=== block 1 ===
Figure 1. Metal 1 (block 1).
Supply wires on this layer in gray.
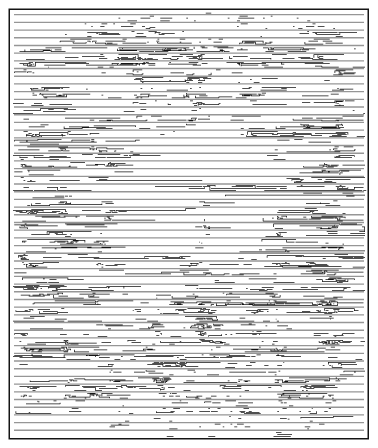
$ cat src/rtl/maze_pkg.sv
// Shared types and default parameters for the maze map SRAM arbiter.
package maze_pkg;

    localparam int          MAP_ADDR_W     = 10;
    localparam logic [31:0] BASE_ADR_DEF   = 32'h3000_0000;
    localparam logic [31:0] ADR_MASK_DEF   = 32'hFFFF_F000;
    localparam logic [31:0] UNMAP_DATA_DEF = 32'h0000_0000;

    typedef enum logic [1:0] {
        IDLE  = 2'd0,
        CMD   = 2'd1,
        RESP  = 2'd2,
        UNMAP = 2'd3
    } arb_state_t;

    typedef enum logic {
        OWN_WB  = 1'b0,
        OWN_ENG = 1'b1
    } owner_t;

endpackage

$ cat src/rtl/rr_arb2.sv
// Two-way round-robin arbiter: bit 0 is Wishbone, bit 1 is the engine.
// On a tie the requester that did not win last time is granted.
module rr_arb2
    import maze_pkg::*;
(
    input  logic       clk,
    input  logic       rst,
    input  logic [1:0] req,
    input  logic       update,
    output logic [1:0] gnt
);

    owner_t last_winner;

    always_ff @(posedge clk or posedge rst) begin
        if (rst) begin
            last_winner <= OWN_ENG;
        end else if (update && (gnt != 2'b00)) begin
            last_winner <= gnt[1] ? OWN_ENG : OWN_WB;
        end
    end

    always_comb begin
        gnt = 2'b00;
        case (req)
            2'b01:   gnt = 2'b01;
            2'b10:   gnt = 2'b10;
            2'b11:   gnt = (last_winner == OWN_ENG) ? 2'b01 : 2'b10;
            default: gnt = 2'b00;
        endcase
    end

endmodule

$ cat src/rtl/maze_mem_arbiter.sv
// Shares the single-port maze map SRAM between the Wishbone slave and the
// engine read port, one access per fixed 3-cycle slot.
//
//   state | meaning
//   IDLE  | arbitrate; register winner's command onto mem_* (mem_cs rises)
//   CMD   | SRAM command cycle, mem_cs high for exactly this cycle
//   RESP  | mem_rdata valid; route it to the owner, ack/rvalid next cycle
//   UNMAP | WB access outside the map window, ack with UNMAP_DATA
module maze_mem_arbiter
    import maze_pkg::*;
#(
    parameter int          ADDR_W     = MAP_ADDR_W,
    parameter logic [31:0] BASE_ADR   = BASE_ADR_DEF,
    parameter logic [31:0] ADR_MASK   = ADR_MASK_DEF,
    parameter logic [31:0] UNMAP_DATA = UNMAP_DATA_DEF
) (
    input  logic              wb_clk_i,
    input  logic              wb_rst_i,
    input  logic              wbs_cyc_i,
    input  logic              wbs_stb_i,
    input  logic              wbs_we_i,
    input  logic [3:0]        wbs_sel_i,
    input  logic [31:0]       wbs_adr_i,
    input  logic [31:0]       wbs_dat_i,
    output logic              wbs_ack_o,
    output logic [31:0]       wbs_dat_o,
    input  logic              eng_req,
    input  logic [ADDR_W-1:0] eng_addr,
    output logic              eng_gnt,
    output logic              eng_rvalid,
    output logic [31:0]       eng_rdata,
    output logic              mem_cs,
    output logic              mem_we,
    output logic [3:0]        mem_wmask,
    output logic [ADDR_W-1:0] mem_addr,
    output logic [31:0]       mem_wdata,
    input  logic [31:0]       mem_rdata
);

    arb_state_t state;
    arb_state_t state_nxt;
    owner_t     owner;
    logic       req_we;
    logic       wb_req;
    logic       wb_hit;
    logic       in_idle;
    logic       unmap_req;
    logic [1:0] arb_req;
    logic [1:0] arb_gnt;

    // The ack cycle itself never counts as a new request.
    assign wb_req    = wbs_cyc_i & wbs_stb_i & ~wbs_ack_o;
    assign wb_hit    = (wbs_adr_i & ADR_MASK) == BASE_ADR;
    assign in_idle   = (state == IDLE);
    assign unmap_req = in_idle & wb_req & ~wb_hit;
    assign arb_req   = (in_idle && !unmap_req) ? {eng_req, wb_req & wb_hit} : 2'b00;
    assign eng_gnt   = arb_gnt[1];

    rr_arb2 u_arb (
        .clk    (wb_clk_i),
        .rst    (wb_rst_i),
        .req    (arb_req),
        .update (in_idle),
        .gnt    (arb_gnt)
    );

    always_ff @(posedge wb_clk_i or posedge wb_rst_i) begin
        if (wb_rst_i) state <= IDLE;
        else          state <= state_nxt;
    end

    always_comb begin
        state_nxt = state;
        case (state)
            IDLE: begin
                if (unmap_req)               state_nxt = UNMAP;
                else if (arb_gnt != 2'b00)   state_nxt = CMD;
            end
            CMD:     state_nxt = RESP;
            RESP:    state_nxt = IDLE;
            UNMAP:   state_nxt = IDLE;
            default: state_nxt = IDLE;
        endcase
    end

    always_ff @(posedge wb_clk_i or posedge wb_rst_i) begin
        if (wb_rst_i) begin
            owner      <= OWN_WB;
            req_we     <= 1'b0;
            mem_cs     <= 1'b0;
            mem_we     <= 1'b0;
            mem_wmask  <= 4'b0;
            mem_addr   <= '0;
            mem_wdata  <= '0;
            wbs_ack_o  <= 1'b0;
            wbs_dat_o  <= '0;
            eng_rvalid <= 1'b0;
            eng_rdata  <= '0;
        end else begin
            wbs_ack_o  <= 1'b0;
            eng_rvalid <= 1'b0;
            case (state)
                IDLE: begin
                    if (arb_gnt[0]) begin
                        owner     <= OWN_WB;
                        req_we    <= wbs_we_i;
                        mem_cs    <= 1'b1;
                        mem_we    <= wbs_we_i;
                        mem_wmask <= wbs_we_i ? wbs_sel_i : 4'b0;
                        mem_addr  <= wbs_adr_i[ADDR_W+1:2];
                        mem_wdata <= wbs_dat_i;
                    end else if (arb_gnt[1]) begin
                        owner     <= OWN_ENG;
                        req_we    <= 1'b0;
                        mem_cs    <= 1'b1;
                        mem_we    <= 1'b0;
                        mem_wmask <= 4'b0;
                        mem_addr  <= eng_addr;
                        mem_wdata <= '0;
                    end
                end
                CMD: begin
                    mem_cs    <= 1'b0;
                    mem_we    <= 1'b0;
                    mem_wmask <= 4'b0;
                end
                RESP: begin
                    if (owner == OWN_ENG) begin
                        eng_rdata  <= mem_rdata;
                        eng_rvalid <= 1'b1;
                    end else if (wbs_cyc_i && wbs_stb_i) begin
                        // A master that abandoned its cycle gets nothing back.
                        wbs_dat_o <= req_we ? 32'h0 : mem_rdata;
                        wbs_ack_o <= 1'b1;
                    end
                end
                UNMAP: begin
                    wbs_dat_o <= UNMAP_DATA;
                    wbs_ack_o <= 1'b1;
                end
                default: ;
            endcase
        end
    end

endmodule

$ cat config.mk
export PLATFORM = sky130hd
export DESIGN_NAME = maze_mem_arbiter
export DESIGN_NICKNAME = d
export VERILOG_FILES = /design/src/rtl/maze_pkg.sv /design/src/rtl/rr_arb2.sv /design/src/rtl/maze_mem_arbiter.sv
export SDC_FILE = /design/constraint.sdc
export NUM_CORES = 1
export LEC_CHECK = 0
export CAP_MARGIN = 20
export CORE_ASPECT_RATIO = 1.2
export CORE_UTILIZATION = 25
export DETAILED_ROUTE_END_ITERATION = 12
export PLACE_DENSITY_LB_ADDON = 0.08
export SETUP_SLACK_MARGIN = 0.15
export SLEW_MARGIN = 30
export SYNTH_ARGS = -nofsm -noshare
export SYNTH_HDL_FRONTEND = slang
export SYNTH_SLANG_ARGS = --single-unit
$ cat constraint.sdc
create_clock -name wb_clk_i -period 4.55 [get_ports wb_clk_i]
set_input_delay 0.91 -clock wb_clk_i [delete_from_list [all_inputs] [get_ports wb_clk_i]]
set_output_delay 0.91 -clock wb_clk_i [all_outputs]
set_load 0.02 [all_outputs]
==> qor.yml <==
run_status: "completed"
num-multi-input-gates: 227
synth-area-yosys_sq_um: 4640
wire_per_inst_microns: 16.6
grt_antenna_before_repair: 0
final_hold_viol_count: 0
dieWidth_microns: 126
required_ns: 3.64
clock.fmax_mhz: 265
cts_num_sinks: 119
ys_cells: 399
seq_power_mw: 1.41
finalCriticalPeriod_ns: 3.78
ctsLongestPathBuffers: 2
hold_end: "eng_rdata[5]"
final.setup_skew_ns: 0.00882
cpMaxStageDelayCell: "clkdlybuf4s50_1"
synth.cell_area_sq_um: 4640
power_top_consumer: "sequential cells"
setup_ws_ns: 0.771
mux_area_share_pct: 0
drv.max_cap_violation_count: 0
timing.setup.critical_path_class: "input pin to primary output"
drt-initial-drc-count: 151
synth.cells.most_frequent: "118 x dfrtp_1, 106 x nand2_1, 65 x a22o_1, 28 x inv_1"
net-switching-power_mw: 1.35
worstSkewPairLatency_ns: 0.41
final_layout_top_logic_cells: "228 x clkdlybuf4s50_1, 118 x dfrtp_1, 106 x nand2_1, 65 x a22o_1, 27 x inv_1"
sh_comb_area_pct: 18.5
critical-path-top-delay-family: "buffers and inverters"
part_of_the_power_in_registers_pct: 34.4
post_cts_buffers: 0
grt.overflow.total: 0
signal_buffer_area_fraction_pct: 30.5
well_tap_count: 224
synth_area_per_cell_sq_um: 11.6
crit_end: "eng_gnt"
synthToLayoutAreaGrowth_pct: 68.3
total_non_filler_cell_area_in_the_finished_layout_sq_um: 7810
timing.critical_path.arrival_ns: 2.87
netlist_instances: 399
Notes on Figure 1 above:
share of all routed wire = 41%
wire length on this layer = 5940 microns
longest straight run = 49.2 microns
main direction = horizontal
nets with wire on the layer = 636
vias post-DR: 3947
total routed wirelength: 14400 microns
grt met1 use: 18.3%


=== block 2 ===
Figure 2. Metal 1 (block 2).
Supply wires on this layer in gray.
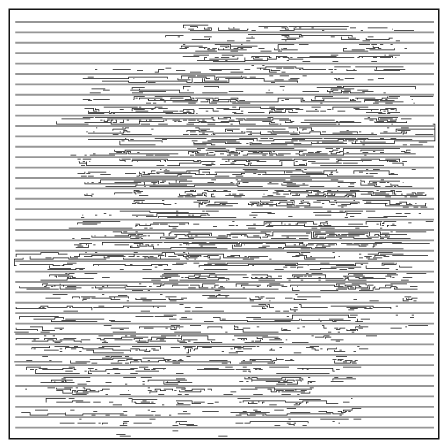
### config.mk
export PLATFORM = sky130hd
export DESIGN_NAME = pipeline_hazard_ctrl
export DESIGN_NICKNAME = d
export VERILOG_FILES = /design/src/rtl/pipeline_hazard_ctrl.sv
export SDC_FILE = /design/constraint.sdc
export NUM_CORES = 1
export LEC_CHECK = 0
export CORE_UTILIZATION = 51
export DETAILED_ROUTE_END_ITERATION = 7
export PLACE_DENSITY = 0.76
export SYNTH_ARGS = -nofsm -noshare
export SYNTH_HDL_FRONTEND = slang
export SYNTH_SLANG_ARGS = --single-unit
export TNS_END_PERCENT = 1
### constraint.sdc
create_clock -name clk -period 4.9 [get_ports clk]
set_clock_uncertainty 0.2 [all_clocks]
set_input_delay 0.98 -clock clk [delete_from_list [all_inputs] [get_ports clk]]
set_output_delay 0.98 -clock clk [all_outputs]
set_load 0.05 [all_outputs]
### src/rtl/pipeline_hazard_ctrl.sv
`default_nettype none
// ============================================================================
// Module   : pipeline_hazard_ctrl
// Purpose  : ID-stage sequencer for an RV32I pipeline. Scoreboards in-flight
//            register writes, stalls IF and IF/ID on RAW hazards with a bubble
//            into ID/EX, and runs a flush sequence after an EX redirect.
// Ports    : clk, rst            - clock, synchronous active-high reset
//            id_*_i              - decoder view of the instruction in IF/ID
//            ex_redirect_i       - one-cycle taken jump/branch pulse from EX
//            stall_if_o/stall_id_o/bubble_ex_o/flush_if_id_o/id_issue_o
//                                - pipeline register controls
//            fwd_sel1_o/fwd_sel2_o - bypass selects (0 = register file)
//            stall_cnt_o         - count of stall_id cycles, wraps at 2^32
// Config   : HAZARD_FORWARD_EN - enables bypassing; only load-use stalls
// Revision : 1.0 - initial release
// ============================================================================
module pipeline_hazard_ctrl #(
   parameter int WB_LAT       = 3,
   parameter int FLUSH_CYCLES = 2
) (
   input  logic        clk,
   input  logic        rst,
   input  logic        id_valid_i,
   input  logic [4:0]  id_rs1_i,
   input  logic [4:0]  id_rs2_i,
   input  logic        id_rs1_used_i,
   input  logic        id_rs2_used_i,
   input  logic [4:0]  id_rd_i,
   input  logic        id_reg_wen_i,
   input  logic        id_is_load_i,
   input  logic        ex_redirect_i,
   output logic        stall_if_o,
   output logic        stall_id_o,
   output logic        bubble_ex_o,
   output logic        flush_if_id_o,
   output logic        id_issue_o,
   output logic [1:0]  fwd_sel1_o,
   output logic [1:0]  fwd_sel2_o,
   output logic [31:0] stall_cnt_o
);

   localparam int C_CNT_W = $clog2(WB_LAT + 1);
   localparam int C_FL_W  = (FLUSH_CYCLES > 1) ? $clog2(FLUSH_CYCLES) : 1;
   localparam logic [C_CNT_W-1:0] C_CNT_LOAD = C_CNT_W'(WB_LAT);
   localparam logic [C_CNT_W-1:0] C_CNT_ONE  = C_CNT_W'(1);
   localparam logic [C_FL_W-1:0]  C_FL_LOAD  = C_FL_W'(FLUSH_CYCLES - 1);
   localparam logic [C_FL_W-1:0]  C_FL_ONE   = C_FL_W'(1);

   typedef enum logic {
      ST_RUN   = 1'b0,
      ST_FLUSH = 1'b1
   } state_t;

   state_t              state_q;
   logic [C_FL_W-1:0]   flush_cnt_q;
   logic [C_CNT_W-1:0]  cnt_q [32];
   logic [31:0]         stall_cnt_q;
   logic [31:0]         stall_cnt_d;

   logic       w_pend1, w_pend2;
   logic       w_busy1, w_busy2, w_hazard;
   logic [1:0] w_fwd1, w_fwd2;
   logic       w_stall, w_bubble, w_flush, w_issue;
   logic       w_sb_write;

   // A source is pending when it is read, is not x0, and a write is in flight.
   assign w_pend1 = id_rs1_used_i && (id_rs1_i != 5'd0) && (cnt_q[id_rs1_i] != '0);
   assign w_pend2 = id_rs2_used_i && (id_rs2_i != 5'd0) && (cnt_q[id_rs2_i] != '0);

`ifdef HAZARD_FORWARD_EN
   logic [31:0] load_q;

   // Only a load issued last cycle cannot be bypassed yet (load-use bubble).
   assign w_busy1 = w_pend1 && load_q[id_rs1_i] && (cnt_q[id_rs1_i] == C_CNT_LOAD);
   assign w_busy2 = w_pend2 && load_q[id_rs2_i] && (cnt_q[id_rs2_i] == C_CNT_LOAD);
   // Counter value maps onto how many stages ahead the producer sits.
   assign w_fwd1  = w_pend1 ? 2'(WB_LAT + 1 - int'(cnt_q[id_rs1_i])) : 2'd0;
   assign w_fwd2  = w_pend2 ? 2'(WB_LAT + 1 - int'(cnt_q[id_rs2_i])) : 2'd0;
`else
   logic w_unused_load;

   assign w_busy1       = w_pend1;
   assign w_busy2       = w_pend2;
   assign w_fwd1        = 2'd0;
   assign w_fwd2        = 2'd0;
   assign w_unused_load = id_is_load_i;
`endif

   assign w_hazard = w_busy1 || w_busy2;

   // Zero-latency control outputs; a redirect overrides any hazard stall.
   always_comb begin
      w_stall  = 1'b0;
      w_bubble = 1'b0;
      w_flush  = 1'b0;
      w_issue  = 1'b0;
      if (rst) begin
         w_stall = 1'b0;
      end else if ((state_q == ST_FLUSH) || ex_redirect_i) begin
         w_flush  = 1'b1;
         w_bubble = 1'b1;
      end else if (!id_valid_i) begin
         w_bubble = 1'b1;
      end else if (w_hazard) begin
         w_stall  = 1'b1;
         w_bubble = 1'b1;
      end else begin
         w_issue = 1'b1;
      end
   end

   assign w_sb_write  = w_issue && id_reg_wen_i && (id_rd_i != 5'd0);
   assign stall_cnt_d = stall_cnt_q + {31'd0, w_stall};

   assign stall_if_o    = w_stall;
   assign stall_id_o    = w_stall;
   assign bubble_ex_o   = w_bubble;
   assign flush_if_id_o = w_flush;
   assign id_issue_o    = w_issue;
   assign fwd_sel1_o    = rst ? 2'd0 : w_fwd1;
   assign fwd_sel2_o    = rst ? 2'd0 : w_fwd2;
   assign stall_cnt_o   = rst ? 32'd0 : stall_cnt_q;

   always_ff @(posedge clk) begin
      if (rst) begin
         state_q     <= ST_RUN;
         flush_cnt_q <= '0;
         stall_cnt_q <= '0;
         for (int r = 0; r < 32; r++) begin
            cnt_q[r] <= '0;
         end
`ifdef HAZARD_FORWARD_EN
         load_q <= '0;
`endif
      end else begin
         stall_cnt_q <= stall_cnt_d;

         // Counters age every cycle regardless of stalls; x0 is never written.
         for (int r = 1; r < 32; r++) begin
            if (cnt_q[r] != '0) begin
               cnt_q[r] <= cnt_q[r] - C_CNT_ONE;
            end
         end
         // Later assignment wins over the decrement above.
         if (w_sb_write) begin
            cnt_q[id_rd_i] <= C_CNT_LOAD;
`ifdef HAZARD_FORWARD_EN
            load_q[id_rd_i] <= id_is_load_i;
`endif
         end

         // The redirect cycle itself is the first flush cycle, so the FLUSH
         // state covers the remaining FLUSH_CYCLES-1 cycles and is left when
         // the counter runs out.
         case (state_q)
            ST_RUN: begin
               if (ex_redirect_i) begin
                  flush_cnt_q <= C_FL_LOAD;
                  state_q     <= (FLUSH_CYCLES > 1) ? ST_FLUSH : ST_RUN;
               end
            end
            ST_FLUSH: begin
               if (ex_redirect_i) begin
                  flush_cnt_q <= C_FL_LOAD;
                  state_q     <= (FLUSH_CYCLES > 1) ? ST_FLUSH : ST_RUN;
               end else begin
                  flush_cnt_q <= flush_cnt_q - C_FL_ONE;
                  if (flush_cnt_q <= C_FL_ONE) begin
                     state_q <= ST_RUN;
                  end
               end
            end
            default: begin
               state_q <= ST_RUN;
            end
         endcase
      end
   end

endmodule
`default_nettype wire

==> qor.yml <==
run_status: "finished, violations left"
finalNonFillerCells: 929
drt_drc_violations_left: 1
post_cts_buffers: 0
required_ns: 3.72
num-multi-input-gates: 524
placedInstanceArea_sq_um: 6890
worstHoldPathType: "flop to flop"
netlist_instances: 734
violations: "design-rule violations"
worstHoldStart: "cnt_q[0][0]"
basic_gates_by_area_pct: 24.9
grt_antenna_before_repair: 0
pin_count: 64
synthToLayoutAreaGrowth_pct: 16.8
cts-root-buf: "clkbuf_16"
ctsLongestPathBuffers: 2
Notes on Figure 2 above:
wire length on this layer = 6350 microns
longest straight run = 40.0 microns
share of all routed wire = 43%
main direction = horizontal
total routed wirelength: 14700 microns
vias post-DR: 5358


=== block 3 ===
## config.mk

```make
export PLATFORM = sky130hd
export DESIGN_NAME = cycle_sequencer
export DESIGN_NICKNAME = d
export VERILOG_FILES = /design/src/rtl/tb4004_pkg.sv /design/src/rtl/instr_len_decode.sv /design/src/rtl/cycle_sequencer.sv
export SDC_FILE = /design/constraint.sdc
export NUM_CORES = 1
export LEC_CHECK = 0
export CORE_MARGIN = 2
export CORE_UTILIZATION = 39
export DETAILED_ROUTE_END_ITERATION = 7
export PLACE_DENSITY = 0.68
export SYNTH_ARGS = -nofsm -noshare
export SYNTH_HDL_FRONTEND = slang
export SYNTH_SLANG_ARGS = --single-unit
```

## constraint.sdc

```tcl
create_clock -name clk -period 2.25 [get_ports clk]
set_clock_uncertainty 0.2 [all_clocks]
set_input_delay 0.3375 -clock clk [delete_from_list [all_inputs] [get_ports clk]]
set_output_delay 0.3375 -clock clk [all_outputs]
set_load 0.005 [all_outputs]
```

## src/rtl/tb4004_pkg.sv

```systemverilog
// Shared TB4004 definitions: machine-cycle phase numbers, opr opcodes and the
// sequencer state encoding used by the cycle sequencer and the instruction decoder.
package tb4004_pkg;

    localparam logic [2:0] CYC_A1 = 3'd0;
    localparam logic [2:0] CYC_A2 = 3'd1;
    localparam logic [2:0] CYC_A3 = 3'd2;
    localparam logic [2:0] CYC_M1 = 3'd3;
    localparam logic [2:0] CYC_M2 = 3'd4;
    localparam logic [2:0] CYC_X1 = 3'd5;
    localparam logic [2:0] CYC_X2 = 3'd6;
    localparam logic [2:0] CYC_X3 = 3'd7;

    // FIM/SRC share opr 2 and FIN/JIN share opr 3; opa[0] tells them apart.
    localparam logic [3:0] OPR_NOP = 4'h0;
    localparam logic [3:0] OPR_JCN = 4'h1;
    localparam logic [3:0] OPR_FIM = 4'h2;
    localparam logic [3:0] OPR_FIN = 4'h3;
    localparam logic [3:0] OPR_JUN = 4'h4;
    localparam logic [3:0] OPR_JMS = 4'h5;
    localparam logic [3:0] OPR_INC = 4'h6;
    localparam logic [3:0] OPR_ISZ = 4'h7;
    localparam logic [3:0] OPR_ADD = 4'h8;
    localparam logic [3:0] OPR_SUB = 4'h9;
    localparam logic [3:0] OPR_LD  = 4'hA;
    localparam logic [3:0] OPR_XCH = 4'hB;
    localparam logic [3:0] OPR_BBL = 4'hC;
    localparam logic [3:0] OPR_LDM = 4'hD;
    localparam logic [3:0] OPR_IO  = 4'hE;
    localparam logic [3:0] OPR_ACC = 4'hF;

    typedef enum logic [1:0] {
        SEQ_ACTIVE1 = 2'd0,
        SEQ_ACTIVE2 = 2'd1,
        SEQ_HALT    = 2'd2
    } seq_state_e;

    function automatic logic [2:0] nextCycle(input logic [2:0] c);
        return c + 3'd1;
    endfunction

endpackage

```

## src/rtl/instr_len_decode.sv

```systemverilog
// Classifies an instruction from its first word: whether a second machine
// cycle follows, and whether that second cycle is a FIN register-pair fetch.
module instr_len_decode
    import tb4004_pkg::*;
(
    input  logic [3:0] opr_i,
    input  logic       opaLsb_i,
    output logic       twoWord_o,
    output logic       isFin_o
);

    always_comb begin
        twoWord_o = 1'b0;
        isFin_o   = 1'b0;
        case (opr_i)
            OPR_JCN, OPR_JUN, OPR_JMS, OPR_ISZ: twoWord_o = 1'b1;
            OPR_FIM: twoWord_o = ~opaLsb_i;
            OPR_FIN: begin
                twoWord_o = ~opaLsb_i;
                isFin_o   = ~opaLsb_i;
            end
            default: twoWord_o = 1'b0;
        endcase
    end

endmodule

```

## src/rtl/cycle_sequencer.sv

```systemverilog
// TB4004 machine-cycle sequencer: 8-phase cycle counter, opr/opa and second-word
// capture, PC increment strobes, and free-run / halt / single-step control.
module cycle_sequencer
    import tb4004_pkg::*;
(
    input  logic       clk,
    input  logic       rstN,
    input  logic       run,
    input  logic       stepReq,
    input  logic [3:0] romData,
    output logic [2:0] cycle,
    output logic       sync,
    output logic [3:0] opr,
    output logic [3:0] opa,
    output logic       secondWord,
    output logic [7:0] operand2,
    output logic       pcInc,
    output logic       addrSel,
    output logic       halted,
    output logic       instDone
);

    seq_state_e stateQ, stateD;
    logic [2:0] cycleQ, cycleD;
    logic [3:0] oprQ, oprD;
    logic [3:0] opaQ, opaD;
    logic [7:0] operand2Q, operand2D;
    logic       bootQ;
    logic       stepPendingQ, stepPendingD;

    logic       syncQ, syncD;
    logic       secondWordQ, secondWordD;
    logic       pcIncQ, pcIncD;
    logic       addrSelQ, addrSelD;
    logic       haltedQ, haltedD;
    logic       instDoneQ, instDoneD;

    logic       twoWordD;
    logic       isFinD;

    // Classification is taken from the next-state opr/opa, so at the M2 edge it
    // already sees the incoming opa nibble.
    instr_len_decode uLenDecode (
        .opr_i    (oprD),
        .opaLsb_i (opaD[0]),
        .twoWord_o(twoWordD),
        .isFin_o  (isFinD)
    );

    always_comb begin
        stateD       = stateQ;
        cycleD       = cycleQ;
        oprD         = oprQ;
        opaD         = opaQ;
        operand2D    = operand2Q;
        stepPendingD = stepPendingQ;

        case (stateQ)
            SEQ_HALT: begin
                cycleD = CYC_A1;
                if (run || stepReq) begin
                    stateD = SEQ_ACTIVE1;
                end
                if (stepReq) begin
                    stepPendingD = 1'b1;
                end
            end

            SEQ_ACTIVE1: begin
                if (cycleQ == CYC_M1) begin
                    oprD = romData;
                end
                if (cycleQ == CYC_M2) begin
                    opaD = romData;
                end
                if (bootQ) begin
                    // The reset state is an instruction boundary: run decides
                    // whether to start counting or park in HALT.
                    if (run) begin
                        cycleD = nextCycle(cycleQ);
                    end else begin
                        stateD = SEQ_HALT;
                    end
                end else if (cycleQ == CYC_X3) begin
                    cycleD = CYC_A1;
                    if (twoWordD) begin
                        stateD = SEQ_ACTIVE2;
                    end else begin
                        stepPendingD = 1'b0;
                        stateD       = run ? SEQ_ACTIVE1 : SEQ_HALT;
                    end
                end else begin
                    cycleD = nextCycle(cycleQ);
                end
            end

            SEQ_ACTIVE2: begin
                if (cycleQ == CYC_M1) begin
                    operand2D[7:4] = romData;
                end
                if (cycleQ == CYC_M2) begin
                    operand2D[3:0] = romData;
                end
                if (cycleQ == CYC_X3) begin
                    cycleD       = CYC_A1;
                    stepPendingD = 1'b0;
                    stateD       = run ? SEQ_ACTIVE1 : SEQ_HALT;
                end else begin
                    cycleD = nextCycle(cycleQ);
                end
            end

            default: begin
                stateD = SEQ_HALT;
                cycleD = CYC_A1;
            end
        endcase
    end

    // Output strobes are computed from the next state so they leave the
    // flops in step with the cycle count they describe.
    always_comb begin
        haltedD     = (stateD == SEQ_HALT);
        secondWordD = (stateD == SEQ_ACTIVE2);
        syncD       = ~haltedD && (cycleD == CYC_X3);
        pcIncD      = (cycleD == CYC_A3) &&
                      ((stateD == SEQ_ACTIVE1) || (secondWordD && ~isFinD));
        addrSelD    = secondWordD && (oprD == OPR_FIN);
        instDoneD   = (cycleD == CYC_X3) &&
                      (secondWordD || ((stateD == SEQ_ACTIVE1) && ~twoWordD));
    end

    always_ff @(posedge clk or negedge rstN) begin
        if (!rstN) begin
            stateQ       <= SEQ_ACTIVE1;
            cycleQ       <= CYC_A1;
            oprQ         <= OPR_NOP;
            opaQ         <= 4'h0;
            operand2Q    <= 8'h00;
            bootQ        <= 1'b1;
            stepPendingQ <= 1'b0;
            syncQ        <= 1'b0;
            secondWordQ  <= 1'b0;
            pcIncQ       <= 1'b0;
            addrSelQ     <= 1'b0;
            haltedQ      <= 1'b0;
            instDoneQ    <= 1'b0;
        end else begin
            stateQ       <= stateD;
            cycleQ       <= cycleD;
            oprQ         <= oprD;
            opaQ         <= opaD;
            operand2Q    <= operand2D;
            bootQ        <= 1'b0;
            stepPendingQ <= stepPendingD;
            syncQ        <= syncD;
            secondWordQ  <= secondWordD;
            pcIncQ       <= pcIncD;
            addrSelQ     <= addrSelD;
            haltedQ      <= haltedD;
            instDoneQ    <= instDoneD;
        end
    end

    assign cycle      = cycleQ;
    assign sync       = syncQ;
    assign opr        = oprQ;
    assign opa        = opaQ;
    assign secondWord = secondWordQ;
    assign operand2   = operand2Q;
    assign pcInc      = pcIncQ;
    assign addrSel    = addrSelQ;
    assign halted     = haltedQ;
    assign instDone   = instDoneQ;

endmodule
```

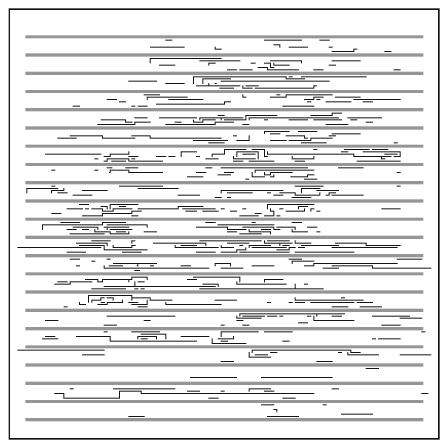
Figure 3: block 3, metal 1.
Supply wires on this layer in gray.
wire length on this layer = 1440 microns
longest straight run = 25.8 microns
share of all routed wire = 41%
total routed wirelength: 3470 microns
vias post-DR: 1152

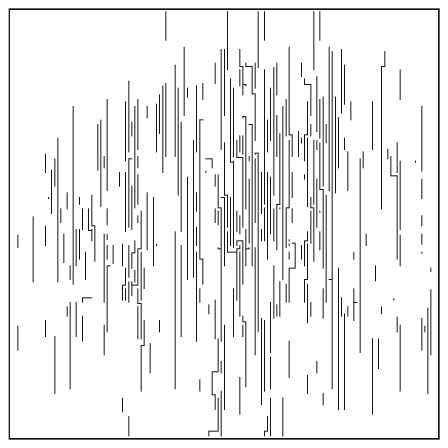
Figure 4: block 3, metal 2.
share of all routed wire = 54%
longest straight run = 50.3 microns
main direction = vertical
GR Layer Usage met2: 29.4%

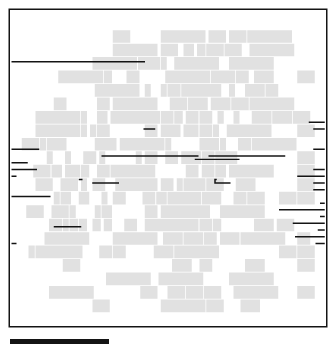
Figure 5: block 3, metal 3.
The bar under the picture is 20 microns long. Cells faint in the background.
share of all routed wire = 4.4%
nets with wire on the layer = 27
wire length on this layer = 152 microns
main direction = horizontal
routing usage on met3: 3.52%

==> qor.yml <==
timing.setup.critical_path_class: "flop to flop"
number_of_cts_inserted_buffers: 3
final_setup_vio_count: 5
setup_ws_ns: -0.111
tot_pwr_mw: 2.36
part_of_the_power_in_registers_pct: 33.3
pin_count: 33
mux_area_share_pct: 15.0
pre_cts_slack_ns: -0.0974
met2WireLength_microns: 1860
buffers: 57
numPlacedInstances: 208
synth_top_flop_cell: "dfrtp_1"
post_route_cells_drive_above_1_share_pct: 34.1
final_layout_top_logic_cells: "32 x clkdlybuf4s50_1, 27 x dfrtp_1, 23 x buf_4, 15 x mux2_2, 11 x nor2_1"
power_frac_clock_pct: 14.0
pwr-share-comb_pct: 52.6
run_status: "finished, violations left"
seq_power_mw: 0.786
drv.max_cap_violation_count: 0
synth.top_cell.area_share_pct: 48.4
multi_input_comb_area_sq_um: 746
cts.repair.resized: 5
violations: "negative setup slack"
register_area_share_after_synthesis_pct: 50.3
clk-power_mw: 0.331
num-multi-input-gates: 81
tightest_slew_ns: 0.506
synthesis.nets: 130
synth_dominant_cell_count: "dfrtp_1"
gp_routability_congestion: 0.835
htree_levels: 1
top_layer_used: "met4"
synthArstFlopShare_pct: 100
design.die.area_sq_um: 4070
sequential_cell_total: 28

=== block 4 ===
Figure 6. Metal 1 (block 4).
Supply wires on this layer in gray.
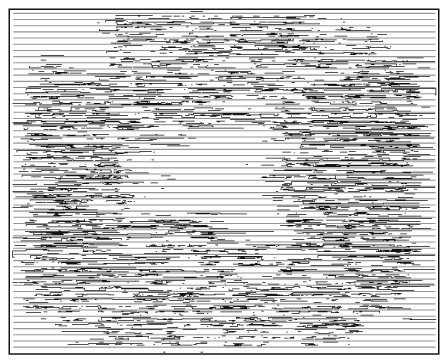
Figure 7. Metal 2 (block 4).
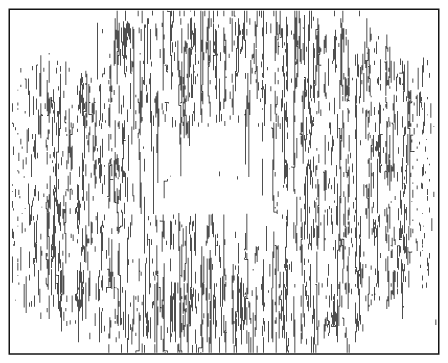
### config.mk
export PLATFORM = sky130hd
export DESIGN_NAME = aes_128_out_serializer
export DESIGN_NICKNAME = d
export VERILOG_FILES = /design/src/rtl/aes_128_pkg.sv /design/src/rtl/aes_128_block_fifo.sv /design/src/rtl/aes_128_out_serializer.sv
export SDC_FILE = /design/constraint.sdc
export NUM_CORES = 1
export LEC_CHECK = 0
export CAP_MARGIN = 5
export CORE_ASPECT_RATIO = 0.8
export CORE_UTILIZATION = 47
export DETAILED_ROUTE_END_ITERATION = 10
export PLACE_DENSITY = 0.7
export SLEW_MARGIN = 20
export SYNTH_ARGS = -nofsm -noshare
export SYNTH_HDL_FRONTEND = slang
export SYNTH_HIERARCHICAL = 1
export SYNTH_SLANG_ARGS = --single-unit
### constraint.sdc
create_clock -name clk -period 2.54 [get_ports clk]
set_input_delay 0.762 -clock clk [delete_from_list [all_inputs] [get_ports clk]]
set_output_delay 0.762 -clock clk [all_outputs]
set_load 0.05 [all_outputs]
### src/rtl/aes_128_pkg.sv
// Shared widths and word-slicing helper for the aes_128 output path.
package aes_128_pkg;

    localparam int AES_BLOCK_W         = 128;
    localparam int AES_WORD_W          = 32;
    localparam int AES_WORDS_PER_BLOCK = 4;
    localparam int AES_IDX_W           = $clog2(AES_WORDS_PER_BLOCK);

    typedef logic [AES_BLOCK_W-1:0] aes_block_t;
    typedef logic [AES_WORD_W-1:0]  aes_word_t;

    // Word 0 is the most significant word, matching hex print order.
    function automatic aes_word_t aes_word_sel(input aes_block_t blk,
                                               input logic [AES_IDX_W-1:0] idx);
        int base;
        base = AES_BLOCK_W - 1 - AES_WORD_W * int'(idx);
        return blk[base -: AES_WORD_W];
    endfunction

endpackage

### src/rtl/aes_128_block_fifo.sv
// DEPTH-entry register FIFO of 128-bit blocks with occupancy count and registered full.
module aes_128_block_fifo
    import aes_128_pkg::*;
#(
    parameter  int DEPTH = 2,
    localparam int CNT_W = $clog2(DEPTH + 1),
    localparam int PTR_W = (DEPTH > 1) ? $clog2(DEPTH) : 1
) (
    input  logic             clk,
    input  logic             rst_n,
    input  logic             push,
    input  logic             pop,
    input  aes_block_t       din,
    output aes_block_t       head,
    output logic [CNT_W-1:0] count,
    output logic             full
);

    aes_block_t       mem [DEPTH];
    logic [PTR_W-1:0] wr_ptr;
    logic [PTR_W-1:0] rd_ptr;
    logic [CNT_W-1:0] count_nxt;
    logic             push_ok;
    logic             pop_ok;

    function automatic logic [PTR_W-1:0] ptr_inc(input logic [PTR_W-1:0] p);
        return (p == PTR_W'(DEPTH - 1)) ? '0 : p + 1'b1;
    endfunction

    // A push into a full FIFO is legal only when the head leaves in the same cycle.
    assign pop_ok  = pop & (count != '0);
    assign push_ok = push & (!full | pop_ok);

    always_comb begin
        count_nxt = count;
        if (push_ok && !pop_ok) begin
            count_nxt = count + 1'b1;
        end else if (!push_ok && pop_ok) begin
            count_nxt = count - 1'b1;
        end
    end

    always_ff @(posedge clk or negedge rst_n) begin
        if (!rst_n) begin
            for (int i = 0; i < DEPTH; i++) begin
                mem[i] <= '0;
            end
            wr_ptr <= '0;
            rd_ptr <= '0;
            count  <= '0;
            full   <= 1'b0;
        end else begin
            if (push_ok) begin
                mem[wr_ptr] <= din;
                wr_ptr      <= ptr_inc(wr_ptr);
            end
            if (pop_ok) begin
                rd_ptr <= ptr_inc(rd_ptr);
            end
            count <= count_nxt;
            full  <= (count_nxt == CNT_W'(DEPTH));
        end
    end

    assign head = mem[rd_ptr];

endmodule

### src/rtl/aes_128_out_serializer.sv
// Buffers aes_128 ciphertext blocks and streams each as four 32-bit words over valid/ready.
module aes_128_out_serializer
    import aes_128_pkg::*;
#(
    parameter int DEPTH = 2
) (
    input  logic             clk,
    input  logic             rst_n,
    input  logic             core_valid,
    input  aes_block_t       core_out,
    output aes_word_t        m_data,
    output logic             m_valid,
    input  logic             m_ready,
    output logic             m_last,
    output logic             full,
    output logic             overflow,
    input  logic             ovf_clr
);

    localparam int CNT_W = $clog2(DEPTH + 1);
    localparam logic [AES_IDX_W-1:0] LAST_IDX = AES_IDX_W'(AES_WORDS_PER_BLOCK - 1);

    logic [AES_IDX_W-1:0] idx;
    logic [CNT_W-1:0]     count;
    aes_block_t           head;
    logic                 xfer;
    logic                 pop;
    logic                 push;
    logic                 drop;

    aes_128_block_fifo #(
        .DEPTH (DEPTH)
    ) u_fifo (
        .clk   (clk),
        .rst_n (rst_n),
        .push  (push),
        .pop   (pop),
        .din   (core_out),
        .head  (head),
        .count (count),
        .full  (full)
    );

    // m_valid comes from registered occupancy only, so m_ready never reaches it.
    assign m_valid = (count != '0);
    assign m_last  = m_valid & (idx == LAST_IDX);
    assign m_data  = aes_word_sel(head, idx);

    assign xfer = m_valid & m_ready;
    assign pop  = xfer & (idx == LAST_IDX);
    assign push = core_valid & (!full | pop);
    assign drop = core_valid & full & !pop;

    always_ff @(posedge clk or negedge rst_n) begin
        if (!rst_n) begin
            idx <= '0;
        end else if (xfer) begin
            idx <= pop ? '0 : idx + 1'b1;
        end
    end

    // A drop in the same cycle as a clear leaves the flag set.
    always_ff @(posedge clk or negedge rst_n) begin
        if (!rst_n) begin
            overflow <= 1'b0;
        end else if (drop) begin
            overflow <= 1'b1;
        end else if (ovf_clr) begin
            overflow <= 1'b0;
        end
    end

endmodule

==> qor.yml <==
final.setup_skew_ns: 0.0127
grt_util_all_layers_pct: 19.3
first_global_vias: 7901
synth.top_cell.area_share_pct: 50.6
area.share.sequential_pct: 40.1
finalNonFillerCells: 1373
r2r_end: "u_fifo/mem[215]"
final_hold_viol_count: 0
critical_path_cell_list: "buf_12 -> buf_12 -> mux2_2 -> mux4_2 -> buf_6"
busiest_layer: "met1"
synth.comb.largest_family: "multiplexers"
net-switching-power_mw: 8.73
run_status: "finished, violations left"
part_of_the_power_in_registers_pct: 29.8
power.static_leakage_nw: 6.99
met3_length_microns: 1180
violations: "negative setup slack"
top_layer_used: "met5"
seqCellArea_sq_um: 6610
critPathCaptureType: "primary output"
finalCriticalPeriod_ns: 3.10
synth.cells.most_frequent: "264 x dfrtp_1, 257 x mux2_2, 110 x mux2_4, 28 x mux4_2, 25 x buf_12"
buffers: 239
holdBufCountCts: 0
synth_top_flop_cell: "dfrtp_1"
cellPowerDensity_nw_per_um2: 1530
final_setup_vio_count: 32
setup_ws_ns: -0.562
clock_buffer_count: 44
largest_register_ffs: 256
critical-path-top-delay-family: "multiplexers"
post_route_cells_drive_above_1_share_pct: 55.2
multi_input_comb_area_sq_um: 5730
About Figure 6:
nets with wire on the layer = 1008
longest straight run = 53.4 microns
share of all routed wire = 52%
wire length on this layer = 13700 microns
vias post-DR: 7137
total routed wirelength: 26500 microns
grt met1 use: 30.0%

About Figure 7:
longest straight run = 66.6 microns
wire length on this layer = 11300 microns
share of all routed wire = 43%
main direction = vertical
nets with wire on the layer = 1041
GR Layer Usage met2: 28.5%


=== block 5 ===
===== src/rtl/mod_counter.sv =====
// Modulo-N up/down counter with prescaler, clear, load and registered terminal-count pulse.
// Define MOD_COUNTER_SAT_EN to hold at the terminal value instead of wrapping.
module mod_counter #(
    parameter int unsigned     WIDTH       = 4,
    parameter longint unsigned MODULUS     = 16,
    parameter int unsigned     PRESCALE    = 1,
    parameter int unsigned     RESET_VALUE = 0
) (
    input  logic             clk,
    input  logic             reset,
    input  logic             enable,
    input  logic             up,
    input  logic             clear,
    input  logic             load,
    input  logic [WIDTH-1:0] load_value,
    output logic [WIDTH-1:0] counter_out,
    output logic             tc
);

    localparam int unsigned       PCNT_W   = (PRESCALE > 1) ? $clog2(PRESCALE) : 1;
    localparam logic [PCNT_W-1:0] PCNT_MAX = PCNT_W'(PRESCALE - 1);
    localparam logic [WIDTH-1:0]  MAX_VAL  = WIDTH'(MODULUS - 1);
    localparam logic [WIDTH-1:0]  RST_VAL  = WIDTH'(RESET_VALUE);

    logic [WIDTH-1:0]  cnt_q, cnt_d;
    logic [PCNT_W-1:0] pcnt_q, pcnt_d;
    logic              tc_q, tc_d;
    logic              at_term;
    logic [WIDTH-1:0]  step_val;

    always_comb begin
        at_term  = up ? (cnt_q == MAX_VAL) : (cnt_q == '0);
        step_val = cnt_q;
        if (at_term) begin
`ifdef MOD_COUNTER_SAT_EN
            step_val = cnt_q;
`else
            step_val = up ? '0 : MAX_VAL;
`endif
        end else begin
            step_val = up ? cnt_q + 1'b1 : cnt_q - 1'b1;
        end
    end

    always_comb begin
        cnt_d  = cnt_q;
        pcnt_d = pcnt_q;
        tc_d   = 1'b0;
        if (clear) begin
            cnt_d  = '0;
            pcnt_d = '0;
        end else if (load) begin
            // Out-of-range loads are clamped so the count never leaves 0..MODULUS-1.
            cnt_d  = (load_value > MAX_VAL) ? MAX_VAL : load_value;
            pcnt_d = '0;
        end else if (enable) begin
            if (pcnt_q == PCNT_MAX) begin
                pcnt_d = '0;
                cnt_d  = step_val;
                tc_d   = at_term;
            end else begin
                pcnt_d = pcnt_q + 1'b1;
            end
        end
    end

    always_ff @(posedge clk or posedge reset) begin
        if (reset) begin
            cnt_q  <= RST_VAL;
            pcnt_q <= '0;
            tc_q   <= 1'b0;
        end else begin
            cnt_q  <= cnt_d;
            pcnt_q <= pcnt_d;
            tc_q   <= tc_d;
        end
    end

    assign counter_out = cnt_q;
    assign tc          = tc_q;

endmodule

===== config.mk =====
export PLATFORM = sky130hd
export DESIGN_NAME = mod_counter
export DESIGN_NICKNAME = d
export VERILOG_FILES = /design/src/rtl/mod_counter.sv
export SDC_FILE = /design/constraint.sdc
export NUM_CORES = 1
export LEC_CHECK = 0
export CAP_MARGIN = 20
export CORE_AREA = 2 2 39 41
export CTS_CLUSTER_SIZE = 8
export DETAILED_ROUTE_END_ITERATION = 10
export DIE_AREA = 0 0 41 43
export PLACE_DENSITY = 0.7
export RECOVER_POWER = 100
export SLEW_MARGIN = 20
export SYNTH_ARGS = -nofsm -noshare
export SYNTH_HDL_FRONTEND = slang
export SYNTH_SLANG_ARGS = --single-unit

===== constraint.sdc =====
create_clock -name clk -period 2.2 [get_ports clk]
set_clock_uncertainty 0.1 [all_clocks]
set_input_delay 0.55 -clock clk [delete_from_list [all_inputs] [get_ports clk]]
set_output_delay 0.55 -clock clk [all_outputs]
set_load 0.1 [all_outputs]

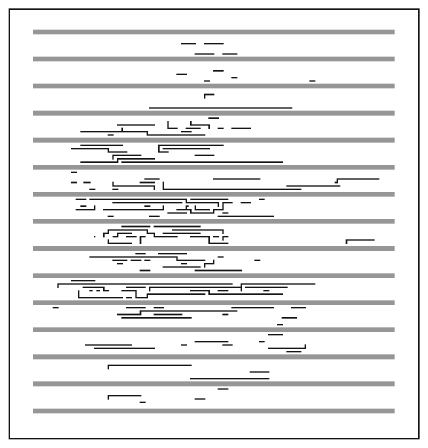
Figure 8: block 5, metal 1.
Supply wires on this layer in gray.
nets with wire on the layer = 72
main direction = horizontal
share of all routed wire = 43%
wire length on this layer = 420 microns
total routed wirelength: 982 microns
vias post-DR: 402
grt met1 use: 19.4%

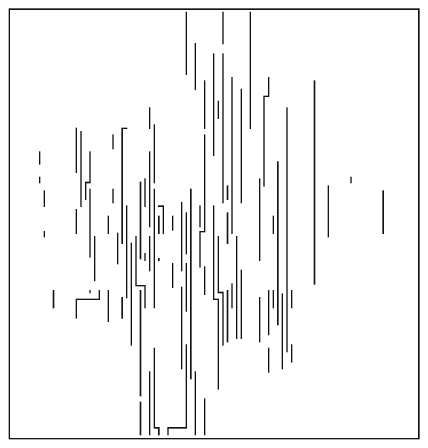
Figure 9: block 5, metal 2.
nets with wire on the layer = 68
main direction = vertical
GR Layer Usage met2: 23.1%

==> qor.yml <==
gp_routability_congestion: 0.819
power_switching_share_pct: 37.1
cts_num_sinks: 5
register_area_share_after_synthesis_pct: 30.7
net-switching-power_mw: 0.137
area.share.sequential_pct: 19.5
buffers: 20
start_kind: "flop"
final_layout_top_logic_cells: "7 x clkdlybuf4s50_1, 6 x nor2_1, 5 x a21oi_1, 5 x dfrtp_1, 5 x buf_4"
synthArstFlopShare_pct: 100
part_of_the_power_in_registers_pct: 30.4
num-multi-input-gates: 37
run_status: "completed"
synth.comb.largest_family: "simple AND/OR/NAND/NOR gates"
post_synth_ao_oa_area_fraction_pct: 18.4
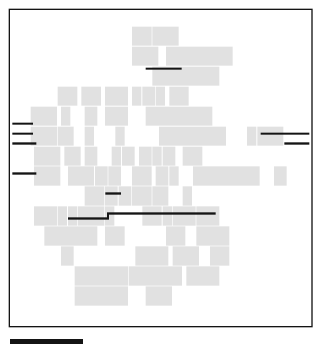
Figure 10: block 5, metal 3.
The bar under the picture is 10 microns long. Cells faint in the background.
share of all routed wire = 4.8%
main direction = horizontal
longest straight run = 14.5 microns
nets with wire on the layer = 9
wire length on this layer = 47.4 microns
routing usage on met3: 2.09%


=== block 6 ===
Figure 11. Metal 1 (block 6).
Supply wires on this layer in gray.
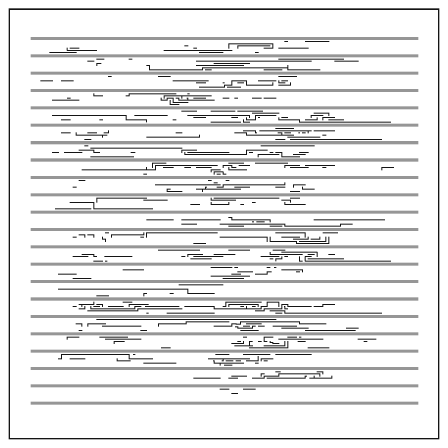
Figure 12. Metal 2 (block 6).
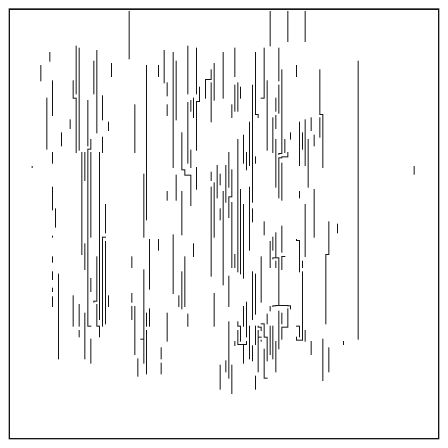
<file path="src/rtl/mod5_pkg.sv">
// Shared types and arithmetic for the divisible-by-5 serial link.
// Both the transmitter and the receiving side use the same remainder recurrence.
package mod5_pkg;

    typedef enum logic [1:0] {
        IDLE,
        DATA,
        CHK
    } state_t;

    localparam int CHK_W = 3;

    // (2*rem + b) mod 5; {rem,b} is exactly 2*rem+b, which is at most 9.
    function automatic logic [2:0] rem_next(input logic [2:0] rem, input logic b);
        logic [3:0] t;
        t = {rem, b};
        return (t >= 4'd5) ? 3'(t - 4'd5) : t[2:0];
    endfunction

    // Check field that returns the frame remainder to 0 after three more bits.
    function automatic logic [CHK_W-1:0] chk_of(input logic [2:0] rem);
        return rem_next(rem, 1'b0);
    endfunction

endpackage

</file>
<file path="src/rtl/mod5_rem_tracker.sv">
// Running remainder mod 5 of a bit stream received MSB-first.
// clear has priority over en and restarts the value at 0.
module mod5_rem_tracker
    import mod5_pkg::*;
(
    input  logic       clk,
    input  logic       resetn,
    input  logic       clear,
    input  logic       en,
    input  logic       din,
    output logic [2:0] rem
);

    always_ff @(posedge clk or negedge resetn) begin
        if (!resetn) begin
            rem <= 3'd0;
        end else if (clear) begin
            rem <= 3'd0;
        end else if (en) begin
            rem <= rem_next(rem, din);
        end
    end

endmodule

</file>
<file path="src/rtl/mod5_frame_tx.sv">
// Serial frame transmitter: DATA_W payload bits MSB-first, then a 3-bit check field
// chosen so that every frame, and therefore every concatenation of frames, is divisible by 5.
module mod5_frame_tx
    import mod5_pkg::*;
#(
    parameter int DATA_W = 8
) (
    input  logic              clk,
    input  logic              resetn,
    input  logic              in_valid,
    output logic              in_ready,
    input  logic [DATA_W-1:0] in_data,
    output logic              sout,
    output logic              sout_valid,
    output logic              sof,
    output logic              eof
);

    localparam int CNT_W = $clog2(DATA_W);
    localparam logic [CNT_W-1:0] LAST_BIT = CNT_W'(DATA_W - 1);

    state_t             state;
    state_t             state_next;
    logic [DATA_W-1:0]  shreg;
    logic [CNT_W-1:0]   bit_cnt;
    logic [1:0]         chk_cnt;
    logic [CHK_W-1:0]   chk;
    logic [CHK_W-1:0]   chk_new;
    logic [2:0]         rem;
    logic               accept;
    logic               last_bit;
    logic               rem_en;

    assign in_ready = (state == IDLE) || (state == CHK && chk_cnt == 2'd2);

    mod5_rem_tracker u_rem (
        .clk    (clk),
        .resetn (resetn),
        .clear  (accept),
        .en     (rem_en),
        .din    (shreg[DATA_W-1]),
        .rem    (rem)
    );

    always_ff @(posedge clk or negedge resetn) begin
        if (!resetn) begin
            state <= IDLE;
        end else begin
            state <= state_next;
        end
    end

    always_comb begin
        accept     = in_valid && in_ready;
        last_bit   = (bit_cnt == LAST_BIT);
        rem_en     = (state == DATA);
        // The check field must cover the last data bit, which is still being shifted in.
        chk_new    = chk_of(rem_next(rem, shreg[DATA_W-1]));
        state_next = state;
        case (state)
            IDLE: if (accept) state_next = DATA;
            DATA: if (last_bit) state_next = CHK;
            CHK: begin
                if (chk_cnt == 2'd2) begin
                    state_next = accept ? DATA : IDLE;
                end
            end
            default: state_next = IDLE;
        endcase
    end

    // Output registers hold the bit that goes on the wire during the following cycle.
    always_ff @(posedge clk or negedge resetn) begin
        if (!resetn) begin
            shreg      <= '0;
            bit_cnt    <= '0;
            chk_cnt    <= 2'd0;
            chk        <= '0;
            sout       <= 1'b0;
            sout_valid <= 1'b0;
            sof        <= 1'b0;
            eof        <= 1'b0;
        end else begin
            sof <= 1'b0;
            eof <= 1'b0;
            if (accept) begin
                shreg      <= in_data;
                bit_cnt    <= '0;
                chk_cnt    <= 2'd0;
                sout       <= in_data[DATA_W-1];
                sout_valid <= 1'b1;
                sof        <= 1'b1;
            end else begin
                case (state)
                    DATA: begin
                        shreg <= shreg << 1;
                        if (last_bit) begin
                            bit_cnt <= '0;
                            chk_cnt <= 2'd0;
                            chk     <= chk_new;
                            sout    <= chk_new[CHK_W-1];
                        end else begin
                            bit_cnt <= bit_cnt + 1'b1;
                            sout    <= shreg[DATA_W-2];
                        end
                    end
                    CHK: begin
                        if (chk_cnt == 2'd2) begin
                            chk_cnt    <= 2'd0;
                            sout       <= 1'b0;
                            sout_valid <= 1'b0;
                        end else begin
                            chk_cnt <= chk_cnt + 1'b1;
                            sout    <= (chk_cnt == 2'd0) ? chk[1] : chk[0];
                            eof     <= (chk_cnt == 2'd1);
                        end
                    end
                    default: begin
                        sout       <= 1'b0;
                        sout_valid <= 1'b0;
                    end
                endcase
            end
        end
    end

endmodule
</file>
<file path="config.mk">
export PLATFORM = sky130hd
export DESIGN_NAME = mod5_frame_tx
export DESIGN_NICKNAME = d
export VERILOG_FILES = /design/src/rtl/mod5_pkg.sv /design/src/rtl/mod5_rem_tracker.sv /design/src/rtl/mod5_frame_tx.sv
export SDC_FILE = /design/constraint.sdc
export NUM_CORES = 1
export LEC_CHECK = 0
export ABC_AREA = 1
export CAP_MARGIN = 10
export CELL_PAD_IN_SITES_DETAIL_PLACEMENT = 0
export CELL_PAD_IN_SITES_GLOBAL_PLACEMENT = 1
export CORE_MARGIN = 3
export CORE_UTILIZATION = 35
export DETAILED_ROUTE_END_ITERATION = 12
export PLACE_DENSITY = 0.68
export SLEW_MARGIN = 20
export SYNTH_ARGS = -nofsm -noshare
export SYNTH_HDL_FRONTEND = slang
export SYNTH_SLANG_ARGS = --single-unit
</file>
<file path="constraint.sdc">
create_clock -name clk -period 2.25 [get_ports clk]
set_clock_uncertainty 0.2 [all_clocks]
set_input_delay 0.45 -clock clk [delete_from_list [all_inputs] [get_ports clk]]
set_output_delay 0.45 -clock clk [all_outputs]
set_load 0.01 [all_outputs]
</file>
==> qor.yml <==
seqCellArea_sq_um: 601
timing.setup.critical_path_class: "flop to primary output"
part_of_the_power_in_registers_pct: 36.0
seq_power_mw: 0.676
synth.cell_area_sq_um: 1300
crit_end: "in_ready"
ant_nets: 0
holdBufCountCts: 0
design.die.area_sq_um: 4490
yosys.area_share.xor_xnor_pct: 0
ctsLongestPathBuffers: 2
synth_area_per_cell_sq_um: 8.63
number_of_cts_inserted_buffers: 3
biggestRegsByFlops: "shreg x8, bit_cnt x3, u_rem.rem x3"
timing.critical_path.arrival_ns: 1.45
cts_tree: "done"
nNonClkInverters: 32
cellPowerDensity_nw_per_um2: 1200
start_kind: "flop"
synth.top_cell.area_share_pct: 46.1
run_status: "completed"
synthToLayoutAreaGrowth_pct: 20.7
total_non_filler_cell_area_in_the_finished_layout_sq_um: 1570
setup_ws_ns: 0.153
cts.repair.resized: 4
synth.comb.largest_family: "simple AND/OR/NAND/NOR gates"
grt_setup_unrepaired: "no"
largest_register_ffs: 8
clock_buffer_count: 4
Notes on Figure 11 above:
main direction = horizontal
wire length on this layer = 1240 microns
share of all routed wire = 49%
total routed wirelength: 2540 microns
grt met1 use: 17.5%
vias post-DR: 1009

Notes on Figure 12 above:
nets with wire on the layer = 141
share of all routed wire = 46%
GR Layer Usage met2: 21.5%


=== block 7 ===
Figure 13. Metal 1 (block 7).
Supply wires on this layer in gray.
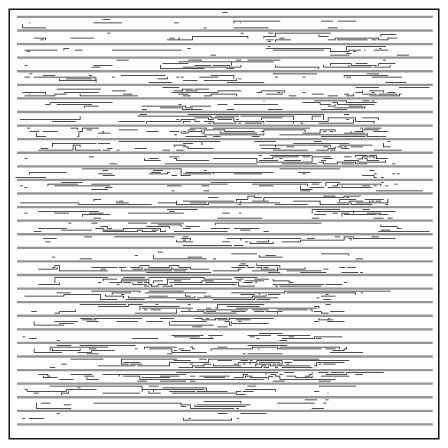
--- src/rtl/btn_cond_pkg.sv ---
// Shared types and helpers for the button conditioner (channel FSM states,
// per-channel event bundle, counter width helper).
package btn_cond_pkg;

  typedef enum logic [1:0] {
    IDLE         = 2'd0,
    PRESS_WAIT   = 2'd1,
    HELD         = 2'd2,
    RELEASE_WAIT = 2'd3
  } btn_state_e;

  typedef struct packed {
    logic level;
    logic press;
    logic rel;
    logic step;
  } btn_ev_t;

  // Bits needed to hold 0..max_val; never less than one.
  function automatic int cnt_w(input int max_val);
    return (max_val < 1) ? 1 : $clog2(max_val + 1);
  endfunction

endpackage

--- src/rtl/btn_debounce_ch.sv ---
// One button channel: 2-flop synchronizer, debounce FSM, optional auto-repeat
// timer (compiled in when BTN_AUTOREPEAT_EN is defined).
module btn_debounce_ch
  import btn_cond_pkg::*;
#(
  parameter int DEBOUNCE_CYCLES = 500000,
  parameter int REPEAT_DELAY    = 25000000,
  parameter int REPEAT_PERIOD   = 5000000,
  parameter int ACTIVE_LOW      = 0
) (
  input  logic    clk,
  input  logic    rst,
  input  logic    raw,
  output btn_ev_t ev
);

  localparam int CW = cnt_w(DEBOUNCE_CYCLES);
  localparam logic [CW-1:0] CNT_LAST = CW'(DEBOUNCE_CYCLES - 1);

  logic s1, s2;
  btn_state_e state, state_d;
  logic [CW-1:0] cnt, cnt_d;
  logic press_d, rel_d;
  logic level_q, press_q, rel_q;

  always_ff @(posedge clk) begin
    if (rst) begin
      s1 <= 1'b0;
      s2 <= 1'b0;
    end else begin
      s1 <= (ACTIVE_LOW != 0) ? ~raw : raw;
      s2 <= s1;
    end
  end

  // The entry edge into a WAIT state counts as the first stable sample, so a
  // change is accepted after DEBOUNCE_CYCLES further stable edges.
  always_comb begin
    state_d = state;
    cnt_d   = cnt;
    press_d = 1'b0;
    rel_d   = 1'b0;
    case (state)
      IDLE: if (s2) begin
        state_d = PRESS_WAIT;
        cnt_d   = '0;
      end
      PRESS_WAIT: begin
        if (!s2) begin
          state_d = IDLE;
          cnt_d   = '0;
        end else if (cnt == CNT_LAST) begin
          state_d = HELD;
          cnt_d   = '0;
          press_d = 1'b1;
        end else if (cnt != '1) begin
          cnt_d = cnt + CW'(1);
        end
      end
      HELD: if (!s2) begin
        state_d = RELEASE_WAIT;
        cnt_d   = '0;
      end
      RELEASE_WAIT: begin
        if (s2) begin
          state_d = HELD;
          cnt_d   = '0;
        end else if (cnt == CNT_LAST) begin
          state_d = IDLE;
          cnt_d   = '0;
          rel_d   = 1'b1;
        end else if (cnt != '1) begin
          cnt_d = cnt + CW'(1);
        end
      end
      default: begin
        state_d = IDLE;
        cnt_d   = '0;
      end
    endcase
  end

  always_ff @(posedge clk) begin
    if (rst) begin
      state   <= IDLE;
      cnt     <= '0;
      level_q <= 1'b0;
      press_q <= 1'b0;
      rel_q   <= 1'b0;
    end else begin
      state   <= state_d;
      cnt     <= cnt_d;
      level_q <= (state_d == HELD) || (state_d == RELEASE_WAIT);
      press_q <= press_d;
      rel_q   <= rel_d;
    end
  end

`ifdef BTN_AUTOREPEAT_EN
  localparam int TW = cnt_w((REPEAT_DELAY > REPEAT_PERIOD) ? REPEAT_DELAY : REPEAT_PERIOD);

  logic [TW-1:0] rtmr, rtmr_d;
  logic rep_d, rep_q;

  // Down-counter reloaded on the press edge; leaving to IDLE wins over a due repeat.
  always_comb begin
    rtmr_d = rtmr;
    rep_d  = 1'b0;
    if (press_d) begin
      rtmr_d = TW'(REPEAT_DELAY - 1);
    end else if (state_d == IDLE) begin
      rtmr_d = '0;
    end else if ((state == HELD) || (state == RELEASE_WAIT)) begin
      if (rtmr == '0) begin
        rep_d  = 1'b1;
        rtmr_d = TW'(REPEAT_PERIOD - 1);
      end else begin
        rtmr_d = rtmr - TW'(1);
      end
    end
  end

  always_ff @(posedge clk) begin
    if (rst) begin
      rtmr  <= '0;
      rep_q <= 1'b0;
    end else begin
      rtmr  <= rtmr_d;
      rep_q <= rep_d;
    end
  end

  assign ev.step = press_q | rep_q;
`else
  // Repeat parameters have no effect in this build; they only appear here.
  if ((REPEAT_DELAY < 1) || (REPEAT_PERIOD < 1)) begin : g_repeat_cfg_unused
  end

  assign ev.step = press_q;
`endif

  assign ev.level = level_q;
  assign ev.press = press_q;
  assign ev.rel   = rel_q;

endmodule

--- src/rtl/btn_conditioner.sv ---
// N_BTN independent debounced button channels with press/release/step pulses;
// auto-repeat on btn_step when BTN_AUTOREPEAT_EN is defined.
module btn_conditioner
  import btn_cond_pkg::*;
#(
  parameter int N_BTN           = 2,
  parameter int DEBOUNCE_CYCLES = 500000,
  parameter int REPEAT_DELAY    = 25000000,
  parameter int REPEAT_PERIOD   = 5000000,
  parameter int ACTIVE_LOW      = 0
) (
  input  logic             clk,
  input  logic             rst,
  input  logic [N_BTN-1:0] btn_raw,
  output logic [N_BTN-1:0] btn_level,
  output logic [N_BTN-1:0] btn_press,
  output logic [N_BTN-1:0] btn_release,
  output logic [N_BTN-1:0] btn_step
);

  btn_ev_t [N_BTN-1:0] ev;

  for (genvar i = 0; i < N_BTN; i++) begin : g_ch
    btn_debounce_ch #(
      .DEBOUNCE_CYCLES(DEBOUNCE_CYCLES),
      .REPEAT_DELAY   (REPEAT_DELAY),
      .REPEAT_PERIOD  (REPEAT_PERIOD),
      .ACTIVE_LOW     (ACTIVE_LOW)
    ) u_ch (
      .clk(clk),
      .rst(rst),
      .raw(btn_raw[i]),
      .ev (ev[i])
    );

    assign btn_level[i]   = ev[i].level;
    assign btn_press[i]   = ev[i].press;
    assign btn_release[i] = ev[i].rel;
    assign btn_step[i]    = ev[i].step;
  end

endmodule

--- config.mk ---
export PLATFORM = sky130hd
export DESIGN_NAME = btn_conditioner
export DESIGN_NICKNAME = d
export VERILOG_FILES = /design/src/rtl/btn_cond_pkg.sv /design/src/rtl/btn_debounce_ch.sv /design/src/rtl/btn_conditioner.sv
export SDC_FILE = /design/constraint.sdc
export NUM_CORES = 1
export LEC_CHECK = 0
export CAP_MARGIN = 10
export CELL_PAD_IN_SITES_DETAIL_PLACEMENT = 1
export CELL_PAD_IN_SITES_GLOBAL_PLACEMENT = 2
export CORE_UTILIZATION = 38
export DETAILED_ROUTE_END_ITERATION = 7
export GPL_TIMING_DRIVEN = 0
export PLACE_DENSITY_LB_ADDON = 0.1
export SLEW_MARGIN = 20
export SYNTH_ARGS = -nofsm -noshare
export SYNTH_HDL_FRONTEND = slang
export SYNTH_SLANG_ARGS = --single-unit
--- constraint.sdc ---
create_clock -name clk -period 2.2 [get_ports clk]
set_input_delay 0.22 -clock clk [delete_from_list [all_inputs] [get_ports clk]]
set_output_delay 0.22 -clock clk [all_outputs]
set_load 0.05 [all_outputs]
==> qor.yml <==
power_frac_clock_pct: 40.9
netlist_instances: 296
cts-root-buf: "clkbuf_8"
ant_nets: 0
buffers: 30
warnings: 26
largest_class: "multi-input combinational cells"
floorplan.die.height_microns: 85.7
numPlacedInstances: 403
wire_per_inst_microns: 15.7
drv.max_cap_violation_count: 0
top_cells_by_area: "dfxtp_1 39%, xnor2_1 6.9%, nor2_1 4.8%, a21oi_1 3.0%, a211oi_1 2.8%"
buffer_ports.inserted: 11
register_area_share_after_synthesis_pct: 39.1
fillers: 808
synth.cells.most_frequent: "52 x dfxtp_1, 34 x nor2_1, 21 x xnor2_1, 16 x a21oi_1, 15 x nand3_1"
placedInstanceArea_sq_um: 2890
enable_flop_cells: 0
power_report.internal_total_mw: 1.35
cts_num_sinks: 52
cpMaxStageDelayCell: "or4b_1"
post_route_cells_drive_above_1_share_pct: 10.1
run_status: "completed"
dp_hpwl_microns: 4680
seq_power_mw: 0.956
About Figure 13:
wire length on this layer = 3450 microns
main direction = horizontal
nets with wire on the layer = 302
total routed wirelength: 6470 microns
grt met1 use: 26.8%
vias post-DR: 2266


=== block 8 ===
Figure 14. Metal 1 (block 8).
Supply wires on this layer in gray.
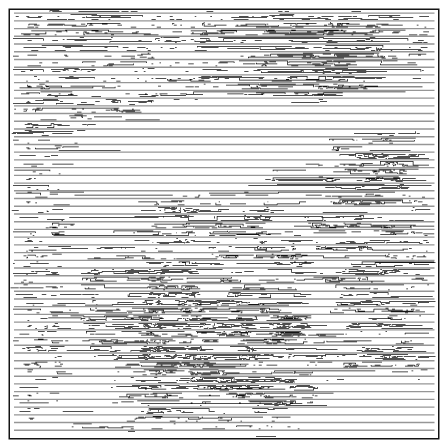
Figure 15. Metal 2 (block 8).
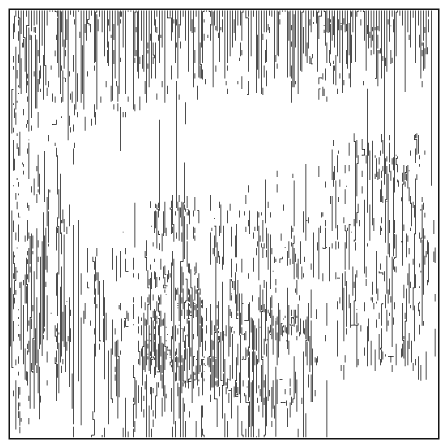
Figure 16. Metal 3 (block 8).
The bar under the picture is 50 microns long. Cells faint in the background.
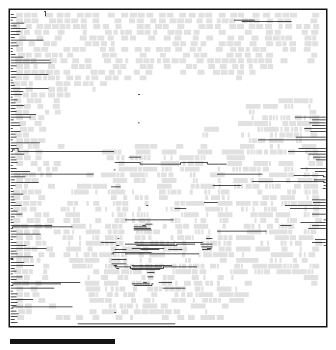
<file path="src/rtl/sim_run_controller.sv">
// Run controller for CPU simulation and bring-up: sequences the CPU reset, counts RUN cycles,
// detects halt (PC stable), then compares watched registers and reports PASS/FAIL/TIMEOUT.
module sim_run_controller #(
  parameter int unsigned DATA_WIDTH     = 32,
  parameter int unsigned NUM_CHECK      = 4,
  parameter int unsigned RESET_CYCLES   = 2,
  parameter int unsigned HALT_CYCLES    = 4,
  parameter int unsigned TIMEOUT_CYCLES = 600,
  parameter int unsigned CNT_W          = 32
) (
  input  logic                            CLK,
  input  logic                            RESET,
  input  logic [DATA_WIDTH-1:0]           PC_OUT,
  input  logic [NUM_CHECK*DATA_WIDTH-1:0] REG_IN,
  input  logic [NUM_CHECK*DATA_WIDTH-1:0] EXPECT_IN,
  input  logic [NUM_CHECK-1:0]            CHECK_MASK,
  output logic                            CPU_RESET,
  output logic                            RUNNING,
  output logic                            DONE,
  output logic                            PASS,
  output logic                            TIMEOUT,
  output logic [NUM_CHECK-1:0]            FAIL_MASK,
  output logic [CNT_W-1:0]                CYCLE_COUNT
);

  localparam int unsigned RST_W  = (RESET_CYCLES > 1) ? $clog2(RESET_CYCLES + 1) : 1;
  localparam int unsigned HALT_W = $clog2(HALT_CYCLES + 1);

  typedef enum logic [1:0] {
    ST_RST   = 2'd0,
    ST_RUN   = 2'd1,
    ST_CHECK = 2'd2,
    ST_FIN   = 2'd3
  } state_t;

  state_t                state_q, state_d;
  logic [RST_W-1:0]      rst_cnt_q, rst_cnt_d;
  logic [HALT_W-1:0]     stable_q, stable_d;
  logic                  first_q, first_d;
  logic [DATA_WIDTH-1:0] prev_pc_q, prev_pc_d;
  logic                  cpu_reset_q, cpu_reset_d;
  logic                  running_q, running_d;
  logic                  done_q, done_d;
  logic                  pass_q, pass_d;
  logic                  timeout_q, timeout_d;
  logic [NUM_CHECK-1:0]  fail_mask_q, fail_mask_d;
  logic [CNT_W-1:0]      cycle_q, cycle_d;

  logic [CNT_W-1:0]      cycle_inc;
  logic                  pc_same;
  logic                  halt_hit;
  logic [NUM_CHECK-1:0]  mismatch;

  // Per-channel compare of watched register against expected value
  always_comb begin
    mismatch = '0;
    for (int i = 0; i < int'(NUM_CHECK); i++) begin
      mismatch[i] = (REG_IN[i*DATA_WIDTH +: DATA_WIDTH] != EXPECT_IN[i*DATA_WIDTH +: DATA_WIDTH]);
    end
  end

  assign cycle_inc = (cycle_q == '1) ? cycle_q : cycle_q + CNT_W'(1);
  assign pc_same   = (PC_OUT == prev_pc_q);
  // The first RUN cycle only loads prev_pc, so it can never contribute to a halt
  assign halt_hit  = !first_q && pc_same && (stable_q == HALT_W'(HALT_CYCLES - 1));

  // Next-state and next-output logic
  always_comb begin
    state_d     = state_q;
    rst_cnt_d   = rst_cnt_q;
    stable_d    = stable_q;
    first_d     = first_q;
    prev_pc_d   = prev_pc_q;
    cpu_reset_d = cpu_reset_q;
    running_d   = running_q;
    done_d      = done_q;
    pass_d      = pass_q;
    timeout_d   = timeout_q;
    fail_mask_d = fail_mask_q;
    cycle_d     = cycle_q;

    case (state_q)
      ST_RST: begin
        if (rst_cnt_q == RST_W'(RESET_CYCLES - 1)) begin
          state_d     = ST_RUN;
          cpu_reset_d = 1'b0;
          running_d   = 1'b1;
          first_d     = 1'b1;
          stable_d    = '0;
        end else begin
          rst_cnt_d = rst_cnt_q + RST_W'(1);
        end
      end
      ST_RUN: begin
        cycle_d   = cycle_inc;
        prev_pc_d = PC_OUT;
        if (first_q) begin
          first_d  = 1'b0;
          stable_d = '0;
        end else if (pc_same) begin
          stable_d = stable_q + HALT_W'(1);
        end else begin
          stable_d = '0;
        end
        // Halt takes priority over a timeout landing on the same cycle
        if (halt_hit) begin
          state_d   = ST_CHECK;
          running_d = 1'b0;
        end else if (cycle_inc == CNT_W'(TIMEOUT_CYCLES)) begin
          state_d     = ST_FIN;
          running_d   = 1'b0;
          done_d      = 1'b1;
          timeout_d   = 1'b1;
          pass_d      = 1'b0;
          fail_mask_d = '0;
        end
      end
      ST_CHECK: begin
        fail_mask_d = CHECK_MASK & mismatch;
        pass_d      = ~|(CHECK_MASK & mismatch);
        done_d      = 1'b1;
        state_d     = ST_FIN;
      end
      ST_FIN: begin
        state_d = ST_FIN;
      end
      default: begin
        state_d = ST_RST;
      end
    endcase
  end

  // State and output registers with synchronous reset
  always_ff @(posedge CLK) begin
    if (RESET) begin
      state_q     <= ST_RST;
      rst_cnt_q   <= '0;
      stable_q    <= '0;
      first_q     <= 1'b0;
      prev_pc_q   <= '0;
      cpu_reset_q <= 1'b1;
      running_q   <= 1'b0;
      done_q      <= 1'b0;
      pass_q      <= 1'b0;
      timeout_q   <= 1'b0;
      fail_mask_q <= '0;
      cycle_q     <= '0;
    end else begin
      state_q     <= state_d;
      rst_cnt_q   <= rst_cnt_d;
      stable_q    <= stable_d;
      first_q     <= first_d;
      prev_pc_q   <= prev_pc_d;
      cpu_reset_q <= cpu_reset_d;
      running_q   <= running_d;
      done_q      <= done_d;
      pass_q      <= pass_d;
      timeout_q   <= timeout_d;
      fail_mask_q <= fail_mask_d;
      cycle_q     <= cycle_d;
    end
  end

  assign CPU_RESET   = cpu_reset_q;
  assign RUNNING     = running_q;
  assign DONE        = done_q;
  assign PASS        = pass_q;
  assign TIMEOUT     = timeout_q;
  assign FAIL_MASK   = fail_mask_q;
  assign CYCLE_COUNT = cycle_q;

endmodule

</file>
<file path="config.mk">
export PLATFORM = sky130hd
export DESIGN_NAME = sim_run_controller
export DESIGN_NICKNAME = d
export VERILOG_FILES = /design/src/rtl/sim_run_controller.sv
export SDC_FILE = /design/constraint.sdc
export NUM_CORES = 1
export LEC_CHECK = 0
export CELL_PAD_IN_SITES_DETAIL_PLACEMENT = 0
export CELL_PAD_IN_SITES_GLOBAL_PLACEMENT = 1
export CORE_UTILIZATION = 26
export DETAILED_ROUTE_END_ITERATION = 6
export GPL_ROUTABILITY_DRIVEN = 0
export PLACE_DENSITY = 0.77
export SYNTH_ARGS = -nofsm -noshare
export SYNTH_HDL_FRONTEND = slang
export SYNTH_SLANG_ARGS = --single-unit
export TNS_END_PERCENT = 5
</file>
<file path="constraint.sdc">
create_clock -name CLK -period 3.59 [get_ports CLK]
set_input_delay 0.359 -clock CLK [delete_from_list [all_inputs] [get_ports CLK]]
set_output_delay 0.359 -clock CLK [all_outputs]
set_load 0.01 [all_outputs]
</file>
==> qor.yml <==
clk-power_mw: 1.08
synth_adder_area_share_pct: 0.871
synth_top_flop_cell: "dfxtp_1"
final_setup_vio_count: 0
num-multi-input-gates: 595
busiest_layer: "met2"
pre_cts_slack_ns: 0.481
fin_crit_sh_pct: 88.8
tot_pwr_mw: 3.27
fillers: 2177
dp_hpwl_microns: 17800
pin_count: 335
power_report.internal_total_mw: 2.29
critical_path.reg2reg.startpoint: "CYCLE_COUNT[1]"
fp-row-count: 54
power.ir.vdd_worst_v: 0.000255
crit_end: "RUNNING"
post_synth_ao_oa_area_fraction_pct: 11.1
fin_setup_tns_ns: 0
synthArstFlopShare_pct: 0
netlist_instances: 722
enable_flop_cells: 0
cts_tree: "done"
start_kind: "flop"
power_top_consumer: "sequential cells"
run_status: "completed"
cpMaxStageDelayCell: "nor4_4"
warnings: 26
grt_antenna_before_repair: 1
finalCriticalPeriod_ns: 3.19
basic_gates_by_area_pct: 27.2
wire_per_inst_microns: 16.3
antennaDiodeCount: 0
critPathCaptureType: "flop"
worstHoldPathType: "input pin to flop"
number_of_cts_inserted_buffers: 9
## Picture notes: Figure 14
main direction = horizontal
longest straight run = 74.5 microns
share of all routed wire = 43%
nets with wire on the layer = 1199
vias post-DR: 6246
total routed wirelength: 21600 microns

## Picture notes: Figure 15
longest straight run = 70.0 microns
wire length on this layer = 10400 microns
GR Layer Usage met2: 29.7%

## Picture notes: Figure 16
longest straight run = 46.2 microns
wire length on this layer = 1620 microns
routing usage on met3: 4.42%


=== block 9 ===
<file path="config.mk">
export PLATFORM = sky130hd
export DESIGN_NAME = mini_src_cpu_top
export DESIGN_NICKNAME = d
export VERILOG_FILES = /design/src/rtl/mini_src_cpu_top.sv
export SDC_FILE = /design/constraint.sdc
export NUM_CORES = 1
export LEC_CHECK = 0
export ABC_AREA = 1
export CORE_MARGIN = 5
export CORE_UTILIZATION = 50
export CTS_BUF_LIST = sky130_fd_sc_hd__clkbuf_2 sky130_fd_sc_hd__clkbuf_4 sky130_fd_sc_hd__clkbuf_8
export CTS_CLUSTER_SIZE = 10
export DETAILED_ROUTE_END_ITERATION = 8
export PLACE_DENSITY_LB_ADDON = 0.25
export SYNTH_ARGS = -nofsm -noshare
export SYNTH_HDL_FRONTEND = slang
export SYNTH_SLANG_ARGS = --single-unit
export TNS_END_PERCENT = 5
</file>
<file path="constraint.sdc">
create_clock -name clk -period 2.75 [get_ports clk]
set_input_delay 0.275 -clock clk [delete_from_list [all_inputs] [get_ports clk]]
set_output_delay 0.275 -clock clk [all_outputs]
set_load 0.005 [all_outputs]
</file>
<file path="src/rtl/mini_src_cpu_top.sv">
// mini_src_cpu_top: Mini SRC CPU datapath core.
// 16x32 general-purpose register file plus PC, IR, HI, LO, Z_HI, Z_LO and MDR,
// all muxed onto one combinational 32-bit bus.
// Optional feature macro: CPU_TOP_PC_INC_EN adds an inc_pc input that steps PC by one.
module mini_src_cpu_top (
   input  logic        clk,
   input  logic        reset,
   input  logic        load,
   input  logic [3:0]  addr_in,
   input  logic [3:0]  addr_out,
   input  logic [31:0] data_in,
   input  logic [4:0]  reg_out_select,
   input  logic        e_PC,
   input  logic        e_IR,
   input  logic        e_HI,
   input  logic        e_LO,
   input  logic        e_ZHI,
   input  logic        e_ZLO,
   input  logic        e_MDR,
`ifdef CPU_TOP_PC_INC_EN
   input  logic        inc_pc,
`endif
   output logic [31:0] bus_out
);

   logic [31:0] gpr [16];
   logic [31:0] pc_q, ir_q, hi_q, lo_q, zhi_q, zlo_q, mdr_q;

   // Register file write port; R0 is an ordinary register.
   always_ff @(posedge clk) begin
      if (!reset) begin
         for (int i = 0; i < 16; i++) gpr[i] <= '0;
      end else if (load) begin
         gpr[addr_in] <= data_in;
      end
   end

   // Special registers; enables are independent, all load the shared data_in.
   always_ff @(posedge clk) begin
      if (!reset) begin
         ir_q  <= '0;
         hi_q  <= '0;
         lo_q  <= '0;
         zhi_q <= '0;
         zlo_q <= '0;
         mdr_q <= '0;
      end else begin
         if (e_IR)  ir_q  <= data_in;
         if (e_HI)  hi_q  <= data_in;
         if (e_LO)  lo_q  <= data_in;
         if (e_ZHI) zhi_q <= data_in;
         if (e_ZLO) zlo_q <= data_in;
         if (e_MDR) mdr_q <= data_in;
      end
   end

   // Program counter; an explicit load takes precedence over the increment.
   always_ff @(posedge clk) begin
      if (!reset) begin
         pc_q <= '0;
      end else if (e_PC) begin
         pc_q <= data_in;
`ifdef CPU_TOP_PC_INC_EN
      end else if (inc_pc) begin
         pc_q <= pc_q + 32'd1;
`endif
      end
   end

   // Bus multiplexer; any code below 16 selects the register-file read port.
   always_comb begin
      bus_out = '0;
      casez (reg_out_select)
         5'b0????: bus_out = gpr[addr_out];
         5'd16:    bus_out = hi_q;
         5'd17:    bus_out = lo_q;
         5'd18:    bus_out = zhi_q;
         5'd19:    bus_out = zlo_q;
         5'd20:    bus_out = pc_q;
         5'd21:    bus_out = ir_q;
         5'd22:    bus_out = mdr_q;
         5'd23:    bus_out = data_in;
         default:  bus_out = '0;
      endcase
   end

endmodule

</file>
==> qor.yml <==
cts_num_sinks: 736
reg2reg_setup_slack_ns: 2.02
pin_count: 87
synth_area_per_cell_sq_um: 8.51
worstHoldPathType: "input pin to flop"
dieWidth_microns: 270
grt_util_all_layers_pct: 24.2
synthArstFlopShare_pct: 0
critical_path.startpoint: "gpr[15][21]"
run_status: "completed"
largest_class: "sequential cells"
worst_slew_margin_rel_pct: 39.0
numPlacedInstances: 4720
grt_setup_unrepaired: "no"
crit_path_max_fanout: 1
finalNonFillerCells: 4929
synth_adder_area_share_pct: 0
power_frac_clock_pct: 38.1
register_area_share_after_synthesis_pct: 58.6
start_kind: "flop"
number_of_cts_inserted_buffers: 112
synth_warnings: 0
power.combinational.total_mw: 2.41
worstHoldStart: "e_ZLO"
synthToLayoutAreaGrowth_pct: 11.7
cts-root-buf: "clkbuf_8"
critical_path.reg2reg.startpoint: "zhi_q[6]"
cts.repair.resized: 0
whs_ns: 0.0747
tot_pwr_mw: 24.4
basic_gates_by_area_pct: 24.8
power_report.internal_total_mw: 18.3
part_of_the_power_in_registers_pct: 52.0
synth_cell_type_count: 16
tightest_slew_ns: 0.914
busiest_layer: "met2"
floorplan.die.height_microns: 270
r2r_end: "zhi_q[6]"
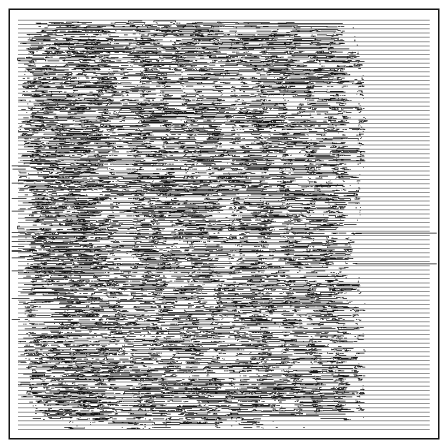
Figure 17: block 9, metal 1.
Supply wires on this layer in gray.
main direction = horizontal
share of all routed wire = 43%
nets with wire on the layer = 3737
vias post-DR: 26600
grt met1 use: 33.6%
total routed wirelength: 90900 microns

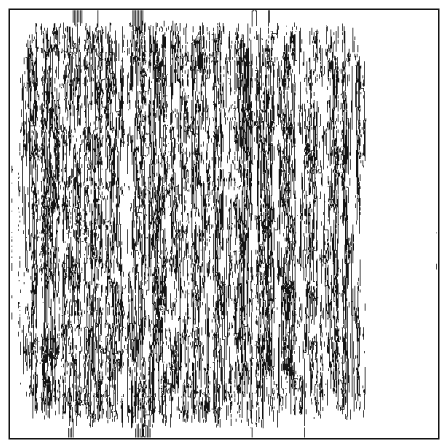
Figure 18: block 9, metal 2.
wire length on this layer = 42.2 mm
share of all routed wire = 46%
nets with wire on the layer = 2795
main direction = vertical
GR Layer Usage met2: 39.5%

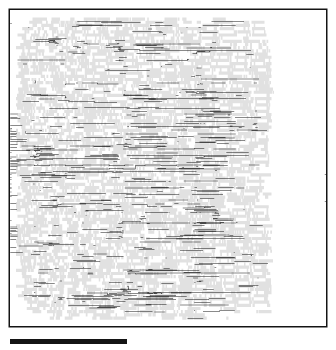
Figure 19: block 9, metal 3.
The bar under the picture is 100 microns long. Cells faint in the background.
wire length on this layer = 7660 microns
longest straight run = 104 microns
main direction = horizontal
routing usage on met3: 4.32%


=== block 10 ===
Figure 20. Metal 1 (block 10).
Supply wires on this layer in gray.
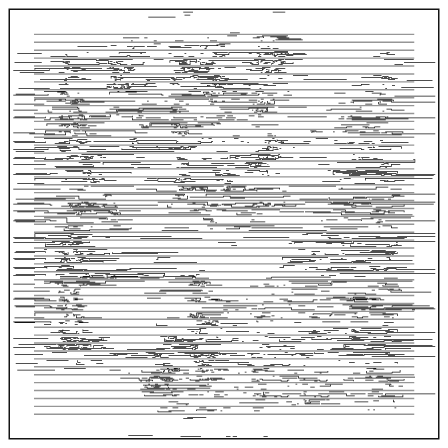
Figure 21. Metal 2 (block 10).
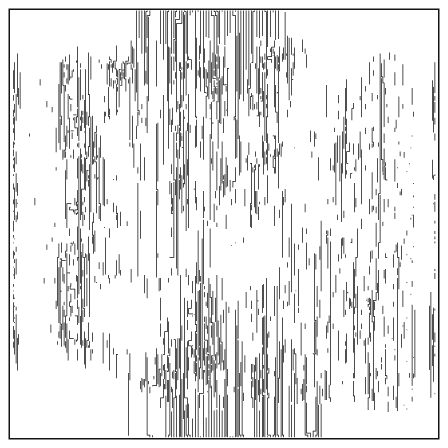
Figure 22. Metal 3 (block 10).
The bar under the picture is 50 microns long. Cells faint in the background.
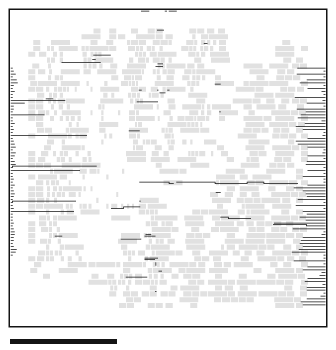
`src/rtl/ceyloniac_memory_arbiter.sv`:
```
// Round-robin arbiter sharing one fixed-latency memory port between the CEYLONIAC control unit and a host loader.
// Optional host ownership locking is enabled by defining CEYLONIAC_ARB_HOST_LOCK_EN.
module ceyloniac_memory_arbiter #(
  parameter int ADDR_WIDTH = 16,
  parameter int DATA_WIDTH = 32,
  parameter int MEM_LAT    = 2,
  parameter int MAX_LOCK   = 8
) (
  input  logic                  clk,
  input  logic                  reset,
  input  logic                  cpu_mem_read,
  input  logic                  cpu_mem_write,
  input  logic [ADDR_WIDTH-1:0] cpu_addr,
  input  logic [DATA_WIDTH-1:0] cpu_wdata,
  output logic [DATA_WIDTH-1:0] cpu_rdata,
  output logic                  control_enable,
  input  logic                  host_req,
  input  logic                  host_we,
  input  logic [ADDR_WIDTH-1:0] host_addr,
  input  logic [DATA_WIDTH-1:0] host_wdata,
  output logic [DATA_WIDTH-1:0] host_rdata,
  output logic                  host_done,
  input  logic                  host_lock,
  output logic                  mem_read,
  output logic                  mem_write,
  output logic [ADDR_WIDTH-1:0] mem_addr,
  output logic [DATA_WIDTH-1:0] mem_wdata,
  input  logic [DATA_WIDTH-1:0] mem_rdata,
  output logic                  owner
);

  typedef enum logic [1:0] {IDLE, ACCESS, DONE} state_t;

  state_t     state;
  logic       last_grant;
  logic [3:0] cnt;
  logic       cpu_req;
  logic       grant_valid;
  logic       grant_host;

  assign cpu_req        = cpu_mem_read | cpu_mem_write;
  assign control_enable = ~cpu_req | (state == DONE && owner == 1'b0);

`ifdef CEYLONIAC_ARB_HOST_LOCK_EN
  localparam int LW = $clog2(MAX_LOCK + 1);
  logic          lock_active;
  logic [LW-1:0] lock_cnt;
`else
  logic unused_host_lock;
  assign unused_host_lock = host_lock ^ (MAX_LOCK == 0);
`endif

  always_comb begin
    grant_valid = cpu_req | host_req;
    if (cpu_req && host_req) grant_host = ~last_grant;
    else                     grant_host = host_req;
`ifdef CEYLONIAC_ARB_HOST_LOCK_EN
    // A locked host jumps the round-robin until the lock budget is spent.
    if (lock_active && host_req && lock_cnt < LW'(MAX_LOCK)) grant_host = 1'b1;
`endif
  end

  always_ff @(posedge clk or posedge reset) begin
    if (reset) begin
      state      <= IDLE;
      last_grant <= 1'b1;
      cnt        <= '0;
      mem_read   <= 1'b0;
      mem_write  <= 1'b0;
      mem_addr   <= '0;
      mem_wdata  <= '0;
      cpu_rdata  <= '0;
      host_rdata <= '0;
      host_done  <= 1'b0;
      owner      <= 1'b0;
`ifdef CEYLONIAC_ARB_HOST_LOCK_EN
      lock_active <= 1'b0;
      lock_cnt    <= '0;
`endif
    end else begin
      case (state)
        IDLE: begin
          host_done <= 1'b0;
          if (grant_valid) begin
            owner      <= grant_host;
            last_grant <= grant_host;
            cnt        <= '0;
            state      <= ACCESS;
            if (grant_host) begin
              mem_addr  <= host_addr;
              mem_wdata <= host_wdata;
              mem_write <= host_we;
              mem_read  <= ~host_we;
            end else begin
              mem_addr  <= cpu_addr;
              mem_wdata <= cpu_wdata;
              mem_write <= cpu_mem_write;
              mem_read  <= ~cpu_mem_write;
            end
`ifdef CEYLONIAC_ARB_HOST_LOCK_EN
            if (!grant_host)    lock_cnt <= '0;
            else if (host_lock) lock_cnt <= lock_cnt + 1'b1;
`endif
          end
        end
        ACCESS: begin
          if (cnt == 4'(MEM_LAT - 1)) begin
            mem_read  <= 1'b0;
            mem_write <= 1'b0;
            if (mem_read) begin
              if (owner) host_rdata <= mem_rdata;
              else       cpu_rdata  <= mem_rdata;
            end
            host_done <= owner;
            state     <= DONE;
          end else begin
            cnt <= cnt + 1'b1;
          end
        end
        DONE: begin
          host_done <= 1'b0;
          state     <= IDLE;
`ifdef CEYLONIAC_ARB_HOST_LOCK_EN
          lock_active <= owner & host_lock;
`endif
        end
        default: state <= IDLE;
      endcase
`ifdef CEYLONIAC_ARB_HOST_LOCK_EN
      if (!host_lock) lock_cnt <= '0;
`endif
    end
  end

endmodule

```
`config.mk`:
```
export PLATFORM = sky130hd
export DESIGN_NAME = ceyloniac_memory_arbiter
export DESIGN_NICKNAME = d
export VERILOG_FILES = /design/src/rtl/ceyloniac_memory_arbiter.sv
export SDC_FILE = /design/constraint.sdc
export NUM_CORES = 1
export LEC_CHECK = 0
export CAP_MARGIN = 40
export CELL_PAD_IN_SITES_DETAIL_PLACEMENT = 0
export CELL_PAD_IN_SITES_GLOBAL_PLACEMENT = 1
export CORE_MARGIN = 8
export CORE_UTILIZATION = 31
export CTS_CLUSTER_SIZE = 25
export DETAILED_ROUTE_END_ITERATION = 8
export GPL_ROUTABILITY_DRIVEN = 0
export GPL_TIMING_DRIVEN = 0
export MAX_ROUTING_LAYER = met4
export PLACE_DENSITY = 0.77
export SLEW_MARGIN = 20
export SYNTH_ARGS = -nofsm -noshare
export SYNTH_HDL_FRONTEND = slang
export SYNTH_SLANG_ARGS = --single-unit
```
`constraint.sdc`:
```
create_clock -name clk -period 4.9 [get_ports clk]
set_input_delay 0.735 -clock clk [delete_from_list [all_inputs] [get_ports clk]]
set_output_delay 0.735 -clock clk [all_outputs]
set_load 0.03 [all_outputs]
```
==> qor.yml <==
run_status: "completed"
grt_setup_unrepaired: "no"
worstSkewPairLatency_ns: 0.41
sequential_cell_total: 123
synth.top_cell.area_share_pct: 57.3
setup_ws_ns: 1.98
r2r_end: "host_rdata[16]"
cts.repair.resized: 0
fp-row-count: 48
drt-initial-drc-count: 186
critical_path.max_stage_delay_ns: 0.76
power_top_consumer: "combinational logic"
final-max-slew-violation-count: 0
placedInstanceArea_sq_um: 8130
pre_cts_slack_ns: 1.97
synth.cell_area_sq_um: 5330
synth_top_flop_cell: "dfrtp_1"
wire_per_inst_microns: 19.1
htree_levels: 4
critical_path_cell_count: 3
synth.comb.largest_family: "AND-OR/OR-AND gates"
numPlacedInstances: 944
tot_pwr_mw: 6.36
pin_count: 252
worstHoldPathType: "flop to flop"
warnings: 28
timing.critical_path.arrival_ns: 2.19
post-route-util_pct: 51.2
hold_end: "host_rdata[24]"
Notes on Figure 20 above:
nets with wire on the layer = 794
wire length on this layer = 8440 microns
longest straight run = 78.7 microns
share of all routed wire = 45%
total routed wirelength: 18700 microns
vias post-DR: 4936
grt met1 use: 21.4%

Notes on Figure 21 above:
longest straight run = 55.4 microns
share of all routed wire = 47%
GR Layer Usage met2: 27.4%

Notes on Figure 22 above:
main direction = horizontal
nets with wire on the layer = 168
share of all routed wire = 6.0%
longest straight run = 39.1 microns
wire length on this layer = 1120 microns
routing usage on met3: 4.68%


=== block 11 ===
File: src/rtl/gate_vec_pkg.sv
// Shared definitions for the gate-vector interface: legal code words,
// bit positions of each gate inside the 7-bit vector, and the decoder FSM states.
package gate_vec_pkg;

   // Bit positions of the gate outputs inside the 7-bit gate vector
   localparam int GATE_OR   = 0;
   localparam int GATE_AND  = 1;
   localparam int GATE_XOR  = 2;
   localparam int GATE_XNOR = 3;
   localparam int GATE_NAND = 4;
   localparam int GATE_NOR  = 5;
   localparam int GATE_SUM  = 6;

   localparam int GATE_VEC_W = 7;

   // The only three words a healthy two-input gate block can produce
   localparam logic [GATE_VEC_W-1:0] CODE_ZERO = 7'h38;  // a=0, b=0
   localparam logic [GATE_VEC_W-1:0] CODE_ONE  = 7'h55;  // a!=b
   localparam logic [GATE_VEC_W-1:0] CODE_TWO  = 7'h0B;  // a=1, b=1

   // Decoded value reported for any word outside the legal set
   localparam logic [1:0] ONES_INVALID = 2'b11;

   // Width of the saturating consecutive-error counter
   localparam int ERR_CNT_W = 4;

   typedef enum logic {
      RUN   = 1'b0,
      FAULT = 1'b1
   } dec_state_e;

   // Reference encoder: builds the gate vector for inputs a and b from the
   // individual gate equations. Handy for future checkers and documents how
   // the three legal codes arise.
   function automatic logic [GATE_VEC_W-1:0] gate_vec_encode(input logic a, input logic b);
      logic [GATE_VEC_W-1:0] v;
      v            = '0;
      v[GATE_OR]   = a | b;
      v[GATE_AND]  = a & b;
      v[GATE_XOR]  = a ^ b;
      v[GATE_XNOR] = ~(a ^ b);
      v[GATE_NAND] = ~(a & b);
      v[GATE_NOR]  = ~(a | b);
      v[GATE_SUM]  = a ^ b;
      return v;
   endfunction

endpackage

File: src/rtl/gate_code_lookup.sv
// Pure combinational map from a 7-bit gate vector to the number of asserted
// gate inputs. Anything outside the three legal words is reported as
// ones=2'b11 with err=1.
module gate_code_lookup
   import gate_vec_pkg::*;
(
   input  logic [GATE_VEC_W-1:0] code_i,
   output logic [1:0]            ones_o,
   output logic                  err_o
);

   // Decode one gate vector; the default arm catches every illegal word
   always_comb begin
      ones_o = ONES_INVALID;
      err_o  = 1'b1;
      case (code_i)
         CODE_ZERO: begin
            ones_o = 2'd0;
            err_o  = 1'b0;
         end
         CODE_ONE: begin
            ones_o = 2'd1;
            err_o  = 1'b0;
         end
         CODE_TWO: begin
            ones_o = 2'd2;
            err_o  = 1'b0;
         end
         default: begin
            ones_o = ONES_INVALID;
            err_o  = 1'b1;
         end
      endcase
   end

endmodule

File: src/rtl/gate_vector_decoder.sv
// Streaming decoder for gate-vector words with a single output register
// stage, valid/ready on both sides and a latched FAULT state after
// ERR_LIMIT consecutive invalid words (legal range 1..15).
// Optional feature: define GATE_DEC_STATS_EN to add saturating per-class
// transfer counters cnt_zero/cnt_one/cnt_two/cnt_err (CNT_W bits each).
module gate_vector_decoder
   import gate_vec_pkg::*;
#(
   parameter int ERR_LIMIT = 3
`ifdef GATE_DEC_STATS_EN
   ,
   parameter int CNT_W = 16
`endif
)
(
   input  logic                  clk,
   input  logic                  rst,
   input  logic                  in_valid,
   output logic                  in_ready,
   input  logic [GATE_VEC_W-1:0] in_y,
   output logic                  out_valid,
   input  logic                  out_ready,
   output logic [1:0]            out_ones,
   output logic                  out_err,
   output logic                  fault,
   input  logic                  clear_fault
`ifdef GATE_DEC_STATS_EN
   ,
   output logic [CNT_W-1:0]      cnt_zero,
   output logic [CNT_W-1:0]      cnt_one,
   output logic [CNT_W-1:0]      cnt_two,
   output logic [CNT_W-1:0]      cnt_err
`endif
);

   localparam logic [ERR_CNT_W-1:0] ERR_LIMIT_C = ERR_CNT_W'(ERR_LIMIT);
   localparam logic [ERR_CNT_W-1:0] ERR_CNT_MAX = '1;

   dec_state_e            state_q;
   logic                  fault_q;
   logic [ERR_CNT_W-1:0]  err_cnt_q;
   logic [ERR_CNT_W-1:0]  err_cnt_d;

   logic                  out_valid_q;
   logic [1:0]            out_ones_q;
   logic                  out_err_q;

   logic [1:0]            lk_ones;
   logic                  lk_err;
   logic                  xfer;

   gate_code_lookup u_lookup (
      .code_i (in_y),
      .ones_o (lk_ones),
      .err_o  (lk_err)
   );

   // Accept only in RUN and only when the output register is free or being
   // drained this same cycle; deliberately independent of in_valid
   always_comb begin
      in_ready = (state_q == RUN) && (!out_valid_q || out_ready);
   end

   assign xfer = in_valid && in_ready;

   // Saturating increment of the consecutive-error count for an invalid word
   always_comb begin
      err_cnt_d = (err_cnt_q == ERR_CNT_MAX) ? ERR_CNT_MAX : err_cnt_q + 4'd1;
   end

   // Run/fault FSM with the consecutive-error counter and registered fault flag.
   // A clear_fault pulse takes priority over a same-cycle transfer for the
   // counter, so a clear is never undone by the word arriving alongside it.
   always_ff @(posedge clk) begin
      if (rst) begin
         state_q   <= RUN;
         fault_q   <= 1'b0;
         err_cnt_q <= '0;
      end else begin
         case (state_q)
            RUN: begin
               if (clear_fault) begin
                  err_cnt_q <= '0;
               end else if (xfer) begin
                  if (lk_err) begin
                     err_cnt_q <= err_cnt_d;
                     if (err_cnt_d >= ERR_LIMIT_C) begin
                        state_q <= FAULT;
                        fault_q <= 1'b1;
                     end
                  end else begin
                     err_cnt_q <= '0;
                  end
               end
            end
            FAULT: begin
               if (clear_fault) begin
                  state_q   <= RUN;
                  fault_q   <= 1'b0;
                  err_cnt_q <= '0;
               end
            end
            default: begin
               state_q   <= RUN;
               fault_q   <= 1'b0;
               err_cnt_q <= '0;
            end
         endcase
      end
   end

   // Output register: load on every transfer, otherwise empty once consumed.
   // A pending result keeps draining even while the FSM sits in FAULT.
   always_ff @(posedge clk) begin
      if (rst) begin
         out_valid_q <= 1'b0;
         out_ones_q  <= 2'd0;
         out_err_q   <= 1'b0;
      end else if (xfer) begin
         out_valid_q <= 1'b1;
         out_ones_q  <= lk_ones;
         out_err_q   <= lk_err;
      end else if (out_ready) begin
         out_valid_q <= 1'b0;
      end
   end

   assign out_valid = out_valid_q;
   assign out_ones  = out_ones_q;
   assign out_err   = out_err_q;
   assign fault     = fault_q;

`ifdef GATE_DEC_STATS_EN
   // One saturating counter per decoded class; the class index is the
   // decoded ones value itself (0, 1, 2, and 3 for invalid words).
   localparam logic [CNT_W-1:0] CNT_INC = {{(CNT_W-1){1'b0}}, 1'b1};

   for (genvar gi = 0; gi < 4; gi++) begin : g_stat
      logic [CNT_W-1:0] cnt_q;

      // Count transfers of this class, holding at all-ones; only rst clears
      always_ff @(posedge clk) begin
         if (rst) begin
            cnt_q <= '0;
         end else if (xfer && (lk_ones == 2'(gi)) && (cnt_q != '1)) begin
            cnt_q <= cnt_q + CNT_INC;
         end
      end
   end

   assign cnt_zero = g_stat[0].cnt_q;
   assign cnt_one  = g_stat[1].cnt_q;
   assign cnt_two  = g_stat[2].cnt_q;
   assign cnt_err  = g_stat[3].cnt_q;
`endif

endmodule

File: config.mk
export PLATFORM = sky130hd
export DESIGN_NAME = gate_vector_decoder
export DESIGN_NICKNAME = d
export VERILOG_FILES = /design/src/rtl/gate_vec_pkg.sv /design/src/rtl/gate_code_lookup.sv /design/src/rtl/gate_vector_decoder.sv
export SDC_FILE = /design/constraint.sdc
export NUM_CORES = 1
export LEC_CHECK = 0
export ABC_AREA = 1
export CORE_MARGIN = 1
export CORE_UTILIZATION = 45
export DETAILED_ROUTE_END_ITERATION = 10
export HOLD_SLACK_MARGIN = 0.03
export PLACE_DENSITY = 0.87
export REMOVE_ABC_BUFFERS = 1
export SLEW_MARGIN = 40
export SYNTH_ARGS = -nofsm -noshare
export SYNTH_HDL_FRONTEND = slang
export SYNTH_HIERARCHICAL = 1
export SYNTH_SLANG_ARGS = --single-unit
File: constraint.sdc
create_clock -name clk -period 1.5 [get_ports clk]
set_input_delay 0.375 -clock clk [delete_from_list [all_inputs] [get_ports clk]]
set_output_delay 0.375 -clock clk [all_outputs]
set_load 0.02 [all_outputs]
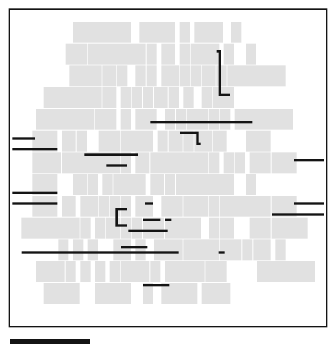
Figure 23: block 11, metal 3.
The bar under the picture is 10 microns long. Cells faint in the background.
share of all routed wire = 6.2%
wire length on this layer = 100 microns
longest straight run = 19.3 microns
nets with wire on the layer = 18
routing usage on met3: 1.70%
total routed wirelength: 1620 microns

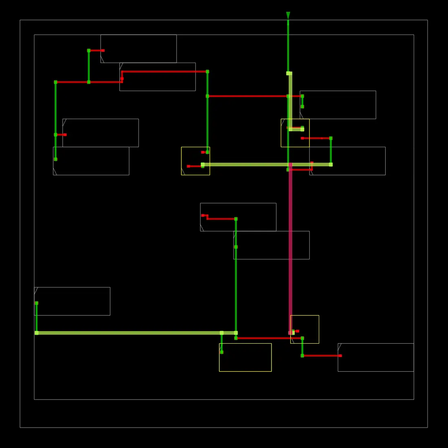
Figure 24: block 11, clock wiring as the flow saved it.
number of CTS-inserted buffers: 3
Clock Sink Count: 10
flip-flop and latch count: 10
clk pwr: 0.257 mW

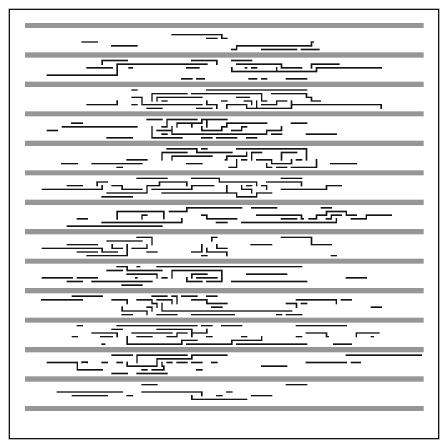
Figure 25: block 11, metal 1.
Supply wires on this layer in gray.
share of all routed wire = 42%
wire length on this layer = 678 microns
longest straight run = 13.3 microns
grt met1 use: 26.2%
vias post-DR: 719

==> qor.yml <==
r2r_end: "state_q"
critical-path-top-delay-family: "simple AND/OR/NAND/NOR gates"
nets: 138
yosys_register_bits: 10
final-max-slew-violation-count: 0
basic_gates_by_area_pct: 42.9
run_status: "completed"
timing.setup.critical_path_class: "input pin to flop"
pwr-share-comb_pct: 22.3
post_synth_ao_oa_area_fraction_pct: 11.9
holdBufCountCts: 0
critical_path.reg2reg.startpoint: "err_cnt_q[0]"
core_util_floorplan_pct: 48.7
fin_crit_sh_pct: 96.7
power.static_leakage_nw: 0.504
mux_area_share_pct: 0
cts_tree: "done"

=== block 12 ===
Figure 26. Metal 1 (block 12).
Supply wires on this layer in gray.
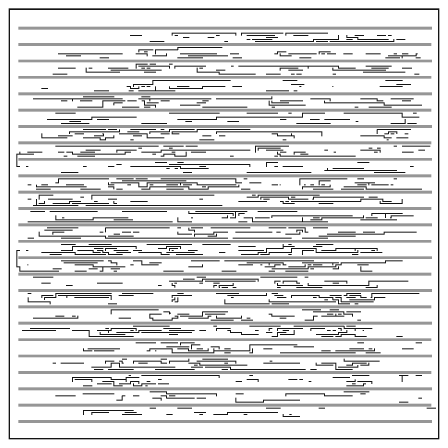
## src/rtl/n64adv_vpll_seq_if.sv

```systemverilog
// n64adv_vpll_seq_if: controller/PLL side bundle of the VCLK/VPLL
// Tx clock switch-over sequencer.
interface n64adv_vpll_seq_if;
   logic       USE_VPLL;
   logic       PLL_LOCKED_i;
   logic       PLL_ARESET;
   logic [1:0] VCLK_Tx_select;
   logic       TxRST_req;
   logic       VPLL_ACTIVE;
   logic       VPLL_ERR;
   logic [2:0] SEQ_STATE;

   modport master (
      output USE_VPLL,
      output PLL_LOCKED_i,
      input  PLL_ARESET,
      input  VCLK_Tx_select,
      input  TxRST_req,
      input  VPLL_ACTIVE,
      input  VPLL_ERR,
      input  SEQ_STATE
   );

   modport slave (
      input  USE_VPLL,
      input  PLL_LOCKED_i,
      output PLL_ARESET,
      output VCLK_Tx_select,
      output TxRST_req,
      output VPLL_ACTIVE,
      output VPLL_ERR,
      output SEQ_STATE
   );
endinterface

```

## src/rtl/n64adv_vpll_seq.sv

```systemverilog
// n64adv_vpll_seq: VCLK <-> video PLL Tx clock switch-over sequencer.
// Define N64ADV_VPLL_RETRY_EN to retry automatically out of FAIL.
module n64adv_vpll_seq #(
   parameter int RST_CYC     = 16,
   parameter int SETTLE_CYC  = 256,
   parameter int GAP_CYC     = 8,
   parameter int TIMEOUT_CYC = 1048576,
   parameter int RETRY_CYC   = 65536
) (
   input logic SYS_CLK,
   input logic SRST,
   n64adv_vpll_seq_if.slave bus
);

   typedef enum logic [2:0] {
      S_DIRECT  = 3'd0,
      S_PLL_RST = 3'd1,
      S_WAIT    = 3'd2,
      S_GAP_IN  = 3'd3,
      S_RUN     = 3'd4,
      S_GAP_OUT = 3'd5,
      S_FAIL    = 3'd6
   } state_t;

   localparam int RW = $clog2(RST_CYC + 1);
   localparam int SW = $clog2(SETTLE_CYC + 1);
   localparam int GW = $clog2(GAP_CYC + 1);
   localparam int TW = $clog2(TIMEOUT_CYC + 1);

   localparam logic [RW-1:0] RST_LAST = RW'(RST_CYC - 1);
   localparam logic [RW-1:0] RST_TOP  = RW'(RST_CYC);
   localparam logic [SW-1:0] SET_LAST = SW'(SETTLE_CYC - 1);
   localparam logic [SW-1:0] SET_TOP  = SW'(SETTLE_CYC);
   localparam logic [GW-1:0] GAP_LAST = GW'(GAP_CYC - 1);
   localparam logic [GW-1:0] GAP_TOP  = GW'(GAP_CYC);
   localparam logic [TW-1:0] TO_LAST  = TW'(TIMEOUT_CYC - 1);
   localparam logic [TW-1:0] TO_TOP   = TW'(TIMEOUT_CYC);

   generate
      if (RST_CYC < 1 || SETTLE_CYC < 1 || GAP_CYC < 1 ||
          TIMEOUT_CYC < 1 || RETRY_CYC < 1) begin : g_bad_param
         $error("n64adv_vpll_seq: cycle parameters must be >= 1");
      end
   endgenerate

   state_t        st;
   state_t        nxt;
   logic [1:0]    sync;
   logic          lock_s;
   logic [RW-1:0] rst_cnt;
   logic [SW-1:0] set_cnt;
   logic [GW-1:0] gap_cnt;
   logic [TW-1:0] to_cnt;
   logic          mark;
   logic          fail_set;
   logic [1:0]    sel;
   logic          areset;
   logic          txrst;
   logic          active;
   logic          err;
   logic [1:0]    sel_n;
   logic          areset_n;
   logic          txrst_n;
   logic          active_n;
   logic          err_n;

`ifdef N64ADV_VPLL_RETRY_EN
   localparam int YW = $clog2(RETRY_CYC + 1);
   localparam logic [YW-1:0] RTY_LAST = YW'(RETRY_CYC - 1);
   localparam logic [YW-1:0] RTY_TOP  = YW'(RETRY_CYC);
   logic [YW-1:0] rty_cnt;
`endif

   assign lock_s = sync[1];

   // A dropped request always wins over timeout, settle or lock loss.
   always_comb begin
      nxt      = st;
      fail_set = 1'b0;
      unique case (st)
         S_DIRECT:
            if (bus.USE_VPLL) nxt = S_PLL_RST;
         S_PLL_RST:
            if (!bus.USE_VPLL) nxt = S_DIRECT;
            else if (rst_cnt == RST_LAST) nxt = S_WAIT;
         S_WAIT:
            if (!bus.USE_VPLL) nxt = S_DIRECT;
            else if (lock_s && set_cnt == SET_LAST) nxt = S_GAP_IN;
            else if (to_cnt == TO_LAST) nxt = S_FAIL;
         S_GAP_IN:
            if (gap_cnt == GAP_LAST) nxt = S_RUN;
         S_RUN:
            if (!bus.USE_VPLL) nxt = S_GAP_OUT;
            else if (!lock_s) begin
               nxt      = S_GAP_OUT;
               fail_set = 1'b1;
            end
         S_GAP_OUT:
            if (gap_cnt == GAP_LAST) nxt = mark ? S_FAIL : S_DIRECT;
         S_FAIL:
            if (!bus.USE_VPLL) nxt = S_DIRECT;
`ifdef N64ADV_VPLL_RETRY_EN
            else if (rty_cnt == RTY_LAST) nxt = S_PLL_RST;
`endif
         default:
            nxt = S_DIRECT;
      endcase
   end

   always_comb begin
      sel_n    = 2'b00;
      areset_n = 1'b0;
      txrst_n  = 1'b0;
      active_n = 1'b0;
      unique case (1'b1)
         (nxt == S_GAP_IN): begin
            sel_n   = 2'b10;
            txrst_n = 1'b1;
         end
         (nxt == S_GAP_OUT): begin
            sel_n    = 2'b10;
            txrst_n  = 1'b1;
            areset_n = 1'b1;
         end
         (nxt == S_RUN): begin
            sel_n    = 2'b01;
            active_n = 1'b1;
         end
         (nxt == S_DIRECT || nxt == S_PLL_RST || nxt == S_FAIL):
            areset_n = 1'b1;
         default: ;
      endcase
      err_n = (nxt == S_FAIL) |
              (err & (nxt != S_DIRECT) & (nxt != S_RUN));
   end

   always_ff @(posedge SYS_CLK) begin
      if (SRST) begin
         st      <= S_DIRECT;
         sync    <= 2'b00;
         rst_cnt <= '0;
         set_cnt <= '0;
         gap_cnt <= '0;
         to_cnt  <= '0;
         mark    <= 1'b0;
         sel     <= 2'b00;
         areset  <= 1'b1;
         txrst   <= 1'b0;
         active  <= 1'b0;
         err     <= 1'b0;
`ifdef N64ADV_VPLL_RETRY_EN
         rty_cnt <= '0;
`endif
      end else begin
         sync   <= {sync[0], bus.PLL_LOCKED_i};
         st     <= nxt;
         sel    <= sel_n;
         areset <= areset_n;
         txrst  <= txrst_n;
         active <= active_n;
         err    <= err_n;
         if (nxt != st) begin
            rst_cnt <= '0;
            set_cnt <= '0;
            gap_cnt <= '0;
            to_cnt  <= '0;
            mark    <= fail_set;
`ifdef N64ADV_VPLL_RETRY_EN
            rty_cnt <= '0;
`endif
         end else begin
            unique case (st)
               S_PLL_RST:
                  if (rst_cnt != RST_TOP) rst_cnt <= rst_cnt + 1'b1;
               S_WAIT: begin
                  if (!lock_s) set_cnt <= '0;
                  else if (set_cnt != SET_TOP) set_cnt <= set_cnt + 1'b1;
                  if (to_cnt != TO_TOP) to_cnt <= to_cnt + 1'b1;
               end
               S_GAP_IN, S_GAP_OUT:
                  if (gap_cnt != GAP_TOP) gap_cnt <= gap_cnt + 1'b1;
`ifdef N64ADV_VPLL_RETRY_EN
               S_FAIL:
                  if (rty_cnt != RTY_TOP) rty_cnt <= rty_cnt + 1'b1;
`endif
               default: ;
            endcase
         end
      end
   end

   assign bus.PLL_ARESET     = areset;
   assign bus.VCLK_Tx_select = sel;
   assign bus.TxRST_req      = txrst;
   assign bus.VPLL_ACTIVE    = active;
   assign bus.VPLL_ERR       = err;
   assign bus.SEQ_STATE      = st;

endmodule

```

## src/flat_wrapper.sv

```systemverilog
// flat-port wrapper written by rule: the top's interface ports become plain ports
module n64adv_vpll_seq_flat 
#(
   parameter int RST_CYC     = 16,
   parameter int SETTLE_CYC  = 256,
   parameter int GAP_CYC     = 8,
   parameter int TIMEOUT_CYC = 1048576,
   parameter int RETRY_CYC   = 65536
)
  (SYS_CLK, SRST, bus_USE_VPLL, bus_PLL_LOCKED_i, bus_PLL_ARESET, bus_VCLK_Tx_select, bus_TxRST_req, bus_VPLL_ACTIVE, bus_VPLL_ERR, bus_SEQ_STATE);
  n64adv_vpll_seq_if bus_i ();
  input logic SYS_CLK;
  input logic SRST;
  input wire logic [$bits(bus_i.USE_VPLL)-1:0] bus_USE_VPLL;
  input wire logic [$bits(bus_i.PLL_LOCKED_i)-1:0] bus_PLL_LOCKED_i;
  output wire logic [$bits(bus_i.PLL_ARESET)-1:0] bus_PLL_ARESET;
  output wire logic [$bits(bus_i.VCLK_Tx_select)-1:0] bus_VCLK_Tx_select;
  output wire logic [$bits(bus_i.TxRST_req)-1:0] bus_TxRST_req;
  output wire logic [$bits(bus_i.VPLL_ACTIVE)-1:0] bus_VPLL_ACTIVE;
  output wire logic [$bits(bus_i.VPLL_ERR)-1:0] bus_VPLL_ERR;
  output wire logic [$bits(bus_i.SEQ_STATE)-1:0] bus_SEQ_STATE;
  assign bus_i.USE_VPLL = bus_USE_VPLL;
  assign bus_i.PLL_LOCKED_i = bus_PLL_LOCKED_i;
  assign bus_PLL_ARESET = bus_i.PLL_ARESET;
  assign bus_VCLK_Tx_select = bus_i.VCLK_Tx_select;
  assign bus_TxRST_req = bus_i.TxRST_req;
  assign bus_VPLL_ACTIVE = bus_i.VPLL_ACTIVE;
  assign bus_VPLL_ERR = bus_i.VPLL_ERR;
  assign bus_SEQ_STATE = bus_i.SEQ_STATE;
  n64adv_vpll_seq #(.RST_CYC(RST_CYC), .SETTLE_CYC(SETTLE_CYC), .GAP_CYC(GAP_CYC), .TIMEOUT_CYC(TIMEOUT_CYC), .RETRY_CYC(RETRY_CYC)) u_core (.SYS_CLK(SYS_CLK), .SRST(SRST), .bus(bus_i));
endmodule
```

## config.mk

```make
export PLATFORM = sky130hd
export DESIGN_NAME = n64adv_vpll_seq_flat
export DESIGN_NICKNAME = d
export VERILOG_FILES = /design/src/rtl/n64adv_vpll_seq_if.sv /design/src/rtl/n64adv_vpll_seq.sv /design/src/flat_wrapper.sv
export SDC_FILE = /design/constraint.sdc
export NUM_CORES = 1
export LEC_CHECK = 0
export CORE_UTILIZATION = 53
export CTS_CLUSTER_SIZE = 14
export DETAILED_ROUTE_END_ITERATION = 8
export PLACE_DENSITY_LB_ADDON = 0.05
export SYNTH_ARGS = -nofsm -noshare
export SYNTH_HDL_FRONTEND = slang
export SYNTH_SLANG_ARGS = --single-unit
```

## constraint.sdc

```tcl
create_clock -name SYS_CLK -period 2.3 [get_ports SYS_CLK]
set_input_delay 0.23 -clock SYS_CLK [delete_from_list [all_inputs] [get_ports SYS_CLK]]
set_output_delay 0.23 -clock SYS_CLK [all_outputs]
set_load 0.02 [all_outputs]
```

==> qor.yml <==
run_status: "finished, violations left"
violations: "design-rule violations, negative setup slack"
global_route_wire_length_before_repair_microns: 9460
floorplan.core_area_sq_um: 4470
fin_setup_tns_ns: -1.02
nNonClkInverters: 15
post_synth_ao_oa_area_fraction_pct: 8.08
drt_drc_violations_left: 4
numPlacedInstances: 371
final_setup_vio_count: 24
reg2regPathDepth: 10
critPathCaptureType: "flop"
worstSkewPairLatency_ns: 0.30
cts.repair.resized: 15
dp_hpwl_microns: 3480
wire_per_inst_microns: 14.8
grt_antenna_before_repair: 0
setup_ws_ns: -0.0725
floorplan.die.height_microns: 71.0
power_report.internal_total_mw: 1.28
multi_input_comb_area_sq_um: 1620
critical_path.startpoint: "u_core.rst_cnt[0]"
synth.top_cell.area_share_pct: 39.6
power_switching_share_pct: 21.1
design.die.area_sq_um: 5040
synth_top_flop_cell: "dfxtp_1"
hold_end: "u_core.sync[1]"
wl_met1_microns: 2600
seq_power_mw: 0.873
enable_flop_cells: 0
drt-initial-drc-count: 168
critical_path.reg2reg.startpoint: "u_core.rst_cnt[0]"
Notes on Figure 26 above:
main direction = horizontal
wire length on this layer = 2600 microns
nets with wire on the layer = 317
vias post-DR: 2183
grt met1 use: 29.7%
total routed wirelength: 5690 microns


=== block 13 ===
<file path="src/rtl/jtag_dma_engine_if.sv">
// Single-beat bus master port of the JTAG DMA engine: request/address/data
// from the engine, ack/err/rdata back from the bus.
interface jtag_dma_engine_if;
  logic        bus_req;
  logic        bus_we;
  logic [31:0] bus_addr;
  logic [3:0]  bus_be;
  logic [31:0] bus_wdata;
  logic        bus_ack;
  logic        bus_err;
  logic [31:0] bus_rdata;

  modport master (
    output bus_req, bus_we, bus_addr, bus_be, bus_wdata,
    input  bus_ack, bus_err, bus_rdata
  );

  modport slave (
    input  bus_req, bus_we, bus_addr, bus_be, bus_wdata,
    output bus_ack, bus_err, bus_rdata
  );
endinterface

</file>
<file path="src/rtl/jtag_dma_engine.sv">
// Burst DMA between the engine side of a ping-pong buffer and a single-beat
// bus; one word per beat, fixed byte lanes, incrementing word address.
module jtag_dma_engine #(
  parameter int unsigned TIMEOUT_CYCLES = 255
) (
  input  logic                      clock,
  input  logic                      reset,
  input  logic [31:0]               dma_address,
  input  logic [3:0]                dma_byte_enable,
  input  logic [7:0]                burst_size,
  input  logic                      dma_data_ready,
  input  logic                      dma_readReady,
  output logic                      switch_ready,
  output logic [8:0]                dma_pp_address,
  output logic                      dma_pp_writeEnable,
  output logic [31:0]               dma_pp_dataIn,
  input  logic [31:0]               dma_pp_dataOut,
  jtag_dma_engine_if.master         bus,
  output logic                      busy,
  output logic                      done,
  output logic                      dma_error
);

  localparam logic [2:0] S_IDLE    = 3'd0;
  localparam logic [2:0] S_W_FETCH = 3'd1;
  localparam logic [2:0] S_W_BUS   = 3'd2;
  localparam logic [2:0] S_R_BUS   = 3'd3;
  localparam logic [2:0] S_NEXT    = 3'd4;
  localparam logic [2:0] S_FINISH  = 3'd5;

  localparam logic [15:0] TMO_LAST = 16'(TIMEOUT_CYCLES - 1);

  logic [2:0]  state;
  logic [31:0] addr_q;
  logic [3:0]  be_q;
  logic [7:0]  burst_q;
  logic [7:0]  idx_q;
  logic        write_q;
  logic [31:0] wdata_q;
  logic [15:0] tmo_cnt;
  logic        err_q;

  logic in_bus;
  logic beat_ok;
  logic first_bus_cycle;

  assign in_bus          = (state == S_W_BUS) || (state == S_R_BUS);
  assign beat_ok         = in_bus && bus.bus_ack && !bus.bus_err;
  assign first_bus_cycle = (tmo_cnt == 16'd0);

  always_ff @(posedge clock or posedge reset) begin
    if (reset) begin
      state   <= S_IDLE;
      addr_q  <= '0;
      be_q    <= '0;
      burst_q <= '0;
      idx_q   <= '0;
      write_q <= 1'b0;
      wdata_q <= '0;
      tmo_cnt <= '0;
      err_q   <= 1'b0;
    end else begin
      case (state)
        S_IDLE: begin
          if (dma_data_ready || dma_readReady) begin
            addr_q  <= dma_address;
            be_q    <= dma_byte_enable;
            burst_q <= burst_size;
            idx_q   <= '0;
            err_q   <= 1'b0;
            tmo_cnt <= '0;
            write_q <= dma_data_ready;
            state   <= dma_data_ready ? S_W_FETCH : S_R_BUS;
          end
        end
        S_W_FETCH: begin
          tmo_cnt <= '0;
          state   <= S_W_BUS;
        end
        S_W_BUS, S_R_BUS: begin
          // Buffer word arrives in the first W_BUS cycle; hold it for the rest of the beat.
          if ((state == S_W_BUS) && first_bus_cycle)
            wdata_q <= dma_pp_dataOut;
          if (bus.bus_ack) begin
            if (bus.bus_err) begin
              err_q <= 1'b1;
              state <= S_FINISH;
            end else if (idx_q == burst_q) begin
              state <= S_FINISH;
            end else begin
              idx_q  <= idx_q + 8'd1;
              addr_q <= addr_q + 32'd4;
              state  <= S_NEXT;
            end
          end else if (tmo_cnt == TMO_LAST) begin
            err_q <= 1'b1;
            state <= S_FINISH;
          end else begin
            tmo_cnt <= tmo_cnt + 16'd1;
          end
        end
        S_NEXT: begin
          tmo_cnt <= '0;
          state   <= write_q ? S_W_FETCH : S_R_BUS;
        end
        S_FINISH: state <= S_IDLE;
        default:  state <= S_IDLE;
      endcase
    end
  end

  assign switch_ready = (state == S_IDLE);
  assign busy         = (state != S_IDLE);
  assign done         = (state == S_FINISH);
  assign dma_error    = err_q;

  assign bus.bus_req   = in_bus;
  assign bus.bus_we    = (state == S_W_BUS);
  assign bus.bus_addr  = in_bus ? addr_q : 32'd0;
  assign bus.bus_be    = in_bus ? be_q : 4'd0;
  assign bus.bus_wdata = (state != S_W_BUS) ? 32'd0 :
                         (first_bus_cycle ? dma_pp_dataOut : wdata_q);

  // Read beats land in the buffer in the same cycle the bus acknowledges.
  assign dma_pp_writeEnable = (state == S_R_BUS) && beat_ok;
  assign dma_pp_address     = ((state == S_W_FETCH) || dma_pp_writeEnable) ? {1'b0, idx_q} : 9'd0;
  assign dma_pp_dataIn      = dma_pp_writeEnable ? bus.bus_rdata : 32'd0;

endmodule

</file>
<file path="src/flat_wrapper.sv">
// flat-port wrapper written by rule: the top's interface ports become plain ports
module jtag_dma_engine_flat 
#(
  parameter int unsigned TIMEOUT_CYCLES = 255
)
  (clock, reset, dma_address, dma_byte_enable, burst_size, dma_data_ready, dma_readReady, switch_ready, dma_pp_address, dma_pp_writeEnable, dma_pp_dataIn, dma_pp_dataOut, busy, done, dma_error, bus_bus_req, bus_bus_we, bus_bus_addr, bus_bus_be, bus_bus_wdata, bus_bus_ack, bus_bus_err, bus_bus_rdata);
  jtag_dma_engine_if bus_i ();
  input  logic clock;
  input  logic reset;
  input  logic [31:0] dma_address;
  input  logic [3:0] dma_byte_enable;
  input  logic [7:0] burst_size;
  input  logic dma_data_ready;
  input  logic dma_readReady;
  output logic switch_ready;
  output logic [8:0] dma_pp_address;
  output logic dma_pp_writeEnable;
  output logic [31:0] dma_pp_dataIn;
  input  logic [31:0] dma_pp_dataOut;
  output logic busy;
  output logic done;
  output logic dma_error;
  output wire logic [$bits(bus_i.bus_req)-1:0] bus_bus_req;
  output wire logic [$bits(bus_i.bus_we)-1:0] bus_bus_we;
  output wire logic [$bits(bus_i.bus_addr)-1:0] bus_bus_addr;
  output wire logic [$bits(bus_i.bus_be)-1:0] bus_bus_be;
  output wire logic [$bits(bus_i.bus_wdata)-1:0] bus_bus_wdata;
  input wire logic [$bits(bus_i.bus_ack)-1:0] bus_bus_ack;
  input wire logic [$bits(bus_i.bus_err)-1:0] bus_bus_err;
  input wire logic [$bits(bus_i.bus_rdata)-1:0] bus_bus_rdata;
  assign bus_bus_req = bus_i.bus_req;
  assign bus_bus_we = bus_i.bus_we;
  assign bus_bus_addr = bus_i.bus_addr;
  assign bus_bus_be = bus_i.bus_be;
  assign bus_bus_wdata = bus_i.bus_wdata;
  assign bus_i.bus_ack = bus_bus_ack;
  assign bus_i.bus_err = bus_bus_err;
  assign bus_i.bus_rdata = bus_bus_rdata;
  jtag_dma_engine #(.TIMEOUT_CYCLES(TIMEOUT_CYCLES)) u_core (.clock(clock), .reset(reset), .dma_address(dma_address), .dma_byte_enable(dma_byte_enable), .burst_size(burst_size), .dma_data_ready(dma_data_ready), .dma_readReady(dma_readReady), .switch_ready(switch_ready), .dma_pp_address(dma_pp_address), .dma_pp_writeEnable(dma_pp_writeEnable), .dma_pp_dataIn(dma_pp_dataIn), .dma_pp_dataOut(dma_pp_dataOut), .bus(bus_i), .busy(busy), .done(done), .dma_error(dma_error));
endmodule
</file>
<file path="config.mk">
export PLATFORM = sky130hd
export DESIGN_NAME = jtag_dma_engine_flat
export DESIGN_NICKNAME = d
export VERILOG_FILES = /design/src/rtl/jtag_dma_engine_if.sv /design/src/rtl/jtag_dma_engine.sv /design/src/flat_wrapper.sv
export SDC_FILE = /design/constraint.sdc
export NUM_CORES = 1
export LEC_CHECK = 0
export CAP_MARGIN = 25
export CORE_AREA = 2 2 123 125
export DETAILED_ROUTE_END_ITERATION = 8
export DIE_AREA = 0 0 125 127
export PLACE_DENSITY = 0.8
export REMOVE_ABC_BUFFERS = 1
export SYNTH_ARGS = -nofsm -noshare
export SYNTH_HDL_FRONTEND = slang
export SYNTH_SLANG_ARGS = --single-unit
</file>
<file path="constraint.sdc">
create_clock -name clock -period 10.1 [get_ports clock]
set_clock_uncertainty 0.2 [all_clocks]
set_input_delay 2.02 -clock clock [delete_from_list [all_inputs] [get_ports clock]]
set_output_delay 2.02 -clock clock [all_outputs]
set_load 0.005 [all_outputs]
</file>
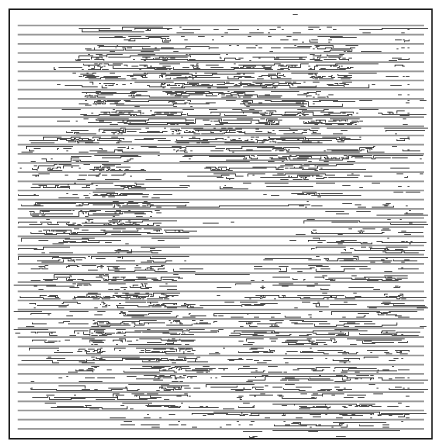
Figure 27: block 13, metal 1.
Supply wires on this layer in gray.
longest straight run = 49.2 microns
wire length on this layer = 7920 microns
total routed wirelength: 18600 microns
vias post-DR: 6202
grt met1 use: 29.0%

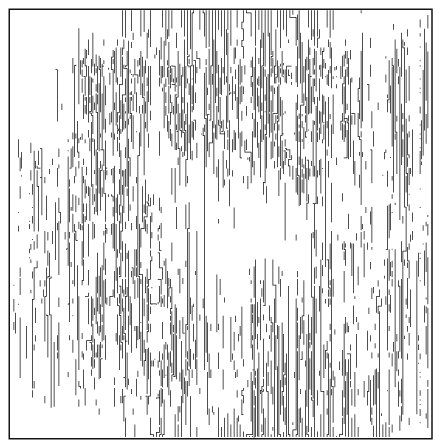
Figure 28: block 13, metal 2.
nets with wire on the layer = 872
share of all routed wire = 50%
wire length on this layer = 9240 microns
main direction = vertical
longest straight run = 69.5 microns
GR Layer Usage met2: 39.3%

==> qor.yml <==
cts_tree: "done"
pwr-share-comb_pct: 54.2
ant_nets: 0
wl_met1_microns: 7920
well_tap_count: 184
final-max-slew-violation-count: 0
wire_per_inst_microns: 16.7
worstHoldStart: "u_core.be_q[3]"
run_status: "completed"
synth_cell_type_count: 58
register_area_share_after_synthesis_pct: 40.6
number_of_cts_inserted_buffers: 9
top_layer_used: "met4"
cpMaxStageDelayCell: "and3_1"
timing.critical_path.arrival_ns: 4.30
nNonClkInverters: 15
critical_path_cell_list: "clkdlybuf4s50_1 -> nor2b_1 -> and3_1 -> and2_1 -> clkdlybuf4s50_1"
signal_buffer_area_fraction_pct: 26.0
pin_count: 230
cts-root-buf: "clkbuf_16"
busiest_layer: "met2"
total_non_filler_cell_area_in_the_finished_layout_sq_um: 9140
synth_dominant_cell_count: "dfrtp_1"
critical_path.reg2reg.startpoint: "u_core.tmo_cnt[8]"
synth.comb.largest_family: "simple AND/OR/NAND/NOR gates"
worstSkewPairLatency_ns: 0.35
yosys.area_share.xor_xnor_pct: 1.89
num-multi-input-gates: 557
power_frac_clock_pct: 14.7
first_global_vias: 5671
timing.setup.critical_path_class: "input pin to primary output"
synth_adder_area_share_pct: 0.966
final_setup_vio_count: 0
grt.overflow.total: 0
power.combinational.total_mw: 1.31
clock_cell_share_of_area_pct: 3.23


==> screenshots <==
Gate-type map.
Plate I
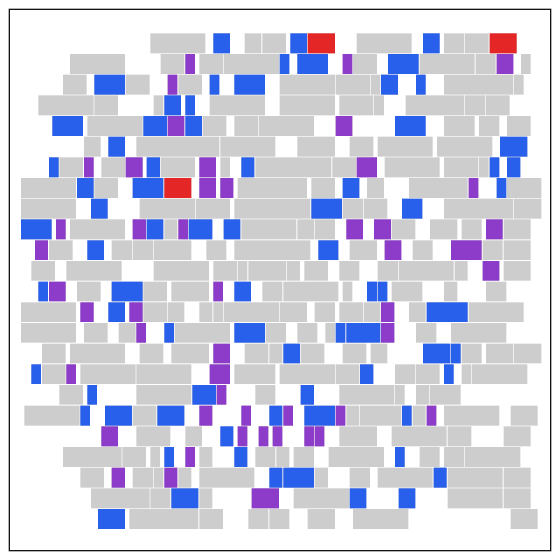
Plate II
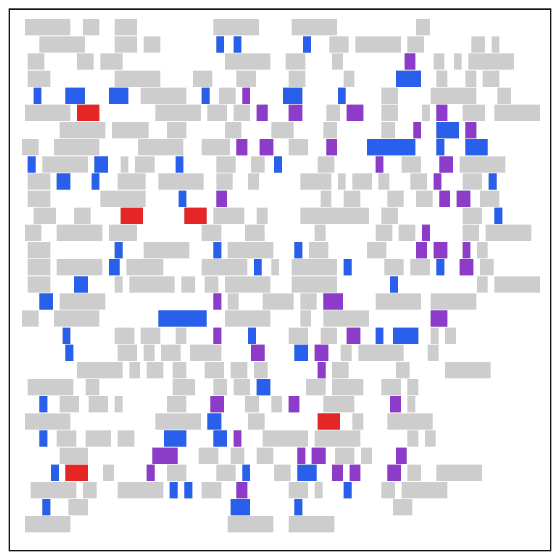
Plate III
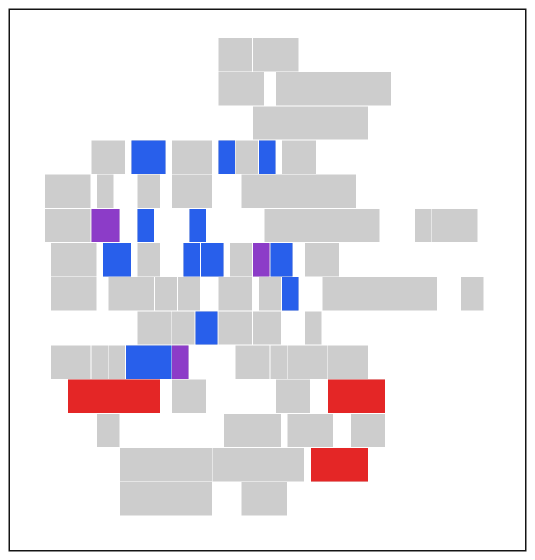
Plate IV
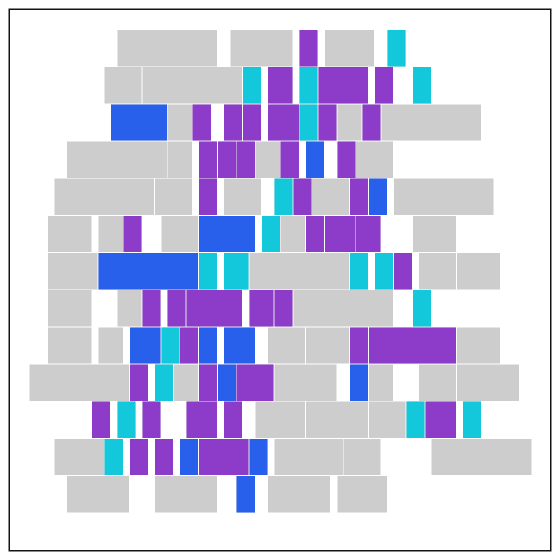
Plate V
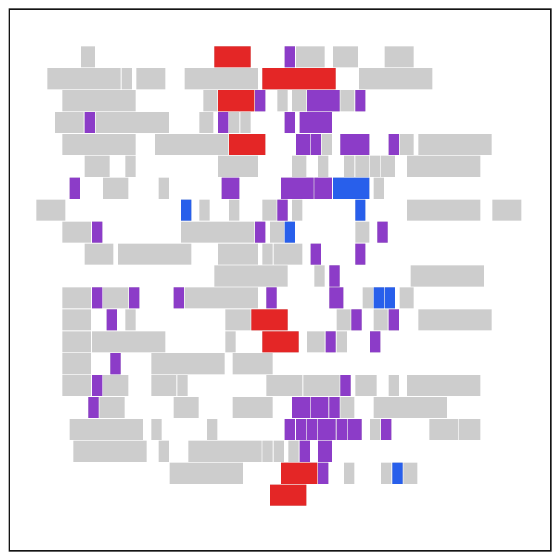
Plate VI
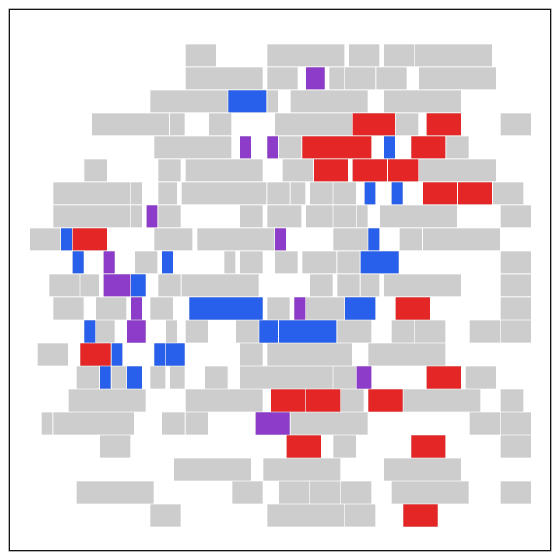
Plate II -> block 7
Plate IV -> block 11
Plate V -> block 6
Plate I -> block 12
Plate III -> block 5
Plate VI -> block 3
- fewest cells: Plate III


==> gallery <==
Metal 3.
picture 1
The bar under the picture is 20 microns long. Cells faint in the background.
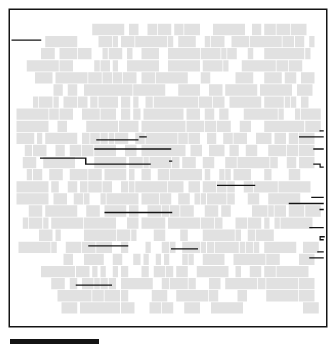
picture 2
The bar under the picture is 50 microns long. Cells faint in the background.
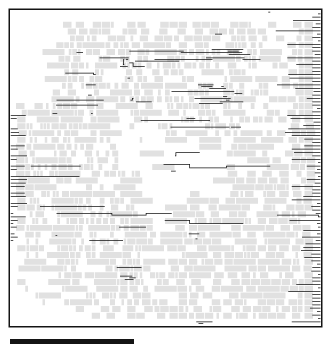
picture 3
The bar under the picture is 20 microns long. Cells faint in the background.
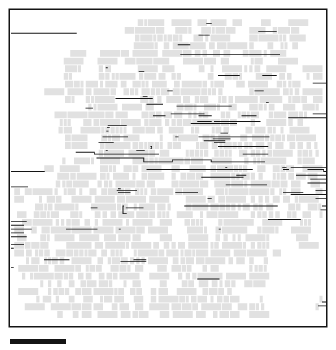
picture 4
The bar under the picture is 50 microns long. Cells faint in the background.
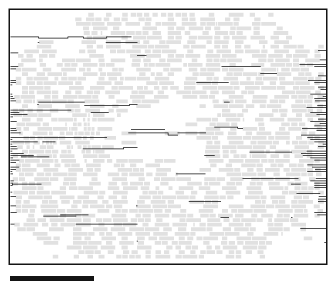
picture 5
The bar under the picture is 20 microns long. Cells faint in the background.
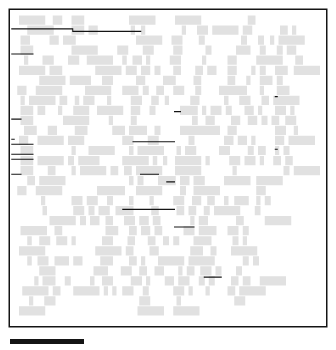
picture 6
The bar under the picture is 50 microns long. Cells faint in the background.
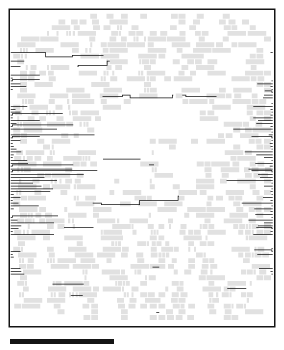
- picture 3 = block 2
- picture 2 = block 13
- picture 5 = block 7
- picture 4 = block 4
- picture 1 = block 12
- picture 6 = block 1
The one with the smallest die is picture 1.

Power and IR drop assume default switching activity.
